# block 1

### src/rtl/pc_seq_pkg.sv
// Shared types and constants for the PC fetch sequencer.
package pc_seq_pkg;

  typedef enum logic [2:0] {
    ST_IDLE   = 3'd0,
    ST_FETCH  = 3'd1,
    ST_ISSUE  = 3'd2,
    ST_HALTED = 3'd3,
    ST_FAULT  = 3'd4
  } seq_state_t;

  // Byte distance between consecutive instruction words.
  localparam int unsigned PC_INCR = 4;

  // Low address bits that must be zero for a word-aligned target.
  localparam logic [1:0] ALIGN_MASK = 2'b11;

  // True when a target's low bits would break word alignment.
  function automatic logic is_misaligned(input logic [1:0] lsb);
    return (lsb & ALIGN_MASK) != 2'b00;
  endfunction

endpackage

### src/rtl/pc_reg.sv
// Program counter register: load-enabled, asynchronously reset to RESET_PC.
module pc_reg #(
  parameter int unsigned       WIDTH    = 32,
  parameter logic [WIDTH-1:0]  RESET_PC = '0
) (
  input  logic             clk,
  input  logic             reset_n,
  input  logic             load,
  input  logic [WIDTH-1:0] d,
  output logic [WIDTH-1:0] q
);

  // Capture the next PC only when the sequencer commits an update.
  always_ff @(posedge clk or negedge reset_n) begin
    if (!reset_n) begin
      q <= RESET_PC;
    end else if (load) begin
      q <= d;
    end
  end

endmodule

### src/rtl/pc_sequencer.sv
// Multicycle fetch controller: owns the PC, fetches over a req/ack handshake,
// presents the instruction to decode and picks the next PC.
module pc_sequencer
  import pc_seq_pkg::*;
#(
  parameter int unsigned       WIDTH    = 32,
  parameter logic [WIDTH-1:0]  RESET_PC = '0,
  parameter int unsigned       MAX_WAIT = 15
) (
  input  logic             clk,
  input  logic             reset_n,
  input  logic             run,
  input  logic             stall,
  input  logic             br_taken,
  input  logic [WIDTH-1:0] br_target,
  input  logic             jmp,
  input  logic [WIDTH-1:0] jmp_target,
  input  logic             halt,
  input  logic             imem_ack,
  input  logic [31:0]      imem_rdata,
  output logic             imem_req,
  output logic [WIDTH-1:0] imem_addr,
  output logic [WIDTH-1:0] pc,
  output logic [31:0]      instr,
  output logic             instr_valid,
  output logic             fault
);

  // Counter must hold values up to MAX_WAIT-1 (MAX_WAIT is expected >= 1).
  localparam int unsigned CNT_W = (MAX_WAIT < 2) ? 1 : $clog2(MAX_WAIT);

  seq_state_t       state, state_next;
  logic [CNT_W-1:0] wait_cnt;
  logic [WIDTH-1:0] pc_seq;
  logic [WIDTH-1:0] target;
  logic [WIDTH-1:0] next_pc;
  logic             redirect;
  logic             misaligned;
  logic             pc_load;

  pc_reg #(
    .WIDTH    (WIDTH),
    .RESET_PC (RESET_PC)
  ) u_pc_reg (
    .clk     (clk),
    .reset_n (reset_n),
    .load    (pc_load),
    .d       (next_pc),
    .q       (pc)
  );

  // Next-PC select: jump beats branch beats sequential; flag bad alignment.
  always_comb begin
    redirect   = jmp | br_taken;
    target     = jmp ? jmp_target : br_target;
    pc_seq     = pc + WIDTH'(PC_INCR);
    next_pc    = redirect ? target : pc_seq;
    misaligned = redirect && is_misaligned(target[1:0]);
  end

  // PC commits only on a non-stalled ISSUE with an aligned destination.
  always_comb begin
    pc_load = (state == ST_ISSUE) && !stall && !misaligned;
  end

  // State transitions; stall freezes ISSUE regardless of halt or redirects.
  always_comb begin
    state_next = state;
    case (state)
      ST_IDLE: begin
        if (run) state_next = ST_FETCH;
      end
      ST_FETCH: begin
        if (imem_ack) begin
          state_next = ST_ISSUE;
        end else if (wait_cnt == CNT_W'(MAX_WAIT - 1)) begin
          state_next = ST_FAULT;
        end
      end
      ST_ISSUE: begin
        if (!stall) begin
          if (misaligned) begin
            state_next = ST_FAULT;
          end else if (halt) begin
            state_next = ST_HALTED;
          end else begin
            state_next = ST_FETCH;
          end
        end
      end
      ST_HALTED: begin
        if (run) state_next = ST_FETCH;
      end
      ST_FAULT: begin
        state_next = ST_FAULT;
      end
      default: begin
        state_next = ST_IDLE;
      end
    endcase
  end

  // State register.
  always_ff @(posedge clk or negedge reset_n) begin
    if (!reset_n) begin
      state <= ST_IDLE;
    end else begin
      state <= state_next;
    end
  end

  // Counts consecutive FETCH cycles without an ack; zero everywhere else.
  always_ff @(posedge clk or negedge reset_n) begin
    if (!reset_n) begin
      wait_cnt <= '0;
    end else if ((state == ST_FETCH) && !imem_ack) begin
      wait_cnt <= wait_cnt + CNT_W'(1);
    end else begin
      wait_cnt <= '0;
    end
  end

  // Instruction latch, loaded on the acknowledged fetch edge.
  always_ff @(posedge clk or negedge reset_n) begin
    if (!reset_n) begin
      instr <= '0;
    end else if ((state == ST_FETCH) && imem_ack) begin
      instr <= imem_rdata;
    end
  end

  // Registered fault flag; FAULT has no exit besides reset, so it stays set.
  always_ff @(posedge clk or negedge reset_n) begin
    if (!reset_n) begin
      fault <= 1'b0;
    end else begin
      fault <= (state_next == ST_FAULT);
    end
  end

  // Handshake and decode qualifiers follow the registered state directly, so
  // reset drops imem_req without waiting for a clock.
  always_comb begin
    imem_req    = (state == ST_FETCH);
    instr_valid = (state == ST_ISSUE);
    imem_addr   = pc;
  end

endmodule
### config.mk
export PLATFORM = sky130hd
export DESIGN_NAME = pc_sequencer
export DESIGN_NICKNAME = d
export VERILOG_FILES = /design/src/rtl/pc_seq_pkg.sv /design/src/rtl/pc_reg.sv /design/src/rtl/pc_sequencer.sv
export SDC_FILE = /design/constraint.sdc
export NUM_CORES = 1
export LEC_CHECK = 0
export ABC_AREA = 1
export CAP_MARGIN = 20
export CORE_UTILIZATION = 42
export DETAILED_ROUTE_END_ITERATION = 7
export HOLD_SLACK_MARGIN = 0.06
export PLACE_DENSITY = 0.91
export SETUP_SLACK_MARGIN = 0.5
export SYNTH_ARGS = -nofsm -noshare
export SYNTH_HDL_FRONTEND = slang
export SYNTH_SLANG_ARGS = --single-unit
### constraint.sdc
create_clock -name clk -period 1.7 [get_ports clk]
set_input_delay 0.17 -clock clk [delete_from_list [all_inputs] [get_ports clk]]
set_output_delay 0.17 -clock clk [all_outputs]
set_load 0.01 [all_outputs]
# block 2

## src/rtl/decrypt_sched.sv

```systemverilog
// Job scheduler: queues {sel, data} requests and issues them one at a time to the decryptor demux,
// honouring per-target busy and a fixed post-issue holdoff. Optional drop counter: DECRYPT_SCHED_STATS_EN.
module decrypt_sched #(
    parameter int MST_DWIDTH = 32,
    parameter int FIFO_DEPTH = 4,
    parameter int HOLDOFF    = 16
) (
    input  logic                          clk_mst,
    input  logic                          rst_n,
    input  logic                          req_valid_i,
    output logic                          req_ready_o,
    input  logic [MST_DWIDTH-1:0]         req_data_i,
    input  logic [1:0]                    req_sel_i,
    input  logic [2:0]                    dec_busy_i,
    output logic [MST_DWIDTH-1:0]         data_o,
    output logic [1:0]                    select_o,
    output logic                          valid_o,
    output logic                          err_o,
`ifdef DECRYPT_SCHED_STATS_EN
    output logic [7:0]                    drop_cnt_o,
`endif
    output logic [$clog2(FIFO_DEPTH):0]   fifo_level_o
);

    localparam int AW = $clog2(FIFO_DEPTH);
    localparam int LW = AW + 1;
    localparam int CW = $clog2(HOLDOFF + 1);

    typedef enum logic [1:0] {IDLE, ISSUE, HOLD} state_t;

    state_t                  state;
    logic [CW-1:0]           cnt;
    logic [MST_DWIDTH+1:0]   mem [FIFO_DEPTH];
    logic [AW-1:0]           wr_ptr;
    logic [AW-1:0]           rd_ptr;
    logic [LW-1:0]           level;

    logic                    accept;
    logic                    bad_req;
    logic                    push;
    logic                    pop;
    logic [MST_DWIDTH+1:0]   head;
    logic [1:0]              head_sel;
    logic [3:0]              busy_ext;

    // Ready depends only on the registered level, never on req_valid_i.
    assign req_ready_o  = (level != LW'(FIFO_DEPTH));
    assign fifo_level_o = level;

    assign accept   = req_valid_i && req_ready_o;
    assign bad_req  = accept && (req_sel_i == 2'd3);
    assign push     = accept && (req_sel_i != 2'd3);
    assign pop      = (state == ISSUE);
    assign head     = mem[rd_ptr];
    assign head_sel = head[MST_DWIDTH+1:MST_DWIDTH];
    // Select 3 never reaches the queue; treat it as permanently busy so indexing stays in range.
    assign busy_ext = {1'b1, dec_busy_i};

    always_ff @(posedge clk_mst) begin
        if (push) begin
            mem[wr_ptr] <= {req_sel_i, req_data_i};
        end
    end

    always_ff @(posedge clk_mst) begin
        if (!rst_n) begin
            wr_ptr <= '0;
            rd_ptr <= '0;
            level  <= '0;
        end else begin
            if (push) wr_ptr <= wr_ptr + 1'b1;
            if (pop)  rd_ptr <= rd_ptr + 1'b1;
            case ({push, pop})
                2'b10:   level <= level + 1'b1;
                2'b01:   level <= level - 1'b1;
                default: level <= level;
            endcase
        end
    end

    always_ff @(posedge clk_mst) begin
        if (!rst_n) begin
            err_o <= 1'b0;
        end else begin
            err_o <= bad_req;
        end
    end

`ifdef DECRYPT_SCHED_STATS_EN
    always_ff @(posedge clk_mst) begin
        if (!rst_n) begin
            drop_cnt_o <= 8'd0;
        end else if (bad_req && (drop_cnt_o != 8'hFF)) begin
            drop_cnt_o <= drop_cnt_o + 8'd1;
        end
    end
`endif

    // Busy is only looked at in IDLE; the head stays put until its own ISSUE.
    always_ff @(posedge clk_mst) begin
        if (!rst_n) begin
            state    <= IDLE;
            cnt      <= '0;
            valid_o  <= 1'b0;
            data_o   <= '0;
            select_o <= 2'd0;
        end else begin
            valid_o <= 1'b0;
            case (state)
                IDLE: begin
                    if ((level != '0) && !busy_ext[head_sel]) begin
                        state <= ISSUE;
                    end
                end
                ISSUE: begin
                    valid_o  <= 1'b1;
                    data_o   <= head[MST_DWIDTH-1:0];
                    select_o <= head_sel;
                    cnt      <= CW'(HOLDOFF - 1);
                    state    <= HOLD;
                end
                HOLD: begin
                    if (cnt == '0) begin
                        state <= IDLE;
                    end else begin
                        cnt <= cnt - 1'b1;
                    end
                end
                default: state <= IDLE;
            endcase
        end
    end

endmodule

```

## config.mk

```make
export PLATFORM = sky130hd
export DESIGN_NAME = decrypt_sched
export DESIGN_NICKNAME = d
export VERILOG_FILES = /design/src/rtl/decrypt_sched.sv
export SDC_FILE = /design/constraint.sdc
export NUM_CORES = 1
export LEC_CHECK = 0
export ABC_AREA = 1
export CORE_ASPECT_RATIO = 1.25
export CORE_MARGIN = 8
export CORE_UTILIZATION = 38
export CTS_CLUSTER_SIZE = 12
export DETAILED_ROUTE_END_ITERATION = 16
export HOLD_SLACK_MARGIN = 0.02
export PLACE_DENSITY = 0.56
export SKIP_LAST_GASP = 1
export SLEW_MARGIN = 20
export SYNTH_ARGS = -nofsm -noshare
export SYNTH_HDL_FRONTEND = slang
export SYNTH_SLANG_ARGS = --single-unit
```

## constraint.sdc

```tcl
create_clock -name clk_mst -period 3.4 [get_ports clk_mst]
set_clock_uncertainty 0.2 [all_clocks]
set_input_delay 0.68 -clock clk_mst [delete_from_list [all_inputs] [get_ports clk_mst]]
set_output_delay 0.68 -clock clk_mst [all_outputs]
set_load 0.005 [all_outputs]
```

Figure 1. Placement by cell class (block 2).
Bar = 50 µm. Fill, decap, tap and diode cells in gray.
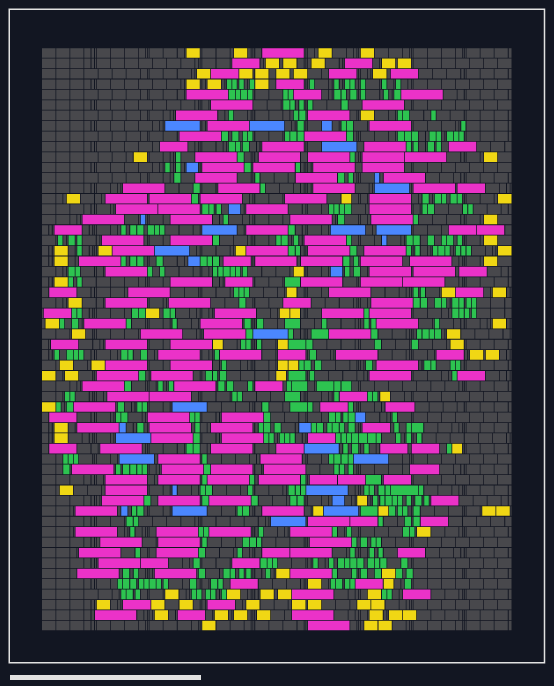
yellow -> other buffers and delay cells  # cells 96, share of their area 11%
blue -> clock drivers and dummy loads  # cells 32, share of their area 6.4%
magenta -> flops  # cells 188, share of their area 60%
green -> combinational and other logic  # cells 438, share of their area 23%
sequential share of cell area: 57.9%
core region area: 18700 µm²
Std-Cell Rows: 56
Layout Utilization: 47.3%
Layout Cell Area excl Fill: 8850 µm²

==> README.md, block 2 <==
| Item | Reported | Unit |
|:---|:---|:---|
| Status | finished clean | - |
| Placed cells | 954 | - |
| Power consumed by combinational cells | 0.000572 | W |
| Met3 global-route usage | 3.25 | % |
| Busiest layer in global routing | met2 | - |
| Count of instances resized after the clock tree is built | 0 | - |
| Required time reported for the critical path endpoint | 2520 | ps |
| Yosys aoi share | 10.2 | % |
| Sequential-to-total area share from yosys stat | 70.8 | % |
| Achievable clock frequency | 408 | MHz |
| Max power group | sequential cells | - |
| Floorplan core density | 38.7 | % |
| Share of cell area taken by muxes after synthesis | 0 | % |
| Minimum hold slack | 280 | ps |
| Clock root buffer | clkbuf_16 | - |
| Area growth, synth to finish | 22.2 | % |
| Non-CTS inverters | 55 | - |
| Worst-case setup margin in the final layout | 951 | ps |
| Synthesized registers | 188 | - |
| Multi-input logic cell count | 383 | - |
| Num tapcells | 232 | - |
| Cells traversed along the worst timing path | inv_1 > nand3_1 > clkdlybuf4s50_1 | - |
| Non-clk buf share | 10.4 | % |
| Total of max-cap violations | 0 | - |
| Vias in the first global route | 4667 | - |
| Yosys cell count | 659 | - |
| Distinct cell type count of the synthesized netlist | 22 | - |
| Minimum clock period | 2450 | ps |
| Unrepaired setup endpoints after global routing | no | - |
| Setup bufs post-CTS | 0 | - |
| Number of nets at floorplan | 706 | - |
| Met1 usage | 15.1 | % |
| Number of OpenROAD warnings | 29 | - |
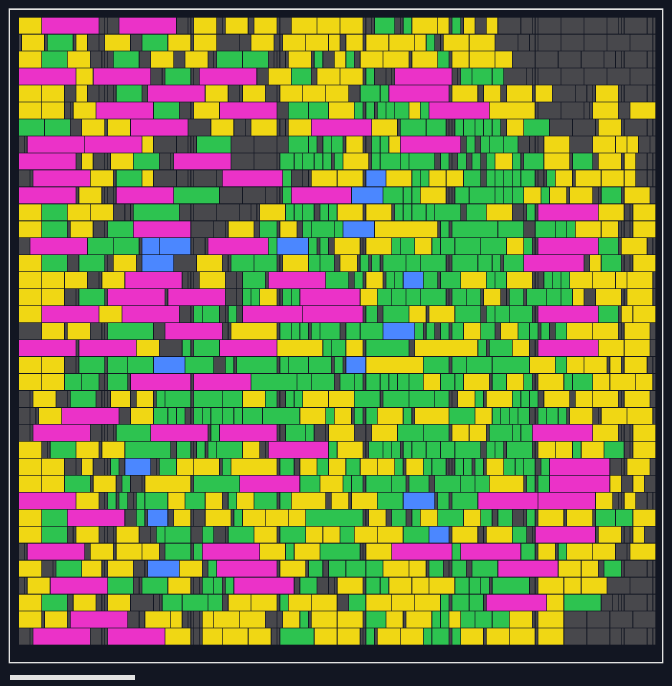
Figure 2: block 1, placement by cell class.
Bar = 20 µm. Fill, decap, tap and diode cells in gray.
blue -> clock drivers and dummy loads  # cells 16, share of their area 2.2%
magenta -> flops  # cells 72, share of their area 22%
yellow -> other buffers and delay cells  # cells 347, share of their area 41%
green -> combinational and other logic  # cells 423, share of their area 35%

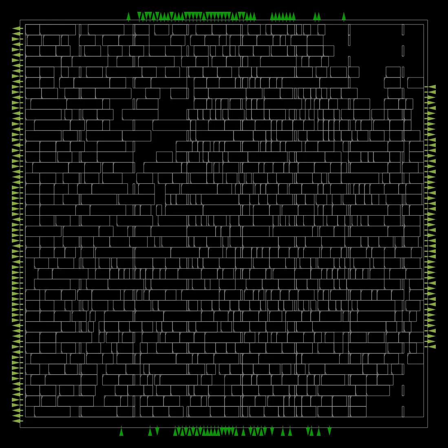
Figure 3: block 1, cell placement.
fill count: 558
Std-Cell Rows: 37
sequential share of cell area: 21.6%
Layout Utilization: 82.7%

==> README.md, block 1 <==
| Item | Reported | Unit |
|:---|:---|:---|
| Final setup violation count | 4 | - |
| Worst setup timing slack at the placement stage | -109 | ps |
| Num tapcells | 136 | - |
| Highest signal layer in the routed design | met4 | - |
| MI comb area | 2740 | µm² |
| Top library cells by usage in the layout, fill and taps aside | 104 x buf_6, 100 x clkdlybuf4s50_1, 84 x nand2_1 | - |
| Total of max-cap violations | 0 | - |
| Worst-case setup margin in the final layout | -93.2 | ps |
| Worst R2R Path Depth | 9 | - |
| Syn Inst Count | 541 | - |
| Via-to-Cell Ratio | 5.89 | - |
| Part of the power in the clock network | 9.9 | % |
| Initial DRC count | 654 | - |
| Non-clk buf share | 39.9 | % |
| Placed cells | 848 | - |
| Max power group | combinational logic | - |
| Length of routed met3 wiring | 2.54 | mm |
| Critical path start-end classification | reg2reg | - |
| Routed WL per cell | 22.4 | µm |
| Top cell area share | 40.8 | % |
| Total iterations of the first detailed-routing run | 8 | - |
| Register-to-register path setup slack | -90 | ps |
| Violations in the final reports | setup timing | - |
| Status | complete, but fails checks | - |
| Sequential-to-total area share from yosys stat | 40.8 | % |
| Yosys aoi share | 11.8 | % |
| Cells traversed along the worst timing path | buf_6 > buf_6 > nand2_4 > inv_4 > nand2_4 > nor2_4 > xor2_2 > nand2_1 > a21oi_1 | - |
| Power consumed by combinational cells | 0.00913 | W |
| Internal power component | 0.00794 | W |
| Number of buffers on the longest clock path | 2 | - |
| Yosys cell count | 541 | - |
| Post-synth top area cell | dfrtp_1 | - |
| Share of post-route cells with drive strength above 1 | 50.8 | % |
| Summed instance area of the synthesized netlist | 4410 | µm² |
| Highest-count logic cell in the final layout | buf_6 | - |
| Number of buffer cells added on primary ports | 202 | - |

==> notes/layouts.md <==
Pictures saved along the way, in no particular order.

Routed clock nets over the placement.
panel A
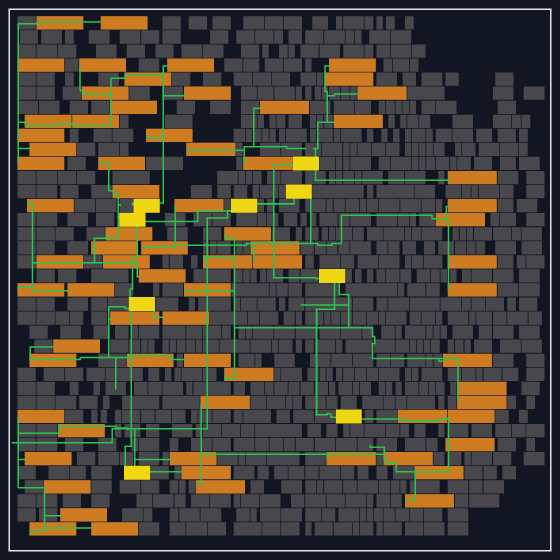
panel B
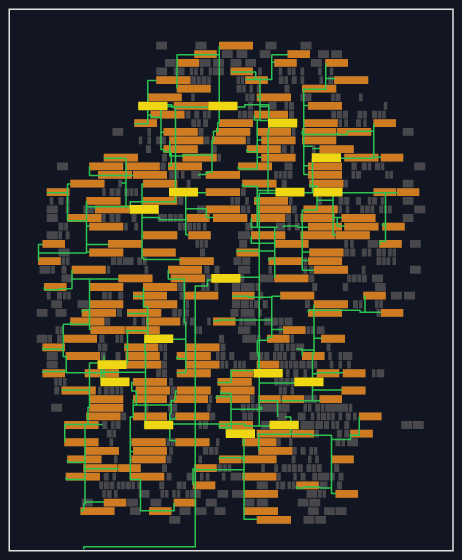
The one with the most sequential cells is panel B.
- block 1 = panel A
- block 2 = panel B


# block 3

Figure 4. Routed clock nets over the placement (block 3).
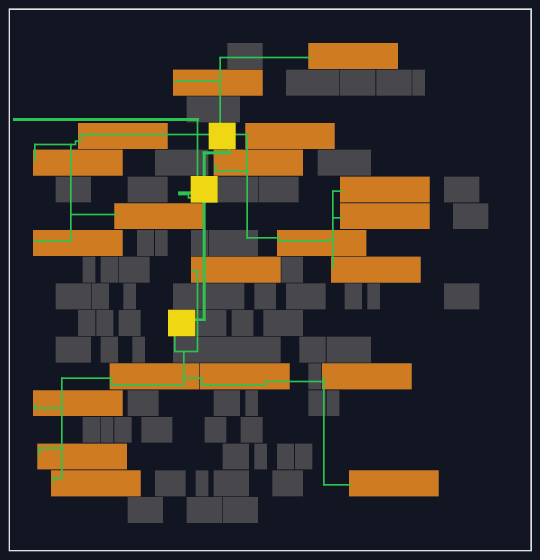

<file path="src/rtl/twos_pkg.sv">
// Definitions shared by the bit-serial two's-complement encoder and decoder:
// the FSM state encoding and the default word width.
package twos_pkg;

    localparam int WIDTH_DEF = 4;

    typedef enum logic [1:0] {
        IDLE  = 2'b00,
        SHIFT = 2'b01,
        DONE  = 2'b10
    } state_t;

endpackage

</file>
<file path="src/rtl/twos_bit_cell.sv">
// Serial copy-until-first-one-then-invert cell. It remembers whether a 1 has
// already passed and, for negative operands, inverts every later bit.
module twos_bit_cell (
    input  logic Clk,
    input  logic Reset,
    input  logic Clear,
    input  logic Enable,
    input  logic Negative,
    input  logic Bit_In,
    output logic Bit_Out
);

    logic r_seen_one;

    always_ff @(posedge Clk or posedge Reset) begin
        if (Reset) begin
            r_seen_one <= 1'b0;
        end else if (Clear) begin
            r_seen_one <= 1'b0;
        end else if (Enable) begin
            r_seen_one <= r_seen_one | Bit_In;
        end
    end

    // The first 1 itself passes unchanged; only bits after it are inverted.
    assign Bit_Out = (Negative & r_seen_one) ? ~Bit_In : Bit_In;

endmodule

</file>
<file path="src/rtl/serial_sign_magnitude_decoder.sv">
// Bit-serial two's-complement to sign-magnitude converter, LSB first, one bit
// per clock, with a Start/Busy/Done handshake.
module serial_sign_magnitude_decoder
    import twos_pkg::*;
#(
    parameter int WIDTH = WIDTH_DEF
) (
    input  logic             Clk,
    input  logic             Reset,
    input  logic             Start,
    input  logic [WIDTH-1:0] Data_In,
    output logic             Busy,
    output logic             Done,
    output logic             Sign,
    output logic [WIDTH-1:0] Magnitude
);

    localparam int CW = (WIDTH > 1) ? $clog2(WIDTH) : 1;

    state_t           r_state;
    state_t           w_next;
    logic [WIDTH-1:0] r_shift;
    logic [WIDTH-1:0] r_result;
    logic [WIDTH-1:0] r_mag;
    logic [CW-1:0]    r_cnt;
    logic             r_busy;
    logic             r_done;
    logic             r_sign;
    logic             w_accept;
    logic             w_shift_en;
    logic             w_last;
    logic             w_bit_out;

    assign w_accept   = (r_state == IDLE) && Start;
    assign w_shift_en = (r_state == SHIFT);
    assign w_last     = w_shift_en && (r_cnt == CW'(WIDTH - 1));

    twos_bit_cell u_cell (
        .Clk      (Clk),
        .Reset    (Reset),
        .Clear    (w_accept),
        .Enable   (w_shift_en),
        .Negative (r_sign),
        .Bit_In   (r_shift[0]),
        .Bit_Out  (w_bit_out)
    );

    always_ff @(posedge Clk or posedge Reset) begin
        if (Reset) begin
            r_state <= IDLE;
        end else begin
            r_state <= w_next;
        end
    end

    always_comb begin
        w_next = r_state;
        case (r_state)
            IDLE:    if (Start)  w_next = SHIFT;
            SHIFT:   if (w_last) w_next = DONE;
            DONE:    w_next = IDLE;
            default: w_next = IDLE;
        endcase
    end

    always_ff @(posedge Clk or posedge Reset) begin
        if (Reset) begin
            r_shift  <= '0;
            r_result <= '0;
            r_mag    <= '0;
            r_cnt    <= '0;
            r_busy   <= 1'b0;
            r_done   <= 1'b0;
            r_sign   <= 1'b0;
        end else begin
            r_done <= 1'b0;
            if (w_accept) begin
                r_shift <= Data_In;
                r_sign  <= Data_In[WIDTH-1];
                r_cnt   <= '0;
                r_busy  <= 1'b1;
            end else if (w_shift_en) begin
                // Result fills from the MSB side so the first bit ends at bit 0.
                r_shift  <= r_shift >> 1;
                r_result <= {w_bit_out, r_result[WIDTH-1:1]};
                if (!w_last) begin
                    r_cnt <= r_cnt + CW'(1);
                end
            end else if (r_state == DONE) begin
                r_done <= 1'b1;
                r_busy <= 1'b0;
                r_mag  <= r_result;
            end
        end
    end

    assign Busy      = r_busy;
    assign Done      = r_done;
    assign Sign      = r_sign;
    assign Magnitude = r_mag;

endmodule

</file>
<file path="config.mk">
export PLATFORM = sky130hd
export DESIGN_NAME = serial_sign_magnitude_decoder
export DESIGN_NICKNAME = d
export VERILOG_FILES = /design/src/rtl/twos_pkg.sv /design/src/rtl/twos_bit_cell.sv /design/src/rtl/serial_sign_magnitude_decoder.sv
export SDC_FILE = /design/constraint.sdc
export NUM_CORES = 1
export LEC_CHECK = 0
export CAP_MARGIN = 5
export CORE_AREA = 2 2 51 53
export DETAILED_ROUTE_END_ITERATION = 12
export DIE_AREA = 0 0 53 55
export GPL_TIMING_DRIVEN = 0
export PLACE_DENSITY = 0.65
export SLEW_MARGIN = 20
export SYNTH_ARGS = -nofsm -noshare
export SYNTH_HDL_FRONTEND = slang
export SYNTH_SLANG_ARGS = --single-unit
</file>
<file path="constraint.sdc">
create_clock -name Clk -period 3.26 [get_ports Clk]
set_input_delay 0.326 -clock Clk [delete_from_list [all_inputs] [get_ports Clk]]
set_output_delay 0.326 -clock Clk [all_outputs]
set_load 0.02 [all_outputs]
</file>
# block 4

`src/rtl/pipe_scoreboard.sv`:
```
// Hazard-detection and forwarding-select scoreboard beside the ID stage.
// Tracks {valid, write-back, load, dest} for each post-ID stage (1 = EX).
module pipe_scoreboard #(
    parameter int unsigned STAGES = 3,
    parameter int unsigned REG_AW = 4,
    parameter int unsigned FWD_EN = 1,
    parameter int unsigned CNT_W  = 16,
    localparam int unsigned SELW  = $clog2(STAGES + 1)
) (
    input  logic              clk,
    input  logic              rst,
    input  logic              id_valid,
    input  logic [REG_AW-1:0] id_src1,
    input  logic [REG_AW-1:0] id_src2,
    input  logic              id_two_src,
    input  logic              id_wb_en,
    input  logic              id_mem_r_en,
    input  logic [REG_AW-1:0] id_dest,
    input  logic              branch_taken,
    input  logic              freeze,
    output logic              hazard,
    output logic [SELW-1:0]   fwd_sel1,
    output logic [SELW-1:0]   fwd_sel2,
    output logic [CNT_W-1:0]  stall_cnt
);

    logic [STAGES:1]   v_q, v_d;
    logic [STAGES:1]   wb_q, wb_d;
    logic [STAGES:1]   ld_q, ld_d;
    logic [REG_AW-1:0] dest_q [STAGES:1];
    logic [REG_AW-1:0] dest_d [STAGES:1];
    logic [CNT_W-1:0]  cnt_q, cnt_d;

    logic [STAGES:1]   match1, match2;
    logic              issue;

    always_comb begin
        match1 = '0;
        match2 = '0;
        for (int s = 1; s <= STAGES; s++) begin
            match1[s] = id_valid & v_q[s] & wb_q[s] & (dest_q[s] == id_src1);
            match2[s] = id_valid & id_two_src & v_q[s] & wb_q[s] & (dest_q[s] == id_src2);
        end
    end

    always_comb begin
        hazard   = 1'b0;
        fwd_sel1 = '0;
        fwd_sel2 = '0;
        if (FWD_EN != 0) begin
            // Only a load still in EX cannot be forwarded in time.
            hazard = ld_q[1] & (match1[1] | match2[1]);
            if (!hazard) begin
                // Walk oldest to youngest so the youngest writer wins.
                for (int s = STAGES; s >= 1; s--) begin
                    if (match1[s]) fwd_sel1 = SELW'(s);
                    if (match2[s]) fwd_sel2 = SELW'(s);
                end
            end
        end else begin
            hazard = |{match1, match2};
        end
    end

    always_comb begin
        v_d    = v_q;
        wb_d   = wb_q;
        ld_d   = ld_q;
        dest_d = dest_q;
        cnt_d  = cnt_q;
        issue  = id_valid & ~hazard & ~branch_taken;
        if (!freeze) begin
            for (int s = STAGES; s >= 2; s--) begin
                v_d[s]    = v_q[s-1];
                wb_d[s]   = wb_q[s-1];
                ld_d[s]   = ld_q[s-1];
                dest_d[s] = dest_q[s-1];
            end
            v_d[1]    = issue;
            wb_d[1]   = issue & id_wb_en;
            ld_d[1]   = issue & id_mem_r_en;
            dest_d[1] = issue ? id_dest : '0;
            if (hazard && !branch_taken && (cnt_q != '1)) begin
                cnt_d = cnt_q + 1'b1;
            end
        end
    end

    always_ff @(posedge clk or negedge rst) begin
        if (!rst) begin
            v_q    <= '0;
            wb_q   <= '0;
            ld_q   <= '0;
            dest_q <= '{default: '0};
            cnt_q  <= '0;
        end else begin
            v_q    <= v_d;
            wb_q   <= wb_d;
            ld_q   <= ld_d;
            dest_q <= dest_d;
            cnt_q  <= cnt_d;
        end
    end

    assign stall_cnt = cnt_q;

endmodule

```
`config.mk`:
```
export PLATFORM = sky130hd
export DESIGN_NAME = pipe_scoreboard
export DESIGN_NICKNAME = d
export VERILOG_FILES = /design/src/rtl/pipe_scoreboard.sv
export SDC_FILE = /design/constraint.sdc
export NUM_CORES = 1
export LEC_CHECK = 0
export CAP_MARGIN = 20
export CORE_MARGIN = 1.5
export CORE_UTILIZATION = 50
export DETAILED_ROUTE_END_ITERATION = 7
export GPL_ROUTABILITY_DRIVEN = 1
export HOLD_SLACK_MARGIN = 0.12
export MAX_ROUTING_LAYER = met4
export PLACE_DENSITY_LB_ADDON = 0.12
export SLEW_MARGIN = 40
export SYNTH_ARGS = -nofsm -noshare
export SYNTH_HDL_FRONTEND = slang
export SYNTH_SLANG_ARGS = --single-unit
```
`constraint.sdc`:
```
create_clock -name clk -period 1.95 [get_ports clk]
set_clock_uncertainty 0.15 [all_clocks]
set_input_delay 0.2925 -clock clk [delete_from_list [all_inputs] [get_ports clk]]
set_output_delay 0.2925 -clock clk [all_outputs]
set_load 0.005 [all_outputs]
```

==> notes/layouts.md <==
Pictures saved along the way, in no particular order.

Placement by cell class.
Bar = 20 µm. Fill, decap, tap and diode cells in gray.
picture 1
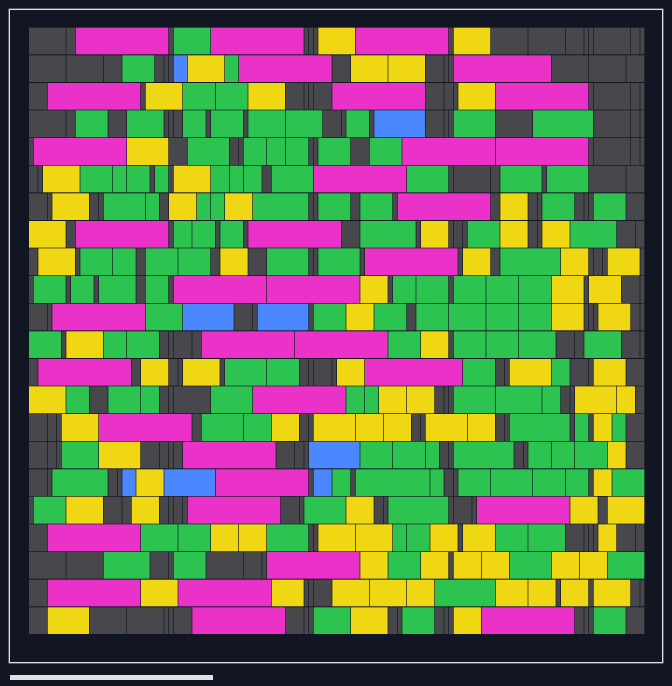
picture 2
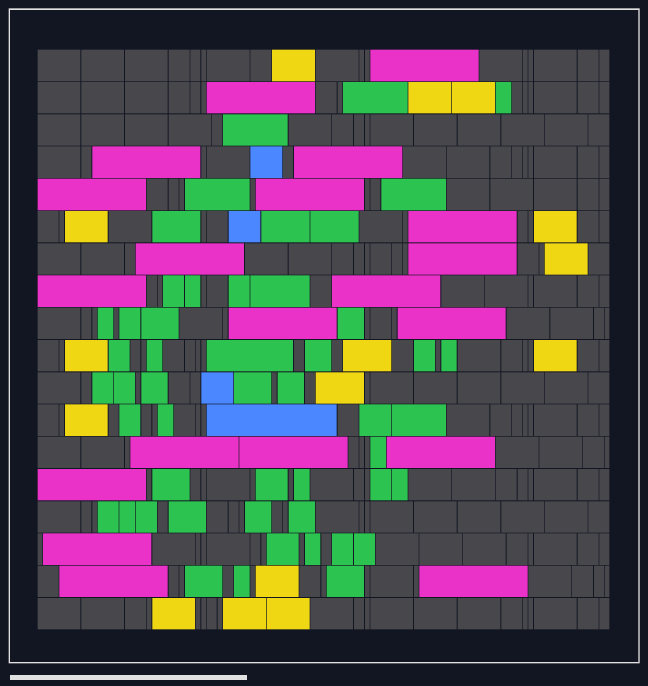
For block 3, see picture 2.
For block 4, see picture 1.
- most sequential cells: picture 1
- largest die: picture 1

Key to picture 1:
blue -> clock drivers and dummy loads  # cells 8, share of their area 2.9%
yellow -> other buffers and delay cells  # cells 84, share of their area 25%
magenta -> flops  # cells 35, share of their area 31%
green -> combinational and other logic  # cells 131, share of their area 41%

Figure 5. Signal wires on met2 (block 3).
Bar = 20 µm.
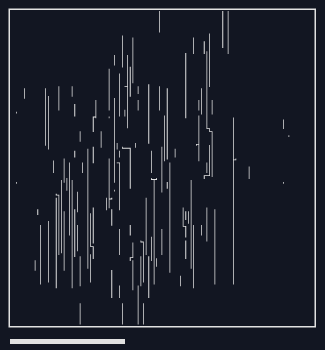
wire length on this layer = 667 µm
nets with wire on the layer = 79

Notes on Figure 4 above:
orange -> flip-flops  # count 20
yellow -> clock drivers  # count 3
green -> clock wires  # length 231 µm
routed clock nets = 4
part of the power in the clock network: 18.0%
Clock Skew: 3.27 ps

==> README.md, block 3 <==
| Item | Reported | Unit |
|:---|:---|:---|
| Initial DRC count | 7 | - |
| Final critical-path share of the clock period | 50.0 | % |
| Area reported by Yosys stat | 886 | µm² |
| Number of hold violations in the final report | 0 | - |
| First-pass GRT wire length | 2.53 | mm |
| CP peak stage delay | 620 | ps |
| Hold-fix buffers, CTS | 0 | - |
| Instance area after placement | 1050 | µm² |
| Critical path start-end classification | reg2out | - |
| Highest-count logic cell in the final layout | dfrtp_1 | - |
| Number of cells on the critical path | 1 | - |
| Num tapcells | 30 | - |
| Fraction of power spent switching nets | 33.3 | % |
| Share of post-route cells with drive strength above 1 | 19.1 | % |
| Critical R2R Launch | r_state[1]$_DFFE_PP0P_ | - |
| MI comb area | 339 | µm² |
| Met2 track demand over resource in global routing | 17.9 | % |
| Area growth, synth to finish | 24.9 | % |
| Status | finished clean | - |
| Post-synth top area cell | dfrtp_1 | - |
| Synthesized-area fraction occupied by adder cells | 1.41 | % |
| Seq group | 0.000432 | W |
| Power Total | 0.00111 | W |
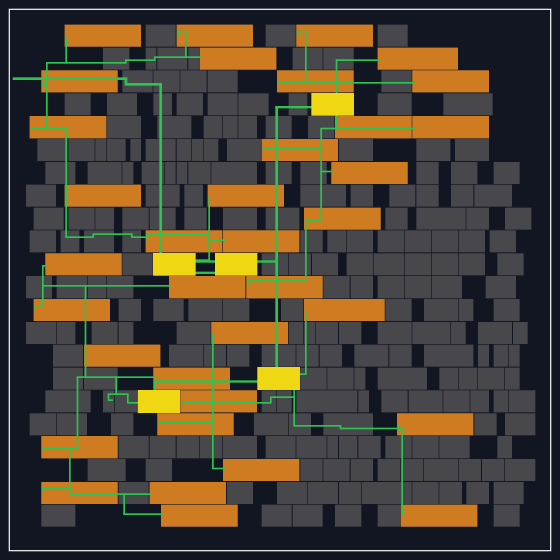
Figure 6: block 4, routed clock nets over the placement.
green -> clock wires  # length 456 µm
orange -> flip-flops  # count 35
yellow -> clock drivers  # count 5
flops lie = widely spread
routed clock nets = 6
part of the power in the clock network: 32.6%
power in the clock group: 0.000508 W
Worst-Skew Late Latency: 280 ps

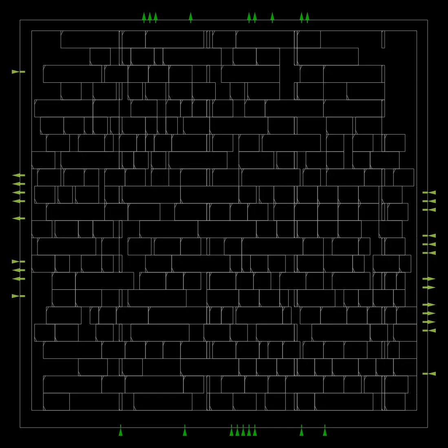
Figure 7: block 4, cell placement.
num sequential: 35
Layout Utilization: 79.6%

==> README.md, block 4 <==
| Item | Reported | Unit |
|:---|:---|:---|
| Status | complete, but fails checks | - |
| Number of nets at floorplan | 192 | - |
| CP peak stage delay | 450 | ps |
| Final setup violation count | 21 | - |
| Met3 global-route usage | 5.81 | % |
| Area fraction of clock buffers and clock inverters | 2.81 | % |
| Largest area class, layout | combinational gates | - |
| Num tapcells | 48 | - |
| Worst-case setup margin in the final layout | -262 | ps |
| MI comb area | 1140 | µm² |
| P_leak | 1.32 | nW |
| Final cell count without fillers | 306 | - |
| Internal power component | 0.00115 | W |
| Fraction of power consumed by combinational cells | 16.6 | % |
| Clock root buffer | clkbuf_8 | - |
| Via-to-Cell Ratio | 5.50 | - |
| Highest-count logic cell in the final layout | buf_4 | - |
| Overflow left after global routing | 0 | - |
| Yosys aoi share | 5.53 | % |
| Dpl hpwl | 3.35 | mm |
| Violations in the final reports | setup timing | - |
| Synthesized registers | 35 | - |
| Number of buffers outside the clock class in the layout | 84 | - |
| CP Buf/Inv Count | 3 | - |
| Largest delay contributor family on the critical path | buffers and inverters | - |
| Count of instances resized after the clock tree is built | 52 | - |
| Floorplan core density | 51.7 | % |
| Final critical-path share of the clock period | 113 | % |
| Power Density | 538 | nW/µm² |
| Die height | 64.3 | µm |
| Proportion of power drawn by flip-flops and latches | 50.8 | % |
| Total of max-cap violations | 0 | - |
| Top library cells by usage in the layout, fill and taps aside | 37 x buf_4, 33 x dfrtp_1, 26 x clkdlybuf4s50_1 | - |
| Synth async-reset ratio | 100 | % |
| Clock buffers created by TritonCTS | 5 | - |
| Total Routed Length | 5.40 | mm |

# block 5

Figure 8. Signal wires on met2 (block 5).
Bar = 20 µm.
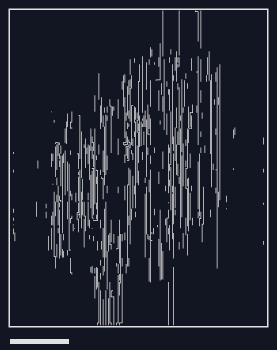

## config.mk

```make
export PLATFORM = sky130hd
export DESIGN_NAME = router_pkt_ctrl
export DESIGN_NICKNAME = d
export VERILOG_FILES = /design/src/rtl/router_pkt_ctrl.sv
export SDC_FILE = /design/constraint.sdc
export NUM_CORES = 1
export LEC_CHECK = 0
export ABC_CLOCK_PERIOD_IN_PS = 3070
export CAP_MARGIN = 15
export CORE_AREA = 8 8 79 99
export CTS_CLUSTER_DIAMETER = 60
export DETAILED_ROUTE_END_ITERATION = 16
export DIE_AREA = 0 0 87 107
export SLEW_MARGIN = 20
export SYNTH_ARGS = -nofsm -noshare
export SYNTH_HDL_FRONTEND = slang
export SYNTH_SLANG_ARGS = --single-unit
```

## constraint.sdc

```tcl
create_clock -name clk -period 3.07 [get_ports clk]
set_clock_uncertainty 0.2 [all_clocks]
set_input_delay 0.4605 -clock clk [delete_from_list [all_inputs] [get_ports clk]]
set_output_delay 0.4605 -clock clk [all_outputs]
set_load 0.03 [all_outputs]
```

## src/rtl/router_pkt_ctrl.sv

```systemverilog
// Ingress packet controller: decodes the header address, steers bytes into one of
// three FIFOs, stalls the source on full/non-empty FIFOs and checks parity and length.
module router_pkt_ctrl #(
  parameter int DATA_W     = 8,
  parameter bit WAIT_EMPTY = 1'b1
) (
  input  logic              clk,
  input  logic              rst,
  input  logic [2:0]        soft_rst,
  input  logic              pkt_valid,
  input  logic [DATA_W-1:0] data_in,
  input  logic [2:0]        fifo_full,
  input  logic [2:0]        fifo_empty,
  output logic              busy,
  output logic [2:0]        write_enb,
  output logic              lfd_state,
  output logic [DATA_W-1:0] dout,
  output logic              parity_done,
  output logic              err
);

  localparam int LEN_W = DATA_W - 2;

  typedef enum logic [2:0] {
    ST_DECODE,
    ST_WAIT,
    ST_LOAD_FIRST,
    ST_LOAD,
    ST_CHECK,
    ST_DROP
  } state_e;

  state_e             state_q;
  logic [DATA_W-1:0]  hdr_q;
  logic [1:0]         addr_q;
  logic [DATA_W-1:0]  par_q;
  logic [DATA_W-1:0]  rxpar_q;
  logic [LEN_W-1:0]   cnt_q;
  logic               err_q;

  logic [1:0] hdr_addr;
  logic [2:0] hdr_sel;
  logic [2:0] sel;
  logic       hdr_empty;
  logic       dst_empty;
  logic       dst_full;
  logic       abort;

  // Address 2'b11 shifts out of the 3-bit vector, so hdr_sel is all zero for it.
  assign hdr_addr  = data_in[1:0];
  assign hdr_sel   = 3'b001 << hdr_addr;
  assign sel       = 3'b001 << addr_q;
  assign hdr_empty = |(fifo_empty & hdr_sel);
  assign dst_empty = |(fifo_empty & sel);
  assign dst_full  = |(fifo_full & sel);

  always_comb begin
    abort = 1'b0;
    if (state_q == ST_WAIT || state_q == ST_LOAD_FIRST ||
        state_q == ST_LOAD || state_q == ST_CHECK)
      abort = |(soft_rst & sel);
  end

  // Outputs are decoded from state so that rst clears them asynchronously with the state.
  always_comb begin
    // NOTE: every output gets a default first so no path through the case infers a latch.
    busy        = 1'b0;
    write_enb   = 3'b000;
    lfd_state   = 1'b0;
    dout        = '0;
    parity_done = 1'b0;
    unique case (state_q)
      ST_DECODE: ;
      ST_WAIT: busy = 1'b1;
      ST_LOAD_FIRST: begin
        busy = 1'b1;
        if (!abort) begin
          write_enb = sel;
          lfd_state = 1'b1;
          dout      = hdr_q;
        end
      end
      ST_LOAD: begin
        busy = dst_full;
        if (!abort && !dst_full) begin
          write_enb = sel;
          dout      = data_in;
        end
      end
      ST_CHECK: begin
        busy        = 1'b1;
        parity_done = 1'b1;
      end
      ST_DROP: ;
      default: ;
    endcase
  end

  assign err = err_q;

  // NOTE: all state updates use non-blocking assignments so every register samples
  // the pre-edge values regardless of statement order.
  always_ff @(posedge clk or posedge rst) begin
    if (rst) begin
      state_q <= ST_DECODE;
      hdr_q   <= '0;
      addr_q  <= '0;
      par_q   <= '0;
      rxpar_q <= '0;
      cnt_q   <= '0;
      err_q   <= 1'b0;
    end else begin
      unique case (state_q)
        ST_DECODE: begin
          if (pkt_valid) begin
            if (hdr_addr == 2'b11) begin
              state_q <= ST_DROP;
            end else begin
              hdr_q   <= data_in;
              addr_q  <= hdr_addr;
              par_q   <= data_in;
              cnt_q   <= '0;
              state_q <= (hdr_empty || !WAIT_EMPTY) ? ST_LOAD_FIRST : ST_WAIT;
            end
          end
        end
        ST_WAIT: begin
          if (abort)          state_q <= ST_DECODE;
          else if (dst_empty) state_q <= ST_LOAD_FIRST;
        end
        ST_LOAD_FIRST: begin
          state_q <= abort ? ST_DECODE : ST_LOAD;
        end
        ST_LOAD: begin
          if (abort) begin
            state_q <= ST_DECODE;
          end else if (!dst_full) begin
            if (pkt_valid) begin
              par_q <= par_q ^ data_in;
              if (cnt_q != '1) cnt_q <= cnt_q + 1'b1;
            end else begin
              rxpar_q <= data_in;
              state_q <= ST_CHECK;
            end
          end
        end
        ST_CHECK: begin
          if (!abort)
            err_q <= (par_q != rxpar_q) || (cnt_q != hdr_q[DATA_W-1:2]);
          state_q <= ST_DECODE;
        end
        ST_DROP: begin
          if (!pkt_valid) state_q <= ST_DECODE;
        end
        default: state_q <= ST_DECODE;
      endcase
    end
  end

endmodule

```

# block 6

$ cat config.mk
export PLATFORM = sky130hd
export DESIGN_NAME = flatten_4ch_serializer
export DESIGN_NICKNAME = d
export VERILOG_FILES = /design/src/rtl/flatten_4ch_serializer.sv
export SDC_FILE = /design/constraint.sdc
export NUM_CORES = 1
export LEC_CHECK = 0
export CAP_MARGIN = 20
export CORE_MARGIN = 5
export CORE_UTILIZATION = 45
export DETAILED_ROUTE_END_ITERATION = 12
export DONT_BUFFER_PORTS = 1
export GPL_TIMING_DRIVEN = 0
export SYNTH_ARGS = -nofsm -noshare
export SYNTH_HDL_FRONTEND = slang
export SYNTH_SLANG_ARGS = --single-unit
$ cat constraint.sdc
create_clock -name clk -period 7.68 [get_ports clk]
set_input_delay 0.768 -clock clk [delete_from_list [all_inputs] [get_ports clk]]
set_output_delay 0.768 -clock clk [all_outputs]
set_load 0.05 [all_outputs]
$ cat src/rtl/flatten_4ch_serializer.sv
// Captures 4-channel pooled pixels into a FIFO and replays them as one serial stream (pixel-major, channel-minor).
// Optional sticky overflow flag: define FLATTEN4_OVERFLOW_FLAG_EN.
//
// state | meaning
// IDLE  | nothing presented, waiting for a FIFO entry
// SEND  | Out/out_ch/out_idx/out_last presented, waiting for out_ready
module flatten_4ch_serializer #(
    parameter int Datawidth = 16,
    parameter int Depth     = 4,
    parameter int Pixels    = 1,
    parameter int IdxWidth  = 8
) (
    input  logic                 clk,
    input  logic                 rst,
    input  logic                 valid_in,
    input  logic [Datawidth-1:0] In_0,
    input  logic [Datawidth-1:0] In_1,
    input  logic [Datawidth-1:0] In_2,
    input  logic [Datawidth-1:0] In_3,
    output logic                 in_full,
    output logic                 ovf,
    output logic                 out_valid,
    input  logic                 out_ready,
    output logic [Datawidth-1:0] Out,
    output logic [1:0]           out_ch,
    output logic [IdxWidth-1:0]  out_idx,
    output logic                 out_last
);
    localparam int AW = $clog2(Depth);
    localparam int CW = AW + 1;
    localparam int PW = (Pixels > 1) ? $clog2(Pixels) : 1;

    typedef enum logic {IDLE, SEND} state_t;

    state_t                      state, state_next;
    logic [3:0][Datawidth-1:0]   mem [Depth];
    logic [3:0][Datawidth-1:0]   in_word, head;
    logic [Datawidth-1:0]        next_head0;
    logic [AW-1:0]               wr_ptr, rd_ptr;
    logic [CW-1:0]               count, count_next;
    logic                        full_q;
    logic [1:0]                  ch, ch_next;
    logic [PW-1:0]               pix, pix_next;
    logic [Datawidth-1:0]        out_q, out_next;
    logic [IdxWidth-1:0]         idx_q, idx_next;
    logic                        last_q, last_next;
    logic                        handshake, pop, wr_en;

    assign in_word    = {In_3, In_2, In_1, In_0};
    assign handshake  = (state == SEND) && out_ready;
    assign pop        = handshake && (ch == 2'd3);
    assign wr_en      = valid_in && ((count < CW'(Depth)) || pop);
    assign count_next = count - CW'(pop) + CW'(wr_en);
    assign head       = mem[rd_ptr];
    // With a single entry being popped, the next head is the word written this same edge.
    assign next_head0 = (count == CW'(1)) ? In_0 : mem[rd_ptr + AW'(1)][0];

    always_ff @(posedge clk) begin
        if (wr_en) begin
            mem[wr_ptr] <= in_word;
        end
    end

    always_ff @(posedge clk or posedge rst) begin
        if (rst) begin
            wr_ptr <= '0;
            rd_ptr <= '0;
            count  <= '0;
            full_q <= 1'b0;
        end else begin
            if (wr_en) wr_ptr <= wr_ptr + AW'(1);
            if (pop)   rd_ptr <= rd_ptr + AW'(1);
            count  <= count_next;
            full_q <= (count_next == CW'(Depth));
        end
    end

    always_ff @(posedge clk or posedge rst) begin
        if (rst) begin
            state  <= IDLE;
            ch     <= 2'd0;
            pix    <= '0;
            out_q  <= '0;
            idx_q  <= '0;
            last_q <= 1'b0;
        end else begin
            state  <= state_next;
            ch     <= ch_next;
            pix    <= pix_next;
            out_q  <= out_next;
            idx_q  <= idx_next;
            last_q <= last_next;
        end
    end

    always_comb begin
        state_next = state;
        ch_next    = ch;
        pix_next   = pix;
        case (state)
            IDLE: begin
                if (count != '0) begin
                    state_next = SEND;
                    ch_next    = 2'd0;
                end
            end
            SEND: begin
                if (handshake) begin
                    if (ch != 2'd3) begin
                        ch_next = ch + 2'd1;
                    end else begin
                        ch_next  = 2'd0;
                        pix_next = (pix == PW'(Pixels - 1)) ? '0 : pix + PW'(1);
                        if (count_next == '0) state_next = IDLE;
                    end
                end
            end
            default: state_next = IDLE;
        endcase
    end

    always_comb begin
        out_next = out_q;
        if ((state == IDLE) && (count != '0)) begin
            out_next = head[0];
        end else if (handshake) begin
            if (ch != 2'd3)               out_next = head[ch + 2'd1];
            else if (count_next != '0)    out_next = next_head0;
        end
        idx_next  = IdxWidth'({pix_next, ch_next});
        last_next = (state_next == SEND) && (pix_next == PW'(Pixels - 1)) && (ch_next == 2'd3);
    end

    assign out_valid = (state == SEND);
    assign Out       = out_q;
    assign out_ch    = ch;
    assign out_idx   = idx_q;
    assign out_last  = last_q;
    assign in_full   = full_q;

`ifdef FLATTEN4_OVERFLOW_FLAG_EN
    logic ovf_q;
    always_ff @(posedge clk or posedge rst) begin
        if (rst)                        ovf_q <= 1'b0;
        else if (valid_in && !wr_en)    ovf_q <= 1'b1;
    end
    assign ovf = ovf_q;
`else
    assign ovf = 1'b0;
`endif

endmodule


## Gallery

Supply network.
Pins as bars on the die edge. Tap cells in gray.
Plate I
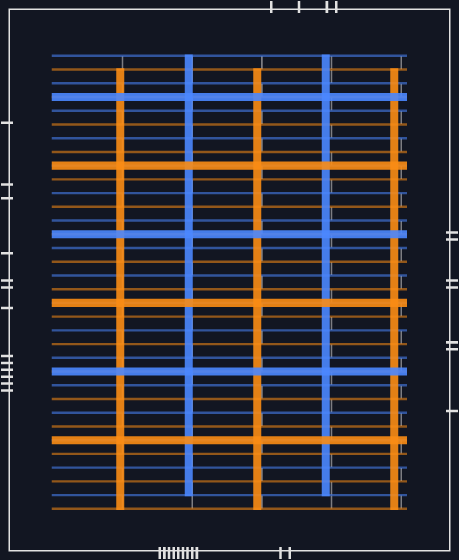
Plate II
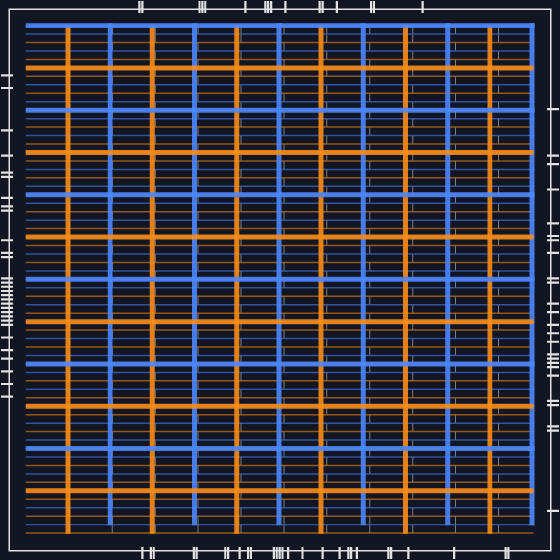
- Plate II = block 6
- Plate I = block 5
- largest die: Plate II

Key to Plate II:
blue -> VDD
orange -> VSS
met4 straps = 12
tap cells = 341
met5 straps = 12
rows = 60
met1 rails = 61

Figure 9. Cell placement (block 6).
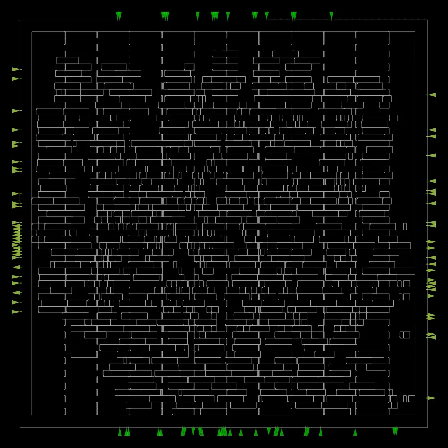
fill count: 2138
final cell count without fillers: 1083

==> README.md, block 6 <==
| Item | Reported | Unit |
|:---|:---|:---|
| Total Routed Length | 28.3 | mm |
| Top library cells by usage in the layout, fill and taps aside | 256 x edfxtp_1, 48 x mux4_2, 45 x mux2i_1 | - |
| Power Total | 0.00575 | W |
| Clock Skew | 23.1 | ps |
| Worst setup timing slack at the placement stage | 2740 | ps |
| Count of instances resized after the clock tree is built | 0 | - |
| Worst R2R Path Depth | 17 | - |
| Antenna Cells | 0 | - |
| TritonCTS clock tree | done | - |
| Yosys warning tally | 0 | - |
| Status | finished clean | - |
| Number of flip-flops in the largest register | 256 | - |
| Internal power component | 0.00366 | W |
| Sequential-to-total area share from yosys stat | 69.8 | % |
| Number of buffer cells added on primary ports | 0 | - |
| Critical path endpoint category | flop | - |
| Synth async-reset ratio | 10.2 | % |
| H-tree level count | 1 | - |
| Routed WL per cell | 26.1 | µm |
| End of the worst register-to-register path | Out[7]$_DFFE_PP0P_ | - |
| Distinct cell type count of the synthesized netlist | 50 | - |
| Highest signal layer in the routed design | met4 | - |
| Arrival time of data at the critical path endpoint | 5460 | ps |
| Area fraction in and, or, nand and nor cells | 2.64 | % |
| Fraction of power spent switching nets | 36.4 | % |
| Area growth, synth to finish | 12.8 | % |
| Die height | 174 | µm |
| Max Fanout on Critical Path | 10 | - |
| Busiest layer in global routing | met2 | - |
| Met1 usage | 23.7 | % |
| Register-to-register path setup slack | 2660 | ps |
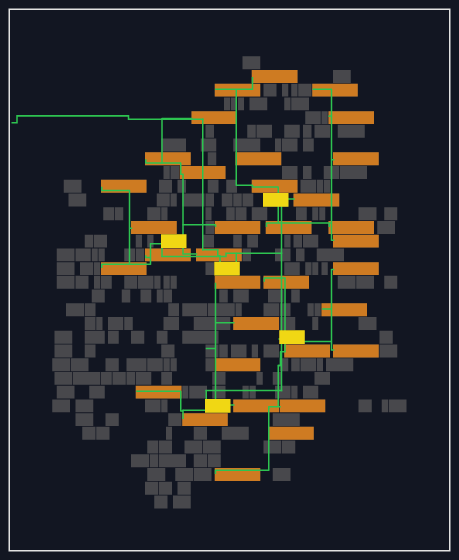
Figure 10: block 5, routed clock nets over the placement.
orange -> flip-flops  # count 34
green -> clock wires  # length 496 µm
yellow -> clock drivers  # count 5
routed clock nets = 6
part of the power in the clock network: 15.5%
Worst-Skew Late Latency: 290 ps
power in the clock group: 0.000351 W

## Picture notes: Figure 8
wire length on this layer = 2650 µm
share of all routed wire = 51%
nets with wire on the layer = 232
main direction = vertical
Total Routed Length: 5.22 mm
met2 track demand over resource in global routing: 21.3%

==> README.md, block 5 <==
| Item | Reported | Unit |
|:---|:---|:---|
| Status | finished clean | - |
| Number of nets at floorplan | 239 | - |
| CP startpoint kind | flop | - |
| Area growth, synth to finish | 24.7 | % |
| Power consumed by combinational cells | 0.00110 | W |
| Number of buffer cells added on primary ports | 34 | - |
| Share of cell area taken by muxes after synthesis | 8.79 | % |
| Worst hold path depth | 2 | - |
| Yosys aoi share | 14.8 | % |
| Clock root buffer | clkbuf_8 | - |
| Minimum clock period | 2860 | ps |
| P_leak | 1.14 | nW |
| Largest delay contributor family on the critical path | buffers and inverters | - |
| Std-Cell Rows | 33 | - |
| Largest net degree at the start of global routing | 35 | - |
| Proportion of power drawn by flip-flops and latches | 36.1 | % |
| CP Buf/Inv Count | 3 | - |
| Setup bufs post-CTS | 0 | - |
| Power Density | 857 | nW/µm² |
| Distinct cell type count of the synthesized netlist | 47 | - |
| Non-CTS inverters | 4 | - |
| Slew at the pin closest to its max-slew limit | 515 | ps |
| Layout Nets | 278 | - |
| Residual DRC | 0 | - |
| Synthesized registers | 34 | - |
| Core region area | 6320 | µm² |
| Worst R2R Path Depth | 7 | - |
| Die height | 107 | µm |
| Startpoint of the most critical setup path | state_q[2]$_DFFE_PP0P_ | - |
| Antenna Cells | 0 | - |

# block 7

Figure 11. Placement by cell class (block 7).
Bar = 20 µm. Fill, decap, tap and diode cells in gray.
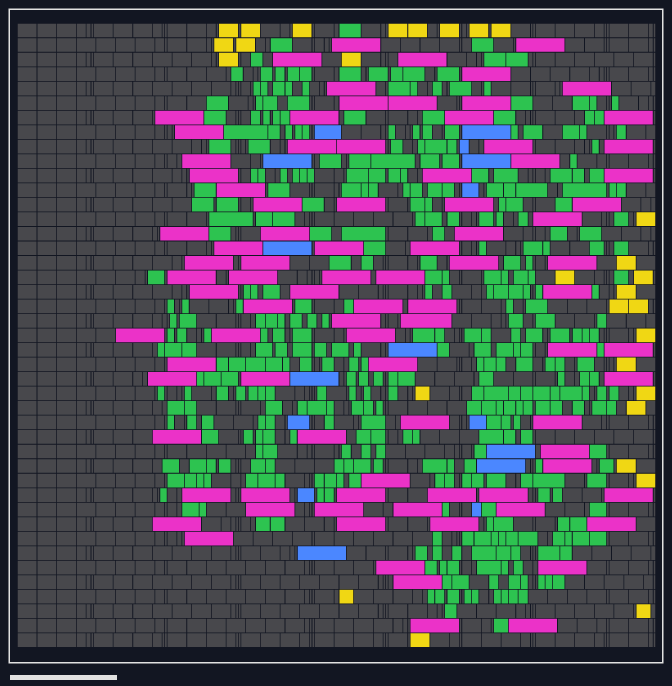

<file path="src/rtl/astro_pkg.sv">
// Shared definitions for the node path sequencer: turn codes and FSM state encoding.
package astro_pkg;

  localparam logic [1:0] TURN_STRAIGHT = 2'd0;
  localparam logic [1:0] TURN_RIGHT    = 2'd1;
  localparam logic [1:0] TURN_UTURN    = 2'd2;
  localparam logic [1:0] TURN_LEFT     = 2'd3;

  typedef enum logic [2:0] {
    ST_IDLE    = 3'd0,
    ST_RUN     = 3'd1,
    ST_AT_NODE = 3'd2,
    ST_DONE    = 3'd3,
    ST_FAULT   = 3'd4
  } seq_state_t;

endpackage

</file>
<file path="src/rtl/path_mem.sv">
// Route memory: DEPTH x 2-bit turn codes, one synchronous write port,
// one combinational read port, cleared to STRAIGHT on reset.
module path_mem
  import astro_pkg::*;
#(
  parameter int DEPTH = 16,
  parameter int AW    = 4
) (
  input  logic          clk_3125KHz,
  input  logic          rst_n,
  input  logic          wr_en,
  input  logic [AW-1:0] wr_addr,
  input  logic [1:0]    wr_data,
  input  logic [AW-1:0] rd_addr,
  output logic [1:0]    rd_data
);

  logic [1:0] entries [DEPTH];

  generate
    for (genvar gi = 0; gi < DEPTH; gi++) begin : g_entry
      logic [1:0] entry_reg;

      always_ff @(posedge clk_3125KHz or negedge rst_n) begin
        if (!rst_n) begin
          entry_reg <= TURN_STRAIGHT;
        end else if (wr_en && (wr_addr == AW'(gi))) begin
          entry_reg <= wr_data;
        end
      end

      assign entries[gi] = entry_reg;
    end
  endgenerate

  assign rd_data = entries[rd_addr];

endmodule

</file>
<file path="src/rtl/node_path_sequencer.sv">
// Walks the line follower through a stored route of turn codes, one entry per
// node, with a minimum dwell per node and a progress watchdog.
module node_path_sequencer
  import astro_pkg::*;
#(
  parameter int DEPTH        = 16,
  parameter int AW           = 4,
  parameter int TURN_MIN_CYC = 3125,
  parameter int TIMEOUT_CYC  = 31_250_000
) (
  input  logic          clk_3125KHz,
  input  logic          rst_n,
  input  logic          start,
  input  logic          abort,
  input  logic          wr_en,
  input  logic [AW-1:0] wr_addr,
  input  logic [1:0]    wr_data,
  input  logic [AW:0]   path_len,
  input  logic          node_flag,
  input  logic          node_changed,
  output logic [1:0]    turn_flag,
  output logic          end_path,
  output logic          busy,
  output logic          fault,
  output logic [AW:0]   node_idx
);

  localparam int LW = AW + 1;
  localparam int HW = $clog2(TURN_MIN_CYC + 1);
  localparam int WW = $clog2(TIMEOUT_CYC);

  localparam logic [HW-1:0] HOLD_MAX  = HW'(TURN_MIN_CYC);
  localparam logic [HW-1:0] HOLD_EXIT = HW'(TURN_MIN_CYC - 1);
  localparam logic [WW-1:0] WD_LAST   = WW'(TIMEOUT_CYC - 1);
  localparam logic [LW-1:0] DEPTH_L   = LW'(DEPTH);

  seq_state_t    state_reg, state_next;
  logic [1:0]    turn_reg, turn_next;
  logic          end_path_reg, end_path_next;
  logic          busy_reg, busy_next;
  logic          fault_reg, fault_next;
  logic [LW-1:0] idx_reg, idx_next;
  logic [LW-1:0] len_reg, len_next;
  logic [HW-1:0] hold_reg, hold_next;
  logic [WW-1:0] wd_reg, wd_next;
  logic          pending_reg, pending_next;
  logic          node_flag_d_reg;

  logic          node_rise;
  logic [LW-1:0] idx_inc;
  logic [LW-1:0] start_len;
  logic [AW-1:0] rd_addr;
  logic [1:0]    rd_data;

  assign node_rise = node_flag & ~node_flag_d_reg;
  assign idx_inc   = idx_reg + 1'b1;
  assign start_len = (path_len > DEPTH_L) ? DEPTH_L : path_len;
  // While idle the next route starts at entry 0; while running we prefetch the next entry.
  assign rd_addr   = busy_reg ? idx_inc[AW-1:0] : '0;

  path_mem #(
    .DEPTH (DEPTH),
    .AW    (AW)
  ) u_path_mem (
    .clk_3125KHz (clk_3125KHz),
    .rst_n       (rst_n),
    .wr_en       (wr_en & ~busy_reg),
    .wr_addr     (wr_addr),
    .wr_data     (wr_data),
    .rd_addr     (rd_addr),
    .rd_data     (rd_data)
  );

  always_ff @(posedge clk_3125KHz or negedge rst_n) begin
    if (!rst_n) begin
      state_reg       <= ST_IDLE;
      turn_reg        <= TURN_STRAIGHT;
      end_path_reg    <= 1'b1;
      busy_reg        <= 1'b0;
      fault_reg       <= 1'b0;
      idx_reg         <= '0;
      len_reg         <= '0;
      hold_reg        <= '0;
      wd_reg          <= '0;
      pending_reg     <= 1'b0;
      node_flag_d_reg <= 1'b0;
    end else begin
      state_reg       <= state_next;
      turn_reg        <= turn_next;
      end_path_reg    <= end_path_next;
      busy_reg        <= busy_next;
      fault_reg       <= fault_next;
      idx_reg         <= idx_next;
      len_reg         <= len_next;
      hold_reg        <= hold_next;
      wd_reg          <= wd_next;
      pending_reg     <= pending_next;
      node_flag_d_reg <= node_flag;
    end
  end

  always_comb begin
    state_next    = state_reg;
    turn_next     = turn_reg;
    end_path_next = end_path_reg;
    busy_next     = busy_reg;
    fault_next    = fault_reg;
    idx_next      = idx_reg;
    len_next      = len_reg;
    hold_next     = hold_reg;
    wd_next       = wd_reg;
    pending_next  = pending_reg;

    if (abort) begin
      state_next    = ST_IDLE;
      turn_next     = TURN_STRAIGHT;
      end_path_next = 1'b1;
      busy_next     = 1'b0;
      fault_next    = 1'b0;
      idx_next      = '0;
      hold_next     = '0;
      wd_next       = '0;
      pending_next  = 1'b0;
    end else begin
      case (state_reg)
        ST_IDLE, ST_DONE, ST_FAULT: begin
          if (start) begin
            len_next     = start_len;
            idx_next     = '0;
            fault_next   = 1'b0;
            hold_next    = '0;
            wd_next      = '0;
            pending_next = 1'b0;
            if (start_len == '0) begin
              state_next    = ST_DONE;
              turn_next     = TURN_STRAIGHT;
              end_path_next = 1'b1;
              busy_next     = 1'b0;
            end else begin
              state_next    = ST_RUN;
              turn_next     = rd_data;
              end_path_next = 1'b0;
              busy_next     = 1'b1;
            end
          end
        end

        ST_RUN: begin
          if (wd_reg == WD_LAST) begin
            state_next    = ST_FAULT;
            turn_next     = TURN_STRAIGHT;
            end_path_next = 1'b1;
            busy_next     = 1'b0;
            fault_next    = 1'b1;
            wd_next       = '0;
          end else if (node_rise) begin
            state_next   = ST_AT_NODE;
            hold_next    = '0;
            wd_next      = '0;
            pending_next = 1'b0;
          end else begin
            wd_next = wd_reg + 1'b1;
          end
        end

        ST_AT_NODE: begin
          // The watchdog wins over a node exit landing on the same cycle.
          if (wd_reg == WD_LAST) begin
            state_next    = ST_FAULT;
            turn_next     = TURN_STRAIGHT;
            end_path_next = 1'b1;
            busy_next     = 1'b0;
            fault_next    = 1'b1;
            wd_next       = '0;
            hold_next     = '0;
            pending_next  = 1'b0;
          end else if ((pending_reg | node_changed) && (hold_reg >= HOLD_EXIT)) begin
            pending_next = 1'b0;
            wd_next      = '0;
            hold_next    = '0;
            idx_next     = idx_inc;
            if (idx_inc == len_reg) begin
              state_next    = ST_DONE;
              turn_next     = TURN_STRAIGHT;
              end_path_next = 1'b1;
              busy_next     = 1'b0;
            end else begin
              state_next = ST_RUN;
              turn_next  = rd_data;
            end
          end else begin
            wd_next = wd_reg + 1'b1;
            if (hold_reg != HOLD_MAX) begin
              hold_next = hold_reg + 1'b1;
            end
            if (node_changed) begin
              pending_next = 1'b1;
            end
          end
        end

        default: begin
          state_next = ST_IDLE;
        end
      endcase
    end
  end

  assign turn_flag = turn_reg;
  assign end_path  = end_path_reg;
  assign busy      = busy_reg;
  assign fault     = fault_reg;
  assign node_idx  = idx_reg;

endmodule

</file>
<file path="config.mk">
export PLATFORM = sky130hd
export DESIGN_NAME = node_path_sequencer
export DESIGN_NICKNAME = d
export VERILOG_FILES = /design/src/rtl/astro_pkg.sv /design/src/rtl/path_mem.sv /design/src/rtl/node_path_sequencer.sv
export SDC_FILE = /design/constraint.sdc
export NUM_CORES = 1
export LEC_CHECK = 0
export CAP_MARGIN = 20
export CORE_UTILIZATION = 35
export CTS_CLUSTER_DIAMETER = 50
export DETAILED_ROUTE_END_ITERATION = 8
export SETUP_SLACK_MARGIN = 0.02
export SLEW_MARGIN = 20
export SYNTH_ARGS = -nofsm -noshare
export SYNTH_HDL_FRONTEND = slang
export SYNTH_SLANG_ARGS = --single-unit
</file>
<file path="constraint.sdc">
create_clock -name clk_3125KHz -period 5.8 [get_ports clk_3125KHz]
set_input_delay 0.87 -clock clk_3125KHz [delete_from_list [all_inputs] [get_ports clk_3125KHz]]
set_output_delay 0.87 -clock clk_3125KHz [all_outputs]
set_load 0.01 [all_outputs]
</file>
# block 8

--- src/rtl/bus_pkg.sv ---
// Shared definitions for the CPU-to-device bus router.
// Holds the router FSM state encoding, well-known device indices and the
// data pattern returned on an errored access (unmapped device or timeout).
package bus_pkg;

    typedef enum logic [1:0] {
        ST_IDLE   = 2'd0,
        ST_ACCESS = 2'd1,
        ST_RESP   = 2'd2
    } state_t;

    // Fixed device slots on the router's device side
    localparam int DEV_MEM = 0;
    localparam int DEV_FP  = 1;

    // Read data returned on any errored response; sliced to the bus width
    localparam logic [63:0] ERR_DATA = {64{1'b1}};

endpackage

--- src/rtl/bus_addr_decode.sv ---
// Device select decode for the bus router (purely combinational).
// Ports: dev_field  - top DEV_BITS of the CPU address
//        dev_onehot - one-hot device select (all zero when unmapped)
//        mapped     - high when the index addresses an attached device
module bus_addr_decode #(
    parameter int DEV_BITS = 4,
    parameter int NUM_DEV  = 4
) (
    input  logic [DEV_BITS-1:0] dev_field,
    output logic [NUM_DEV-1:0]  dev_onehot,
    output logic                mapped
);

    always_comb begin
        dev_onehot = '0;
        for (int i = 0; i < NUM_DEV; i++) begin
            dev_onehot[i] = (dev_field == DEV_BITS'(i));
        end
    end

    // One extra bit so NUM_DEV == 2**DEV_BITS compares correctly
    assign mapped = ({1'b0, dev_field} < (DEV_BITS + 1)'(NUM_DEV));

endmodule

--- src/rtl/data_bus_router.sv ---
// CPU-to-device bus router: decodes the top address bits to a device, runs a
// single outstanding access per CPU request and returns a registered response.
// Ports: Clock/Reset (async active-high); CPU side ReadData/WriteData/DataAddr/
//        BusIn -> BusOut/Waitreq/BusErr; device side one-hot DevRead/DevWrite,
//        DevAddr, DevWdata, packed DevRdata and DevWaitreq.
// Optional: DATA_BUS_ROUTER_TIMEOUT_EN aborts an access after TIMEOUT cycles.
module data_bus_router
    import bus_pkg::*;
#(
    parameter int DATA_W   = 16,
    parameter int ADDR_W   = 16,
    parameter int DEV_BITS = 4,
    parameter int NUM_DEV  = 4,
    parameter int TIMEOUT  = 15
) (
    input  logic                       Clock,
    input  logic                       Reset,
    input  logic                       ReadData,
    input  logic                       WriteData,
    input  logic [ADDR_W-1:0]          DataAddr,
    input  logic [DATA_W-1:0]          BusIn,
    output logic [DATA_W-1:0]          BusOut,
    output logic                       Waitreq,
    output logic                       BusErr,
    output logic [NUM_DEV-1:0]         DevRead,
    output logic [NUM_DEV-1:0]         DevWrite,
    output logic [ADDR_W-DEV_BITS-1:0] DevAddr,
    output logic [DATA_W-1:0]          DevWdata,
    input  logic [NUM_DEV*DATA_W-1:0]  DevRdata,
    input  logic [NUM_DEV-1:0]         DevWaitreq
);

    if (NUM_DEV > (1 << DEV_BITS) || TIMEOUT < 1) begin : g_param_check
        $error("data_bus_router: NUM_DEV exceeds 2**DEV_BITS or TIMEOUT < 1");
    end

    state_t              state, state_nxt;
    logic [NUM_DEV-1:0]  dec_onehot;
    logic                dec_mapped;
    logic [NUM_DEV-1:0]  sel_oh_q;
    logic                is_wr_q;
    logic                start, access_done, access_abort;
    logic                dev_wait;
    logic [DATA_W-1:0]   rd_sel;
    logic                tmo_hit;

    bus_addr_decode #(
        .DEV_BITS (DEV_BITS),
        .NUM_DEV  (NUM_DEV)
    ) u_decode (
        .dev_field  (DataAddr[ADDR_W-1 -: DEV_BITS]),
        .dev_onehot (dec_onehot),
        .mapped     (dec_mapped)
    );

    // Latched one-hot select lets us avoid a variable index into device buses
    assign dev_wait = |(DevWaitreq & sel_oh_q);

    always_comb begin
        rd_sel = '0;
        for (int i = 0; i < NUM_DEV; i++) begin
            if (sel_oh_q[i]) begin
                rd_sel = rd_sel | DevRdata[i*DATA_W +: DATA_W];
            end
        end
    end

`ifdef DATA_BUS_ROUTER_TIMEOUT_EN
    localparam int CNT_W = $clog2(TIMEOUT + 1);
    logic [CNT_W-1:0] tmo_cnt;

    // Hit on the TIMEOUT-th ACCESS cycle (counter starts at 0 on entry)
    assign tmo_hit = (tmo_cnt == CNT_W'(TIMEOUT - 1));

    always_ff @(posedge Clock or posedge Reset) begin
        if (Reset) begin
            tmo_cnt <= '0;
        end else if (start) begin
            tmo_cnt <= '0;
        end else if (state == ST_ACCESS) begin
            tmo_cnt <= tmo_cnt + 1'b1;
        end
    end
`else
    assign tmo_hit = 1'b0;
`endif

    always_ff @(posedge Clock or posedge Reset) begin
        if (Reset) begin
            state <= ST_IDLE;
        end else begin
            state <= state_nxt;
        end
    end

    always_comb begin
        state_nxt    = state;
        Waitreq      = 1'b0;
        start        = 1'b0;
        access_done  = 1'b0;
        access_abort = 1'b0;
        unique case (state)
            ST_IDLE: begin
                if (ReadData || WriteData) begin
                    Waitreq   = 1'b1;
                    start     = 1'b1;
                    state_nxt = dec_mapped ? ST_ACCESS : ST_RESP;
                end
            end
            ST_ACCESS: begin
                Waitreq = 1'b1;
                if (!dev_wait) begin
                    access_done = 1'b1;
                    state_nxt   = ST_RESP;
                end else if (tmo_hit) begin
                    access_abort = 1'b1;
                    state_nxt    = ST_RESP;
                end
            end
            ST_RESP: begin
                state_nxt = ST_IDLE;
            end
            default: begin
                state_nxt = ST_IDLE;
            end
        endcase
        // Stall is released the moment reset is applied, even with a request held
        if (Reset) begin
            Waitreq = 1'b0;
        end
    end

    always_ff @(posedge Clock or posedge Reset) begin
        if (Reset) begin
            sel_oh_q <= '0;
            is_wr_q  <= 1'b0;
            DevAddr  <= '0;
            DevWdata <= '0;
            DevRead  <= '0;
            DevWrite <= '0;
            BusOut   <= '0;
            BusErr   <= 1'b0;
        end else begin
            if (start) begin
                sel_oh_q <= dec_onehot;
                // Write wins when both requests are raised together
                is_wr_q  <= WriteData;
                DevAddr  <= DataAddr[ADDR_W-DEV_BITS-1:0];
                DevWdata <= BusIn;
                if (dec_mapped) begin
                    DevRead  <= WriteData ? '0 : dec_onehot;
                    DevWrite <= WriteData ? dec_onehot : '0;
                end else begin
                    BusOut <= ERR_DATA[DATA_W-1:0];
                    BusErr <= 1'b1;
                end
            end
            if (access_done) begin
                DevRead  <= '0;
                DevWrite <= '0;
                if (!is_wr_q) begin
                    BusOut <= rd_sel;
                end
            end
            if (access_abort) begin
                DevRead  <= '0;
                DevWrite <= '0;
                BusOut   <= ERR_DATA[DATA_W-1:0];
                BusErr   <= 1'b1;
            end
            if (state == ST_RESP) begin
                BusErr <= 1'b0;
            end
        end
    end

endmodule

--- config.mk ---
export PLATFORM = sky130hd
export DESIGN_NAME = data_bus_router
export DESIGN_NICKNAME = d
export VERILOG_FILES = /design/src/rtl/bus_pkg.sv /design/src/rtl/bus_addr_decode.sv /design/src/rtl/data_bus_router.sv
export SDC_FILE = /design/constraint.sdc
export NUM_CORES = 1
export LEC_CHECK = 0
export ABC_AREA = 1
export CAP_MARGIN = 40
export CELL_PAD_IN_SITES_DETAIL_PLACEMENT = 1
export CELL_PAD_IN_SITES_GLOBAL_PLACEMENT = 2
export CORE_MARGIN = 8
export CORE_UTILIZATION = 23
export CTS_BUF_LIST = sky130_fd_sc_hd__clkbuf_8
export DETAILED_ROUTE_END_ITERATION = 7
export GPL_ROUTABILITY_DRIVEN = 0
export PLACE_DENSITY = 0.95
export SKIP_CTS_REPAIR_TIMING = 1
export SYNTH_ARGS = -nofsm -noshare
export SYNTH_HDL_FRONTEND = slang
export SYNTH_SLANG_ARGS = --single-unit
--- constraint.sdc ---
create_clock -name Clock -period 2.95 [get_ports Clock]
set_input_delay 0.7375 -clock Clock [delete_from_list [all_inputs] [get_ports Clock]]
set_output_delay 0.7375 -clock Clock [all_outputs]
set_load 0.05 [all_outputs]
# block 9

### src/rtl/pic_int_sequencer_if.sv
`default_nettype none
// ============================================================================
// Module      : pic_int_sequencer_if
// Description : Request/mask inputs, EOI command, mode configuration and
//               CPU-side interrupt/vector outputs of the PIC interrupt
//               sequencer.
// Revision    : 1.0 - initial release
// ============================================================================
interface pic_int_sequencer_if;
    logic [7:0] irr;
    logic [7:0] imr;
    logic       inta;
    logic       eoi;
    logic       eoi_spec;
    logic [2:0] eoi_lvl;
    logic       rot_eoi;
    logic       aeoi;
    logic       ar;
    logic       fn;
    logic       int_o;
    logic [7:0] isr;
    logic [7:0] irr_clr;
    logic       vec_valid;
    logic [7:0] vec;
    logic [2:0] pri_base;

    // Sequencer side
    modport slave (
        input  irr, imr, inta, eoi, eoi_spec, eoi_lvl, rot_eoi, aeoi, ar, fn,
        output int_o, isr, irr_clr, vec_valid, vec, pri_base
    );

    // Register block / CPU side
    modport master (
        output irr, imr, inta, eoi, eoi_spec, eoi_lvl, rot_eoi, aeoi, ar, fn,
        input  int_o, isr, irr_clr, vec_valid, vec, pri_base
    );
endinterface
`default_nettype wire

### src/rtl/pic_int_sequencer.sv
`default_nettype none
// ============================================================================
// Module      : pic_int_sequencer
// Description : Interrupt-cycle controller for an 8-level PIC. Holds the ISR
//               and rotating priority base, raises INT, runs the two-pulse
//               INTA handshake and services specific / non-specific / auto
//               EOI with optional rotation.
// Revision    : 1.0 - initial release
// ============================================================================
module pic_int_sequencer #(
    parameter logic [4:0] VEC_BASE = 5'b00001,
    parameter logic [2:0] SPUR_LVL = 3'd7
) (
    input  wire logic            clk,
    input  wire logic            rst_n,
    pic_int_sequencer_if.slave   bus
);

    typedef enum logic [1:0] {
        S_IDLE = 2'd0,
        S_PEND = 2'd1,
        S_ACK2 = 2'd2
    } state_t;

    state_t     r_state, w_state_nxt;
    logic       r_int,   w_int_nxt;
    logic [7:0] r_isr,   w_isr_nxt;
    logic [7:0] r_irr_clr, w_irr_clr_nxt;
    logic       r_vec_valid, w_vec_valid_nxt;
    logic [7:0] r_vec,   w_vec_nxt;
    logic [2:0] r_pri_base, w_pri_nxt;
    logic [2:0] r_lvl,   w_lvl_nxt;
    logic       r_spur,  w_spur_nxt;

    logic [7:0] w_set, w_aeoi_clr, w_eoi_clr;
    logic       w_aeoi_rot, w_eoi_rot;
    logic [2:0] w_eoi_lvl;
    logic [3:0] w_win, w_isr_top, w_eoi_top;
    logic       w_blocked, w_req;

    // Highest-priority set bit of 'bits' relative to 'base': {found, level}.
    // Scanned from lowest to highest priority so the last hit wins.
    function automatic logic [3:0] f_top(input logic [7:0] bits, input logic [2:0] base);
        logic [3:0] res;
        logic [2:0] lvl;
        res = 4'd0;
        for (int r = 7; r >= 0; r--) begin
            lvl = base + 3'd1 + 3'(r);
            if (bits[lvl]) res = {1'b1, lvl};
        end
        return res;
    endfunction

    // Rank of a level: 0 is the highest priority (just above the base).
    function automatic logic [2:0] f_rank(input logic [2:0] lvl, input logic [2:0] base);
        return lvl - base - 3'd1;
    endfunction

    // Arbitration: winning request and whether an in-service level blocks it.
    always_comb begin
        w_win     = f_top(bus.irr & ~bus.imr, r_pri_base);
        w_isr_top = f_top(bus.fn ? r_isr : (r_isr & ~bus.imr), r_pri_base);
        w_eoi_top = f_top(r_isr, r_pri_base);
        w_blocked = w_isr_top[3] &&
                    (f_rank(w_isr_top[2:0], r_pri_base) <= f_rank(w_win[2:0], r_pri_base));
        w_req     = w_win[3] && !w_blocked;
    end

    // Handshake FSM next state and per-cycle strobes.
    always_comb begin
        w_state_nxt     = r_state;
        w_int_nxt       = r_int;
        w_set           = 8'd0;
        w_irr_clr_nxt   = 8'd0;
        w_lvl_nxt       = r_lvl;
        w_spur_nxt      = r_spur;
        w_vec_valid_nxt = 1'b0;
        w_vec_nxt       = r_vec;
        w_aeoi_clr      = 8'd0;
        w_aeoi_rot      = 1'b0;
        case (r_state)
            S_IDLE: begin
                w_int_nxt = 1'b0;
                if (w_req) begin
                    w_int_nxt   = 1'b1;
                    w_state_nxt = S_PEND;
                end
            end
            S_PEND: begin
                if (bus.inta) begin
                    w_int_nxt   = 1'b0;
                    w_state_nxt = S_ACK2;
                    if (w_win[3]) begin
                        w_lvl_nxt     = w_win[2:0];
                        w_spur_nxt    = 1'b0;
                        w_set         = 8'b1 << w_win[2:0];
                        w_irr_clr_nxt = 8'b1 << w_win[2:0];
                    end else begin
                        w_lvl_nxt  = SPUR_LVL;
                        w_spur_nxt = 1'b1;
                    end
                end
            end
            S_ACK2: begin
                if (bus.inta) begin
                    w_vec_valid_nxt = 1'b1;
                    w_vec_nxt       = {VEC_BASE, r_lvl};
                    w_state_nxt     = S_IDLE;
                    if (bus.aeoi && !r_spur) begin
                        w_aeoi_clr = 8'b1 << r_lvl;
                        w_aeoi_rot = bus.ar;
                    end
                end
            end
            default: begin
                w_int_nxt   = 1'b0;
                w_state_nxt = S_IDLE;
            end
        endcase
    end

    // EOI command decode and combined ISR / priority-base update.
    always_comb begin
        w_eoi_clr = 8'd0;
        w_eoi_rot = 1'b0;
        w_eoi_lvl = 3'd0;
        if (bus.eoi) begin
            if (bus.eoi_spec) begin
                if (r_isr[bus.eoi_lvl]) begin
                    w_eoi_clr = 8'b1 << bus.eoi_lvl;
                    w_eoi_rot = bus.rot_eoi;
                    w_eoi_lvl = bus.eoi_lvl;
                end
            end else if (w_eoi_top[3]) begin
                w_eoi_clr = 8'b1 << w_eoi_top[2:0];
                w_eoi_rot = bus.rot_eoi;
                w_eoi_lvl = w_eoi_top[2:0];
            end
        end
        // A newly granted level must survive a coincident clear of the same bit.
        w_isr_nxt = (r_isr & ~(w_eoi_clr | w_aeoi_clr)) | w_set;
        w_pri_nxt = w_aeoi_rot ? r_lvl : (w_eoi_rot ? w_eoi_lvl : r_pri_base);
    end

    // FSM state register.
    always_ff @(posedge clk or negedge rst_n) begin
        if (!rst_n) r_state <= S_IDLE;
        else        r_state <= w_state_nxt;
    end

    // Datapath and output registers.
    always_ff @(posedge clk or negedge rst_n) begin
        if (!rst_n) begin
            r_int       <= 1'b0;
            r_isr       <= 8'd0;
            r_irr_clr   <= 8'd0;
            r_vec_valid <= 1'b0;
            r_vec       <= 8'd0;
            r_pri_base  <= 3'd7;
            r_lvl       <= 3'd0;
            r_spur      <= 1'b0;
        end else begin
            r_int       <= w_int_nxt;
            r_isr       <= w_isr_nxt;
            r_irr_clr   <= w_irr_clr_nxt;
            r_vec_valid <= w_vec_valid_nxt;
            r_vec       <= w_vec_nxt;
            r_pri_base  <= w_pri_nxt;
            r_lvl       <= w_lvl_nxt;
            r_spur      <= w_spur_nxt;
        end
    end

    assign bus.int_o     = r_int;
    assign bus.isr       = r_isr;
    assign bus.irr_clr   = r_irr_clr;
    assign bus.vec_valid = r_vec_valid;
    assign bus.vec       = r_vec;
    assign bus.pri_base  = r_pri_base;

endmodule
`default_nettype wire

### src/flat_wrapper.sv
// flat-port wrapper written by rule: the top's interface ports become plain ports
module pic_int_sequencer_flat 
#(
    parameter logic [4:0] VEC_BASE = 5'b00001,
    parameter logic [2:0] SPUR_LVL = 3'd7
)
  (clk, rst_n, bus_irr, bus_imr, bus_inta, bus_eoi, bus_eoi_spec, bus_eoi_lvl, bus_rot_eoi, bus_aeoi, bus_ar, bus_fn, bus_int_o, bus_isr, bus_irr_clr, bus_vec_valid, bus_vec, bus_pri_base);
  pic_int_sequencer_if bus_i ();
  input  wire logic clk;
  input  wire logic rst_n;
  input wire logic [$bits(bus_i.irr)-1:0] bus_irr;
  input wire logic [$bits(bus_i.imr)-1:0] bus_imr;
  input wire logic [$bits(bus_i.inta)-1:0] bus_inta;
  input wire logic [$bits(bus_i.eoi)-1:0] bus_eoi;
  input wire logic [$bits(bus_i.eoi_spec)-1:0] bus_eoi_spec;
  input wire logic [$bits(bus_i.eoi_lvl)-1:0] bus_eoi_lvl;
  input wire logic [$bits(bus_i.rot_eoi)-1:0] bus_rot_eoi;
  input wire logic [$bits(bus_i.aeoi)-1:0] bus_aeoi;
  input wire logic [$bits(bus_i.ar)-1:0] bus_ar;
  input wire logic [$bits(bus_i.fn)-1:0] bus_fn;
  output wire logic [$bits(bus_i.int_o)-1:0] bus_int_o;
  output wire logic [$bits(bus_i.isr)-1:0] bus_isr;
  output wire logic [$bits(bus_i.irr_clr)-1:0] bus_irr_clr;
  output wire logic [$bits(bus_i.vec_valid)-1:0] bus_vec_valid;
  output wire logic [$bits(bus_i.vec)-1:0] bus_vec;
  output wire logic [$bits(bus_i.pri_base)-1:0] bus_pri_base;
  assign bus_i.irr = bus_irr;
  assign bus_i.imr = bus_imr;
  assign bus_i.inta = bus_inta;
  assign bus_i.eoi = bus_eoi;
  assign bus_i.eoi_spec = bus_eoi_spec;
  assign bus_i.eoi_lvl = bus_eoi_lvl;
  assign bus_i.rot_eoi = bus_rot_eoi;
  assign bus_i.aeoi = bus_aeoi;
  assign bus_i.ar = bus_ar;
  assign bus_i.fn = bus_fn;
  assign bus_int_o = bus_i.int_o;
  assign bus_isr = bus_i.isr;
  assign bus_irr_clr = bus_i.irr_clr;
  assign bus_vec_valid = bus_i.vec_valid;
  assign bus_vec = bus_i.vec;
  assign bus_pri_base = bus_i.pri_base;
  pic_int_sequencer #(.VEC_BASE(VEC_BASE), .SPUR_LVL(SPUR_LVL)) u_core (.clk(clk), .rst_n(rst_n), .bus(bus_i));
endmodule
### config.mk
export PLATFORM = sky130hd
export DESIGN_NAME = pic_int_sequencer_flat
export DESIGN_NICKNAME = d
export VERILOG_FILES = /design/src/rtl/pic_int_sequencer_if.sv /design/src/rtl/pic_int_sequencer.sv /design/src/flat_wrapper.sv
export SDC_FILE = /design/constraint.sdc
export NUM_CORES = 1
export LEC_CHECK = 0
export ABC_CLOCK_PERIOD_IN_PS = 8000
export CORE_AREA = 2 2 68 135
export CTS_CLUSTER_SIZE = 24
export DETAILED_ROUTE_END_ITERATION = 8
export DIE_AREA = 0 0 70 137
export PLACE_DENSITY_LB_ADDON = 0.15
export SLEW_MARGIN = 20
export SYNTH_ARGS = -nofsm -noshare
export SYNTH_HDL_FRONTEND = slang
export SYNTH_SLANG_ARGS = --single-unit
### constraint.sdc
create_clock -name clk -period 8 [get_ports clk]
set_input_delay 0.8 -clock clk [delete_from_list [all_inputs] [get_ports clk]]
set_output_delay 0.8 -clock clk [all_outputs]
set_load 0.05 [all_outputs]
Figure 12. Routed clock nets over the placement (block 7).
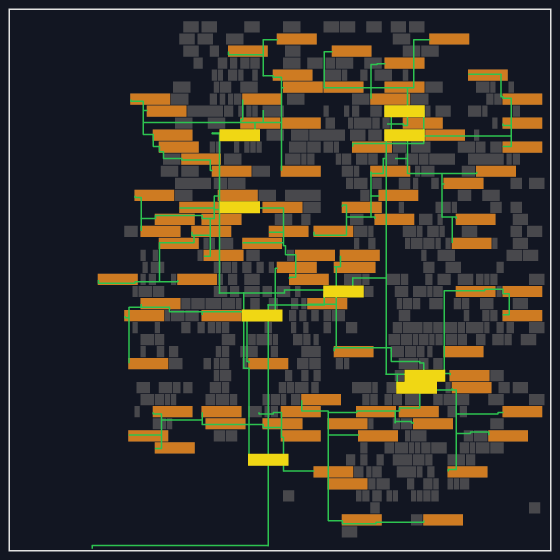
yellow -> clock drivers  # count 9
orange -> flip-flops  # count 89
green -> clock wires  # length 1200 µm
routed clock nets = 10
Clock Skew: 8.29 ps
Worst-Skew Late Latency: 340 ps

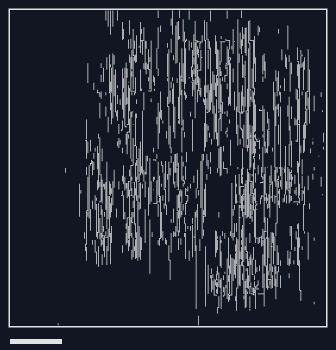
Figure 13: block 7, signal wires on met2.
Bar = 20 µm.
nets with wire on the layer = 474
wire length on this layer = 5470 µm
longest straight run = 41.2 µm

About Figure 11:
green -> combinational and other logic  # cells 396, share of their area 49%
blue -> clock drivers and dummy loads  # cells 16, share of their area 5.2%
magenta -> flops  # cells 89, share of their area 41%
yellow -> other buffers and delay cells  # cells 29, share of their area 5.2%
sequential share of cell area: 39.1%
core region area: 14000 µm²
Layout Cell Area excl Fill: 5700 µm²

==> README.md, block 7 <==
| Item | Reported | Unit |
|:---|:---|:---|
| Status | finished clean | - |
| Wire length on met2 | 5.47 | mm |
| DRT met1 WL | 5.62 | mm |
| Cell with the biggest individual delay on the critical path | clkdlybuf4s50_1 | - |
| Total routing usage reported by global routing | 16.9 | % |
| Commonest cells in the synthesized netlist | 88 x dfrtp_1, 52 x nand2_1, 39 x nor2_1 | - |
| Clock buffers created by TritonCTS | 9 | - |
| Largest area class, layout | combinational gates | - |
| Synth async-reset ratio | 100 | % |
| Layout Nets | 548 | - |
| Layout Utilization | 40.7 | % |
| Die outline width | 122 | µm |
| Residual DRC | 0 | - |
| Met2 track demand over resource in global routing | 26.9 | % |
| TritonCTS clock tree | done | - |
| Synthesized registers | 89 | - |
| H-tree level count | 3 | - |
| Placed cells | 694 | - |
| Yosys aoi share | 13.7 | % |
| Area fraction of clock buffers and clock inverters | 5.03 | % |
| Overall die area | 14900 | µm² |
| Final critical-path share of the clock period | 55.8 | % |
| Fill count | 1335 | - |
| Final setup violation count | 0 | - |
| Most area-consuming cells after synthesis | dfrtp_1 44%, mux2_2 8.0%, nand2_1 3.9%, xnor2_1 3.3%, nor2_1 2.9% | - |
| Number of buffer cells added on primary ports | 27 | - |
| Share of post-route cells with drive strength above 1 | 15.3 | % |
| Post-synth tally of flip-flops with integrated enable | 0 | - |
| Detailed-route via count | 3950 | - |
| Final cell count without fillers | 710 | - |
| Number of hold violations in the final report | 0 | - |
| Antenna Cells | 0 | - |
| Synthesized-area fraction occupied by adder cells | 1.24 | % |
| Area of all sequential standard cells | 2230 | µm² |
| Met1 usage | 23.1 | % |
| CP Buf/Inv Count | 2 | - |
| MI comb area | 2610 | µm² |
| Main combinational cell family by area after synthesis | simple AND/OR/NAND/NOR gates | - |
| Mean cell area of the mapped netlist | 9.97 | µm² |
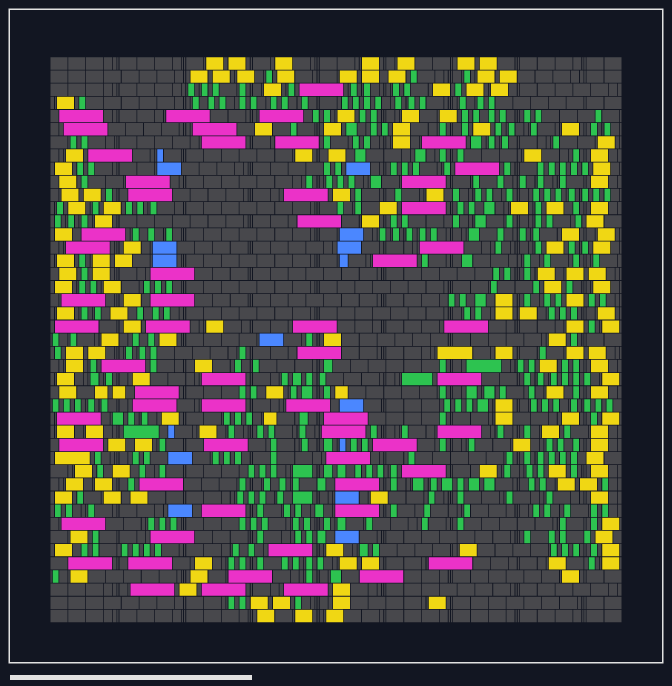
Figure 14: block 8, placement by cell class.
Bar = 50 µm. Fill, decap, tap and diode cells in gray.
green -> combinational and other logic  # cells 401, share of their area 33%
yellow -> other buffers and delay cells  # cells 162, share of their area 33%
blue -> clock drivers and dummy loads  # cells 16, share of their area 3.7%
magenta -> flops  # cells 60, share of their area 30%

==> README.md, block 8 <==
| Item | Reported | Unit |
|:---|:---|:---|
| Total routing usage reported by global routing | 13.7 | % |
| Dominant flop cell | dfrtp_1 | - |
| Register-to-register path setup slack | 1040 | ps |
| Worst-Skew Late Latency | 340 | ps |
| Detailed-route via count | 3418 | - |
| Status | finished clean | - |
| Non-clk buf share | 31.6 | % |
| Post-synth top area cell | dfrtp_1 | - |
| Layout Utilization | 37.4 | % |
| Core region area | 13800 | µm² |
| Largest delay contributor family on the critical path | buffers and inverters | - |
| Most numerous cell in the Yosys netlist | nand2_1 | - |
| Met3 global-route usage | 6.20 | % |
| Final TNS setup | 0 | ps |
| Total Routed Length | 12.3 | mm |
| Most area-consuming cells after synthesis | dfrtp_1 46%, nand2_1 32%, inv_1 7.4%, nand4_1 3.1%, nor2_1 2.8% | - |
| Number of hold violations in the final report | 0 | - |
| Total iterations of the first detailed-routing run | 4 | - |
| End of the worst register-to-register path | DevWrite[0]$_DFFE_PP0P_ | - |
| Layout Cell Area excl Fill | 5170 | µm² |
| Min-Delay Endpoint | DevWdata[6]$_DFFE_PP0N_ | - |
| Number of buffers outside the clock class in the layout | 162 | - |
| Number of buffers on the longest clock path | 2 | - |
| MI comb area | 1380 | µm² |
| Overall die area | 18200 | µm² |
| Summed instance area of the synthesized netlist | 3250 | µm² |
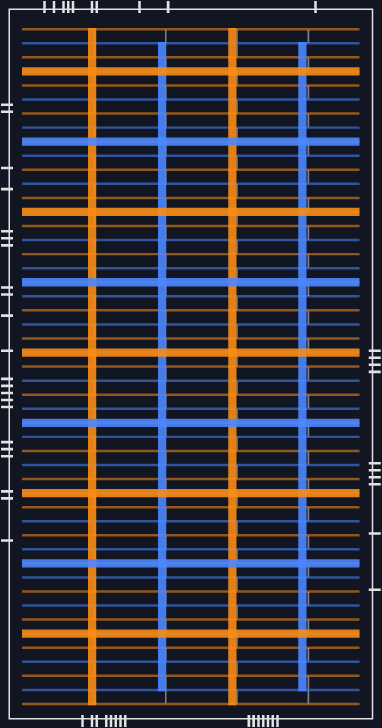
Figure 15: block 9, supply network.
Pins as bars on the die edge. Tap cells in gray.
blue -> VDD
orange -> VSS
met4 straps = 4
met5 straps = 9
signal pins = 57
die height: 137 µm
die outline width: 70 µm
core region area: 8530 µm²

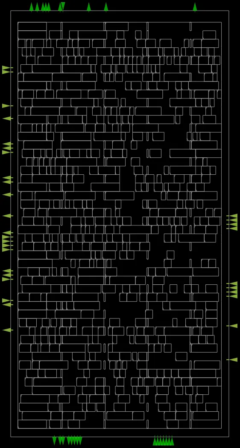
Figure 16: block 9, cell placement.
Layout Utilization: 62.7%
fill count: 765
num tapcells: 100

==> README.md, block 9 <==
| Item | Reported | Unit |
|:---|:---|:---|
| Status | finished clean | - |
| Unrepaired setup endpoints after global routing | no | - |
| Min-Delay Endpoint | u_core.bus.vec[3]$_DFFE_PN0P_ | - |
| Clock input transition at the sequential cells of the worst setup and hold paths | 50 | ps |
| Area reported by Yosys stat | 4670 | µm² |
| Post-synth tally of flip-flops with integrated enable | 0 | - |
| Met2 track demand over resource in global routing | 67.7 | % |
| Worst R2R Path Depth | 23 | - |
| Share of cell area taken by muxes after synthesis | 24.0 | % |
| Syn Inst Count | 519 | - |
| Final critical-path share of the clock period | 80.6 | % |
| CTS Sinks | 31 | - |
| Critical R2R Launch | u_core.bus.pri_base[0]$_DFFE_PN1P_ | - |
| Yosys aoi share | 23.8 | % |
| Crit path capture | u_core.r_state[0]$_DFFE_PN0P_ | - |
| Total routing usage reported by global routing | 35.0 | % |
| Initial DRC count | 405 | - |

# block 10

Figure 17. Routed clock nets over the placement (block 10).
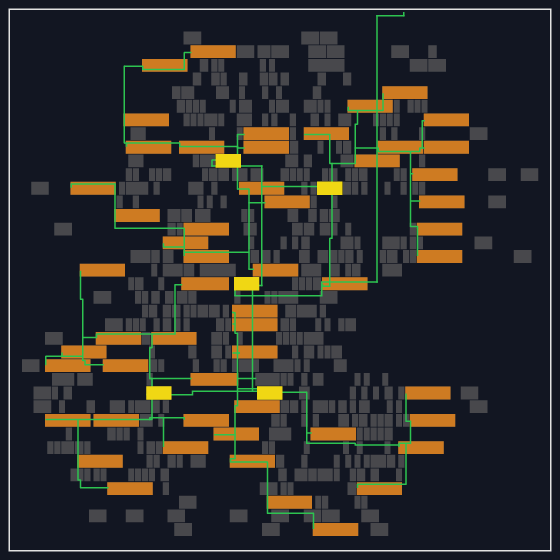

===== config.mk =====
export PLATFORM = sky130hd
export DESIGN_NAME = uart_frame_sender
export DESIGN_NICKNAME = d
export VERILOG_FILES = /design/src/rtl/uart_frame_sender_pkg.sv /design/src/rtl/uart_frame_sender.sv
export SDC_FILE = /design/constraint.sdc
export NUM_CORES = 1
export LEC_CHECK = 0
export ABC_AREA = 1
export CAP_MARGIN = 20
export CORE_MARGIN = 2
export CORE_UTILIZATION = 29
export DETAILED_ROUTE_END_ITERATION = 6
export SETUP_SLACK_MARGIN = 0.2
export SYNTH_ARGS = -nofsm -noshare
export SYNTH_HDL_FRONTEND = slang
export SYNTH_SLANG_ARGS = --single-unit

===== constraint.sdc =====
create_clock -name clk -period 2.25 [get_ports clk]
set_clock_uncertainty 0.05 [all_clocks]
set_input_delay 0.45 -clock clk [delete_from_list [all_inputs] [get_ports clk]]
set_output_delay 0.45 -clock clk [all_outputs]
set_load 0.01 [all_outputs]

===== src/rtl/uart_frame_sender_pkg.sv =====
// Shared constants and encodings for the UART frame sender and the PC-side frame parser model.
package uart_frame_sender_pkg;

  localparam logic [7:0] SYNC0 = 8'hA5;
  localparam logic [7:0] SYNC1 = 8'h5A;

  typedef enum logic [2:0] {
    ST_IDLE    = 3'd0,
    ST_ISSUE   = 3'd1,
    ST_WAIT_TX = 3'd2,
    ST_FETCH   = 3'd3,
    ST_LATCH   = 3'd4,
    ST_DONE    = 3'd5
  } state_e;

  // One-hot byte selector, same style as the transmitter FSM.
  typedef enum logic [4:0] {
    SEL_HDR0    = 5'b00001,
    SEL_HDR1    = 5'b00010,
    SEL_SEQ     = 5'b00100,
    SEL_PAYLOAD = 5'b01000,
    SEL_CSUM    = 5'b10000
  } sel_e;

endpackage


===== src/rtl/uart_frame_sender.sv =====
// Streams one bitmap frame (sync header, seq, payload from RAM, XOR checksum) to the
// byte-level UART transmitter per frame_start request.
module uart_frame_sender #(
  parameter int unsigned NUM_BYTES  = 320,
  parameter int unsigned ADDR_WIDTH = (NUM_BYTES > 1) ? $clog2(NUM_BYTES) : 1,
  parameter logic [7:0]  SYNC0      = uart_frame_sender_pkg::SYNC0,
  parameter logic [7:0]  SYNC1      = uart_frame_sender_pkg::SYNC1
) (
  input  logic                  clk,
  input  logic                  resetn,
  input  logic                  frame_start,
  output logic                  busy,
  output logic                  frame_done,
  output logic [7:0]            dropped_frames,
  output logic                  mem_rd_en,
  output logic [ADDR_WIDTH-1:0] mem_addr,
  input  logic [7:0]            mem_rdata,
  output logic                  tx_data_valid,
  output logic [7:0]            tx_byte,
  input  logic                  tx_done
);

  import uart_frame_sender_pkg::*;

  localparam logic [ADDR_WIDTH-1:0] LAST_ADDR = ADDR_WIDTH'(NUM_BYTES - 1);

  state_e                r_state;
  sel_e                  r_sel;
  logic                  r_busy;
  logic                  r_done;
  logic                  r_tx_valid;
  logic                  r_rd_en;
  logic                  r_gap;
  logic [7:0]            r_tx_byte;
  logic [7:0]            r_csum;
  logic [7:0]            r_seq;
  logic [7:0]            r_dropped;
  logic [ADDR_WIDTH-1:0] r_addr;

  // Frame sequencer; strobes default low and are raised on entry to ISSUE/FETCH/IDLE.
  always_ff @(posedge clk or negedge resetn) begin
    if (!resetn) begin
      r_state    <= ST_IDLE;
      r_sel      <= SEL_HDR0;
      r_busy     <= 1'b0;
      r_done     <= 1'b0;
      r_tx_valid <= 1'b0;
      r_rd_en    <= 1'b0;
      r_gap      <= 1'b0;
      r_tx_byte  <= 8'h00;
      r_csum     <= 8'h00;
      r_seq      <= 8'h00;
      r_dropped  <= 8'h00;
      r_addr     <= '0;
    end else begin
      r_tx_valid <= 1'b0;
      r_rd_en    <= 1'b0;
      r_done     <= 1'b0;

      if (frame_start && (r_state != ST_IDLE) && (r_dropped != 8'hFF)) begin
        r_dropped <= r_dropped + 8'd1;
      end

      case (r_state)
        ST_IDLE: begin
          if (frame_start) begin
            r_busy     <= 1'b1;
            r_csum     <= 8'h00;
            r_sel      <= SEL_HDR0;
            r_tx_byte  <= SYNC0;
            r_tx_valid <= 1'b1;
            r_gap      <= 1'b0;
            r_state    <= ST_ISSUE;
          end
        end

        ST_ISSUE: begin
          r_state <= ST_WAIT_TX;
        end

        // One spare cycle after tx_done lets the transmitter settle back to idle.
        ST_WAIT_TX: begin
          if (r_gap) begin
            r_gap <= 1'b0;
            case (r_sel)
              SEL_HDR0: begin
                r_tx_byte  <= SYNC1;
                r_sel      <= SEL_HDR1;
                r_tx_valid <= 1'b1;
                r_state    <= ST_ISSUE;
              end
              SEL_HDR1: begin
                r_tx_byte  <= r_seq;
                r_csum     <= r_csum ^ r_seq;
                r_sel      <= SEL_SEQ;
                r_tx_valid <= 1'b1;
                r_state    <= ST_ISSUE;
              end
              SEL_SEQ: begin
                r_addr  <= '0;
                r_sel   <= SEL_PAYLOAD;
                r_rd_en <= 1'b1;
                r_state <= ST_FETCH;
              end
              SEL_PAYLOAD: begin
                if (r_addr == LAST_ADDR) begin
                  r_tx_byte  <= r_csum;
                  r_sel      <= SEL_CSUM;
                  r_tx_valid <= 1'b1;
                  r_state    <= ST_ISSUE;
                end else begin
                  r_addr  <= r_addr + ADDR_WIDTH'(1);
                  r_rd_en <= 1'b1;
                  r_state <= ST_FETCH;
                end
              end
              SEL_CSUM: begin
                r_state <= ST_DONE;
              end
              default: begin
                r_state <= ST_DONE;
              end
            endcase
          end else if (tx_done) begin
            r_gap <= 1'b1;
          end
        end

        ST_FETCH: begin
          r_state <= ST_LATCH;
        end

        ST_LATCH: begin
          r_tx_byte  <= mem_rdata;
          r_csum     <= r_csum ^ mem_rdata;
          r_tx_valid <= 1'b1;
          r_state    <= ST_ISSUE;
        end

        ST_DONE: begin
          r_done  <= 1'b1;
          r_busy  <= 1'b0;
          r_seq   <= r_seq + 8'd1;
          r_state <= ST_IDLE;
        end

        default: begin
          r_busy  <= 1'b0;
          r_state <= ST_IDLE;
        end
      endcase
    end
  end

  assign busy           = r_busy;
  assign frame_done     = r_done;
  assign dropped_frames = r_dropped;
  assign mem_rd_en      = r_rd_en;
  assign mem_addr       = r_addr;
  assign tx_data_valid  = r_tx_valid;
  assign tx_byte        = r_tx_byte;

endmodule


# block 11

<file path="src/rtl/bifrost_regs_if.sv">
// 6502-side bus bundle for the Bifrost register block: CPU strobes in, read data and IRQ out.
interface bifrost_regs_if;
   logic       phi2;
   logic       cs_n;
   logic       rw;
   logic [3:0] addr;
   logic [7:0] data_in;
   logic [7:0] data_out;
   logic       data_oe;
   logic       irq_n;

   modport master (
      output phi2, cs_n, rw, addr, data_in,
      input  data_out, data_oe, irq_n
   );

   modport slave (
      input  phi2, cs_n, rw, addr, data_in,
      output data_out, data_oe, irq_n
   );
endinterface

</file>
<file path="src/rtl/bifrost_regs.sv">
// Bifrost CPU register block: ID, scratch, 16-bit interval timer with reload latch and IRQ.
// The 6502 bus is asynchronous; side effects commit on the synchronised phi2 falling edge.
module bifrost_regs #(
   parameter int         PRESCALE = 1,
   parameter logic [7:0] ID_VALUE = 8'hB1
) (
   input  logic          clock,
   input  logic          reset,
   bifrost_regs_if.slave bus
);

   localparam logic [7:0] PRESC_LAST = 8'(PRESCALE - 1);

   logic        phi2_p0, phi2_p1, phi2_p2;
   logic        commit;
   logic        cs_n_p1, rw_p1;
   logic [3:0]  addr_p1;
   logic [7:0]  data_p1;
   logic        en, ie, auto_rl, exp_flag, irq_q;
   logic [15:0] latch, cnt;
   logic [7:0]  shadow, scratch, presc;
   logic        tick, expire;
   logic        wr_en, rd_en;
   logic [7:0]  rd_data;

   function automatic logic [15:0] dec_sat(input logic [15:0] v);
      return (v == 16'h0000) ? 16'h0000 : v - 16'h0001;
   endfunction

   // Stage p0/p1: phi2 synchroniser; p2: delayed copy for falling-edge detect
   always_ff @(posedge clock or posedge reset) begin
      if (reset) begin
         phi2_p0 <= 1'b0;
         phi2_p1 <= 1'b0;
         phi2_p2 <= 1'b0;
      end else begin
         phi2_p0 <= bus.phi2;
         phi2_p1 <= phi2_p0;
         phi2_p2 <= phi2_p1;
      end
   end

   assign commit = phi2_p2 & ~phi2_p1;

   // Stage p1: bus capture while synchronised phi2 is high
   always_ff @(posedge clock or posedge reset) begin
      if (reset) begin
         cs_n_p1 <= 1'b1;
         rw_p1   <= 1'b1;
         addr_p1 <= 4'h0;
         data_p1 <= 8'h00;
      end else if (phi2_p1) begin
         cs_n_p1 <= bus.cs_n;
         rw_p1   <= bus.rw;
         addr_p1 <= bus.addr;
         data_p1 <= bus.data_in;
      end
   end

   assign wr_en  = commit & ~cs_n_p1 & ~rw_p1;
   assign rd_en  = commit & ~cs_n_p1 & rw_p1;
   assign tick   = en && (presc == PRESC_LAST);
   assign expire = tick && (cnt == 16'h0000);

   always_ff @(posedge clock or posedge reset) begin
      if (reset)
         presc <= 8'h00;
      else if (!en || tick)
         presc <= 8'h00;
      else
         presc <= presc + 8'h01;
   end

   // Commit stage: register writes, read side effects and timer update share one edge
   always_ff @(posedge clock or posedge reset) begin
      if (reset) begin
         en       <= 1'b0;
         ie       <= 1'b0;
         auto_rl  <= 1'b0;
         exp_flag <= 1'b0;
         latch    <= 16'h0000;
         cnt      <= 16'h0000;
         shadow   <= 8'h00;
         scratch  <= 8'h00;
         irq_q    <= 1'b1;
      end else begin
         // A THI load wins over both reload and decrement on the same edge
         if (wr_en && addr_p1 == 4'd4)
            cnt <= {data_p1, latch[7:0]};
         else if (expire)
            cnt <= auto_rl ? latch : 16'h0000;
         else if (tick)
            cnt <= dec_sat(cnt);

         if (wr_en && addr_p1 == 4'd3) latch[7:0]  <= data_p1;
         if (wr_en && addr_p1 == 4'd4) latch[15:8] <= data_p1;

         if (wr_en && addr_p1 == 4'd1)
            {auto_rl, ie, en} <= data_p1[2:0];
         else if (expire)
            en <= auto_rl;

         if (expire)
            exp_flag <= 1'b1;
         else if (wr_en && addr_p1 == 4'd2 && data_p1[0])
            exp_flag <= 1'b0;

         if (rd_en && addr_p1 == 4'd5) shadow  <= cnt[15:8];
         if (wr_en && addr_p1 == 4'd7) scratch <= data_p1;

         irq_q <= ~(exp_flag & ie);
      end
   end

   assign bus.data_oe = ~bus.cs_n & bus.rw & bus.phi2;

   always_comb begin
      rd_data = 8'h00;
      case (bus.addr)
         4'd0:    rd_data = ID_VALUE;
         4'd1:    rd_data = {5'b00000, auto_rl, ie, en};
         4'd2:    rd_data = {7'b0000000, exp_flag};
         4'd3:    rd_data = latch[7:0];
         4'd4:    rd_data = latch[15:8];
         4'd5:    rd_data = cnt[7:0];
         4'd6:    rd_data = shadow;
         4'd7:    rd_data = scratch;
         default: rd_data = 8'h00;
      endcase
   end

   assign bus.data_out = bus.data_oe ? rd_data : 8'h00;
   assign bus.irq_n    = irq_q;

endmodule
</file>
<file path="src/flat_wrapper.sv">
// flat-port wrapper written by rule: the top's interface ports become plain ports
module bifrost_regs_flat 
#(
   parameter int         PRESCALE = 1,
   parameter logic [7:0] ID_VALUE = 8'hB1
)
  (clock, reset, bus_phi2, bus_cs_n, bus_rw, bus_addr, bus_data_in, bus_data_out, bus_data_oe, bus_irq_n);
  bifrost_regs_if bus_i ();
  input  logic clock;
  input  logic reset;
  input wire logic [$bits(bus_i.phi2)-1:0] bus_phi2;
  input wire logic [$bits(bus_i.cs_n)-1:0] bus_cs_n;
  input wire logic [$bits(bus_i.rw)-1:0] bus_rw;
  input wire logic [$bits(bus_i.addr)-1:0] bus_addr;
  input wire logic [$bits(bus_i.data_in)-1:0] bus_data_in;
  output wire logic [$bits(bus_i.data_out)-1:0] bus_data_out;
  output wire logic [$bits(bus_i.data_oe)-1:0] bus_data_oe;
  output wire logic [$bits(bus_i.irq_n)-1:0] bus_irq_n;
  assign bus_i.phi2 = bus_phi2;
  assign bus_i.cs_n = bus_cs_n;
  assign bus_i.rw = bus_rw;
  assign bus_i.addr = bus_addr;
  assign bus_i.data_in = bus_data_in;
  assign bus_data_out = bus_i.data_out;
  assign bus_data_oe = bus_i.data_oe;
  assign bus_irq_n = bus_i.irq_n;
  bifrost_regs #(.PRESCALE(PRESCALE), .ID_VALUE(ID_VALUE)) u_core (.clock(clock), .reset(reset), .bus(bus_i));
endmodule
</file>
<file path="config.mk">
export PLATFORM = sky130hd
export DESIGN_NAME = bifrost_regs_flat
export DESIGN_NICKNAME = d
export VERILOG_FILES = /design/src/rtl/bifrost_regs_if.sv /design/src/rtl/bifrost_regs.sv /design/src/flat_wrapper.sv
export SDC_FILE = /design/constraint.sdc
export NUM_CORES = 1
export LEC_CHECK = 0
export CAP_MARGIN = 10
export CELL_PAD_IN_SITES_DETAIL_PLACEMENT = 1
export CELL_PAD_IN_SITES_GLOBAL_PLACEMENT = 1
export CORE_MARGIN = 3
export CORE_UTILIZATION = 50
export DETAILED_ROUTE_END_ITERATION = 16
export PLACE_DENSITY_LB_ADDON = 0.1
export SLEW_MARGIN = 20
export SYNTH_ARGS = -nofsm -noshare
export SYNTH_HDL_FRONTEND = slang
export SYNTH_SLANG_ARGS = --single-unit
</file>
<file path="constraint.sdc">
create_clock -name clock -period 4.2 [get_ports clock]
set_clock_uncertainty 0.05 [all_clocks]
set_input_delay 0.42 -clock clock [delete_from_list [all_inputs] [get_ports clock]]
set_output_delay 0.42 -clock clock [all_outputs]
set_load 0.01 [all_outputs]
</file>
Figure 18. Routed clock nets over the placement (block 11).
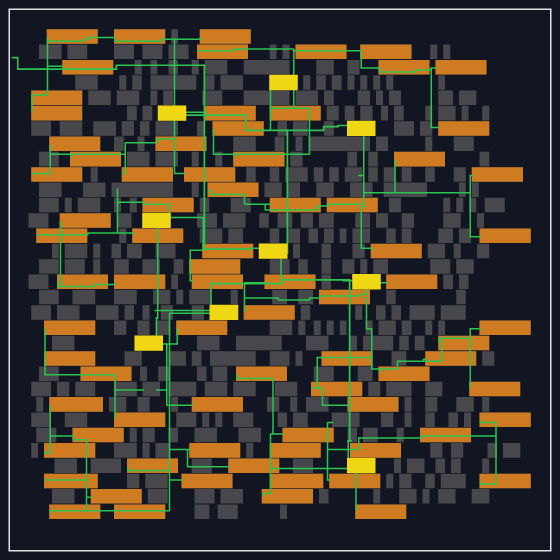
orange -> flip-flops  # count 78
green -> clock wires  # length 1080 µm
yellow -> clock drivers  # count 9
flops lie = widely spread
power in the clock group: 0.000666 W
Worst-Skew Late Latency: 360 ps

==> README.md, block 11 <==
| Item | Reported | Unit |
|:---|:---|:---|
| Pins Over Slew Limit | 0 | - |
| Clock input transition at the sequential cells of the worst setup and hold paths | 90 | ps |
| Number of buffers on the longest clock path | 2 | - |
| Number of nets at floorplan | 409 | - |
| Hold-fix buffers, CTS | 0 | - |
| TritonCTS clock tree | done | - |
| Floorplan core density | 51.9 | % |
| Critical path endpoint category | output pin | - |
| Achievable clock frequency | 312 | MHz |
| Power Density | 481 | nW/µm² |
| Std-Cell Rows | 32 | - |
| Number of buffers outside the clock class in the layout | 29 | - |
| Largest delay contributor family on the critical path | buffers and inverters | - |
| Synth async-reset ratio | 100 | % |
| Commonest cells in the synthesized netlist | 75 x dfrtp_1, 42 x nand2_1, 41 x mux2_2 | - |
| Area growth, synth to finish | 13.4 | % |
| Summed instance area of the synthesized netlist | 4030 | µm² |
| Fraction of power consumed by combinational cells | 21.1 | % |
| Largest area class, layout | sequential cells | - |
| Overflow left after global routing | 0 | - |
| Vias in the first global route | 3279 | - |
| Startpoint of the most critical setup path | bus_addr[1] | - |
| Most area-consuming cells after synthesis | dfrtp_1 47%, mux2_2 11%, nand2_1 3.9%, nor2_1 3.1%, mux4_2 2.8% | - |
| Synthesized-area fraction occupied by adder cells | 1.24 | % |
| Seq group | 0.00107 | W |
| Minimum clock period | 3210 | ps |
| Final TNS setup | 0 | ps |
| Final setup violation count | 0 | - |
| Fraction of power spent switching nets | 33.7 | % |
| Part of the power in the clock network | 30.2 | % |
| Met2 track demand over resource in global routing | 40.7 | % |
| Mean cell area of the mapped netlist | 10.4 | µm² |
| Non-CTS inverters | 6 | - |
| Status | finished clean | - |
| CTS Sinks | 78 | - |
| Placed cells | 494 | - |
| Proportion of power drawn by flip-flops and latches | 48.7 | % |
| End of the worst register-to-register path | u_core.en$_DFFE_PP0P_ | - |
| Area of all sequential standard cells | 1960 | µm² |
| Yosys warning tally | 0 | - |
| Final cell count without fillers | 510 | - |
| Busiest layer in global routing | met2 | - |
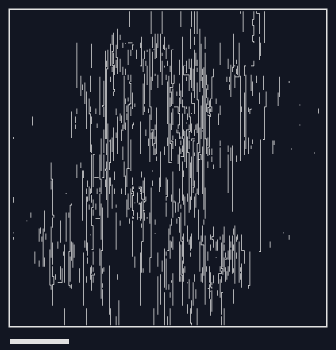
Figure 19: block 10, signal wires on met2.
Bar = 20 µm.
wire length on this layer = 3320 µm
share of all routed wire = 45%
main direction = vertical
longest straight run = 48.4 µm
met2 track demand over resource in global routing: 19.8%
Total Routed Length: 7.32 mm

Notes on Figure 17 above:
orange -> flip-flops  # count 54
green -> clock wires  # length 741 µm
yellow -> clock drivers  # count 5
flops lie = widely spread
routed clock nets = 6
part of the power in the clock network: 14.8%
power in the clock group: 0.000572 W

==> README.md, block 10 <==
| Item | Reported | Unit |
|:---|:---|:---|
| Wire length on met2 | 3.32 | mm |
| Largest net degree at the start of global routing | 37 | - |
| Unrepaired setup endpoints after global routing | no | - |
| Number of buffers on the longest clock path | 2 | - |
| Achievable clock frequency | 532 | MHz |
| Fraction of power spent switching nets | 43.2 | % |
| DRT met1 WL | 3.53 | mm |
| CP peak stage delay | 580 | ps |
| Register-to-register path setup slack | 450 | ps |
| Cells traversed along the worst timing path | clkdlybuf4s50_1 | - |
| Total iterations of the first detailed-routing run | 4 | - |
| Fill count | 1127 | - |
| Synthesized registers | 54 | - |
| Total of max-cap violations | 0 | - |
| Num tapcells | 136 | - |
| Multi-input logic portion of the cell area | 42.4 | % |
| Status | finished clean | - |
| Max Fanout on Critical Path | 6 | - |
| Number of flip-flops in the largest register | 9 | - |
| Power consumed by combinational cells | 0.00179 | W |
| Die outline width | 108 | µm |
| Tally of nets with antenna violations remaining after routing | 0 | - |
| Minimum hold slack | 38.5 | ps |

## Gallery

Cell placement.
shot_01.png
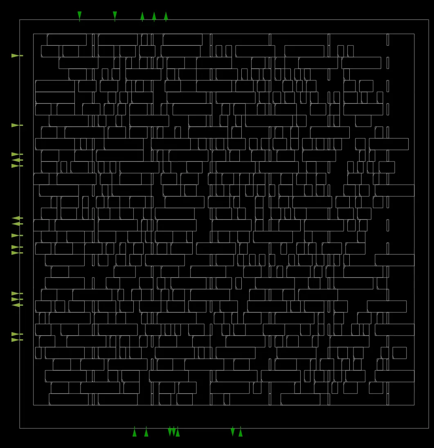
shot_02.png
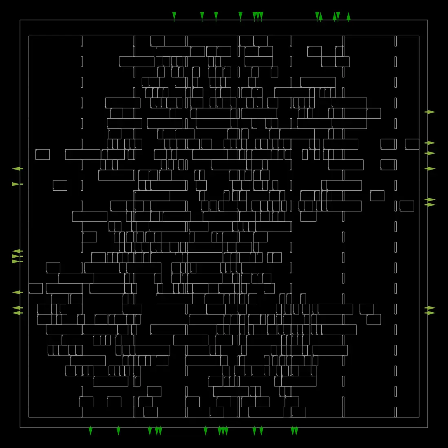
block 10: shot_02.png
block 11: shot_01.png



==> layout pictures side by side <==
Signal wires on met2.
image #1
Bar = 20 µm.
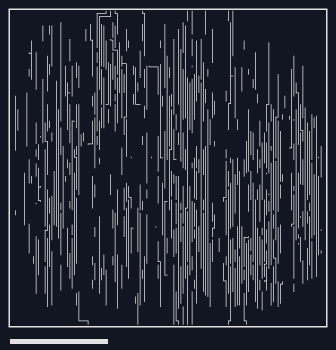
image #2
Bar = 50 µm.
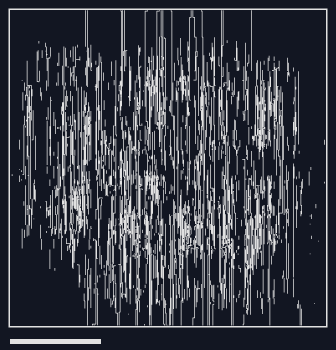
image #3
Bar = 20 µm.
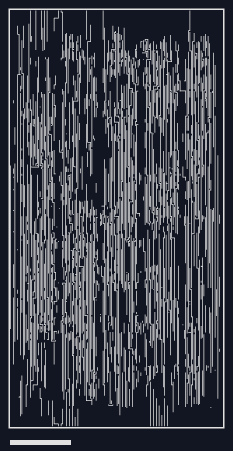
image #4
Bar = 50 µm.
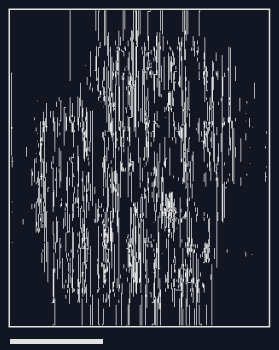
image #5
Bar = 50 µm.
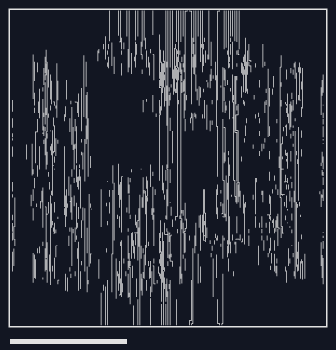
image #6
Bar = 20 µm.
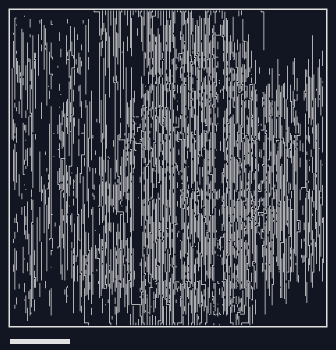
Image #4 is block 2.
Image #3 is block 9.
Image #6 is block 1.
Image #1 is block 4.
Image #5 is block 8.
Image #2 is block 6.


==> gallery <==
Supply network.
Pins as bars on the die edge. Tap cells in gray.
(a)
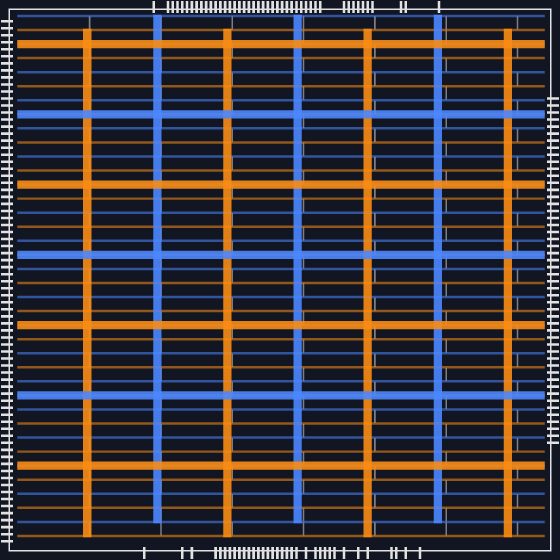
(b)
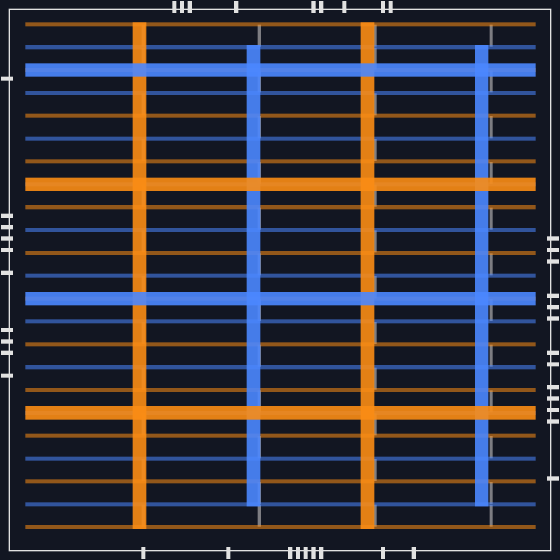
(c)
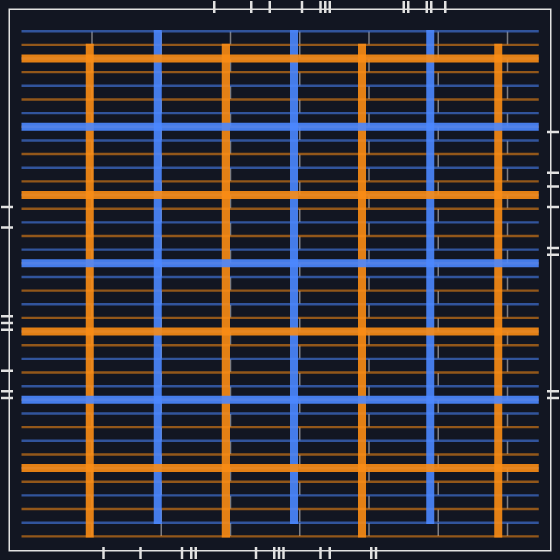
(d)
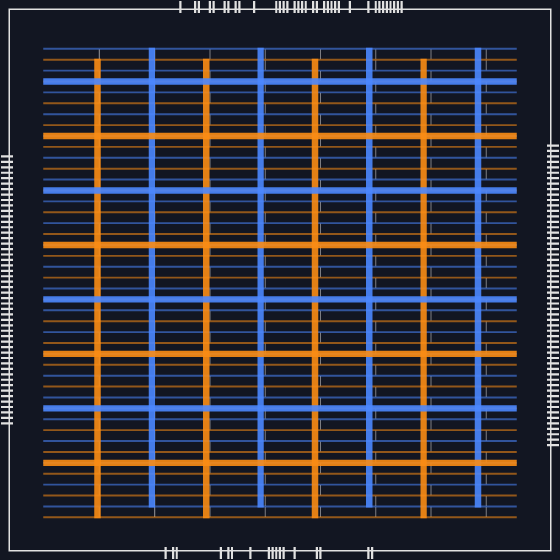
(e)
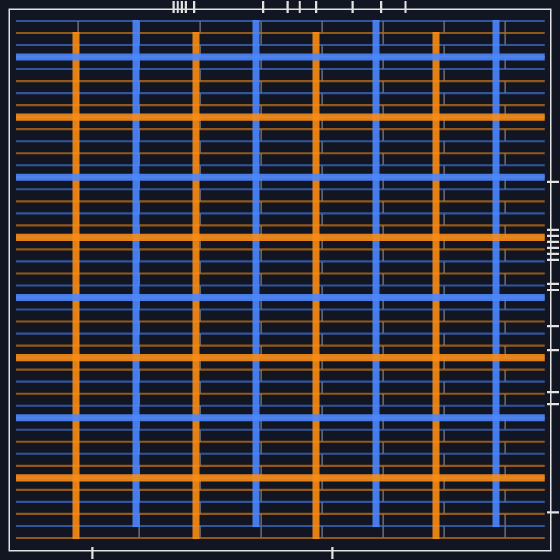
(f)
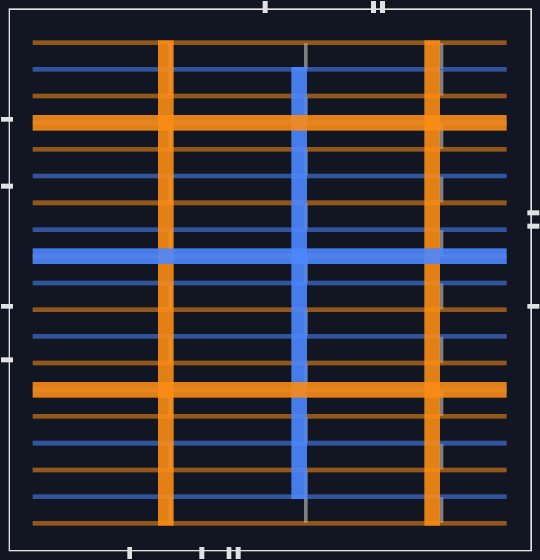
block 10 -> (c)
block 3 -> (f)
block 1 -> (a)
block 8 -> (d)
block 4 -> (b)
block 7 -> (e)

No activity file was given, so power comes from the tool's default toggle rates.
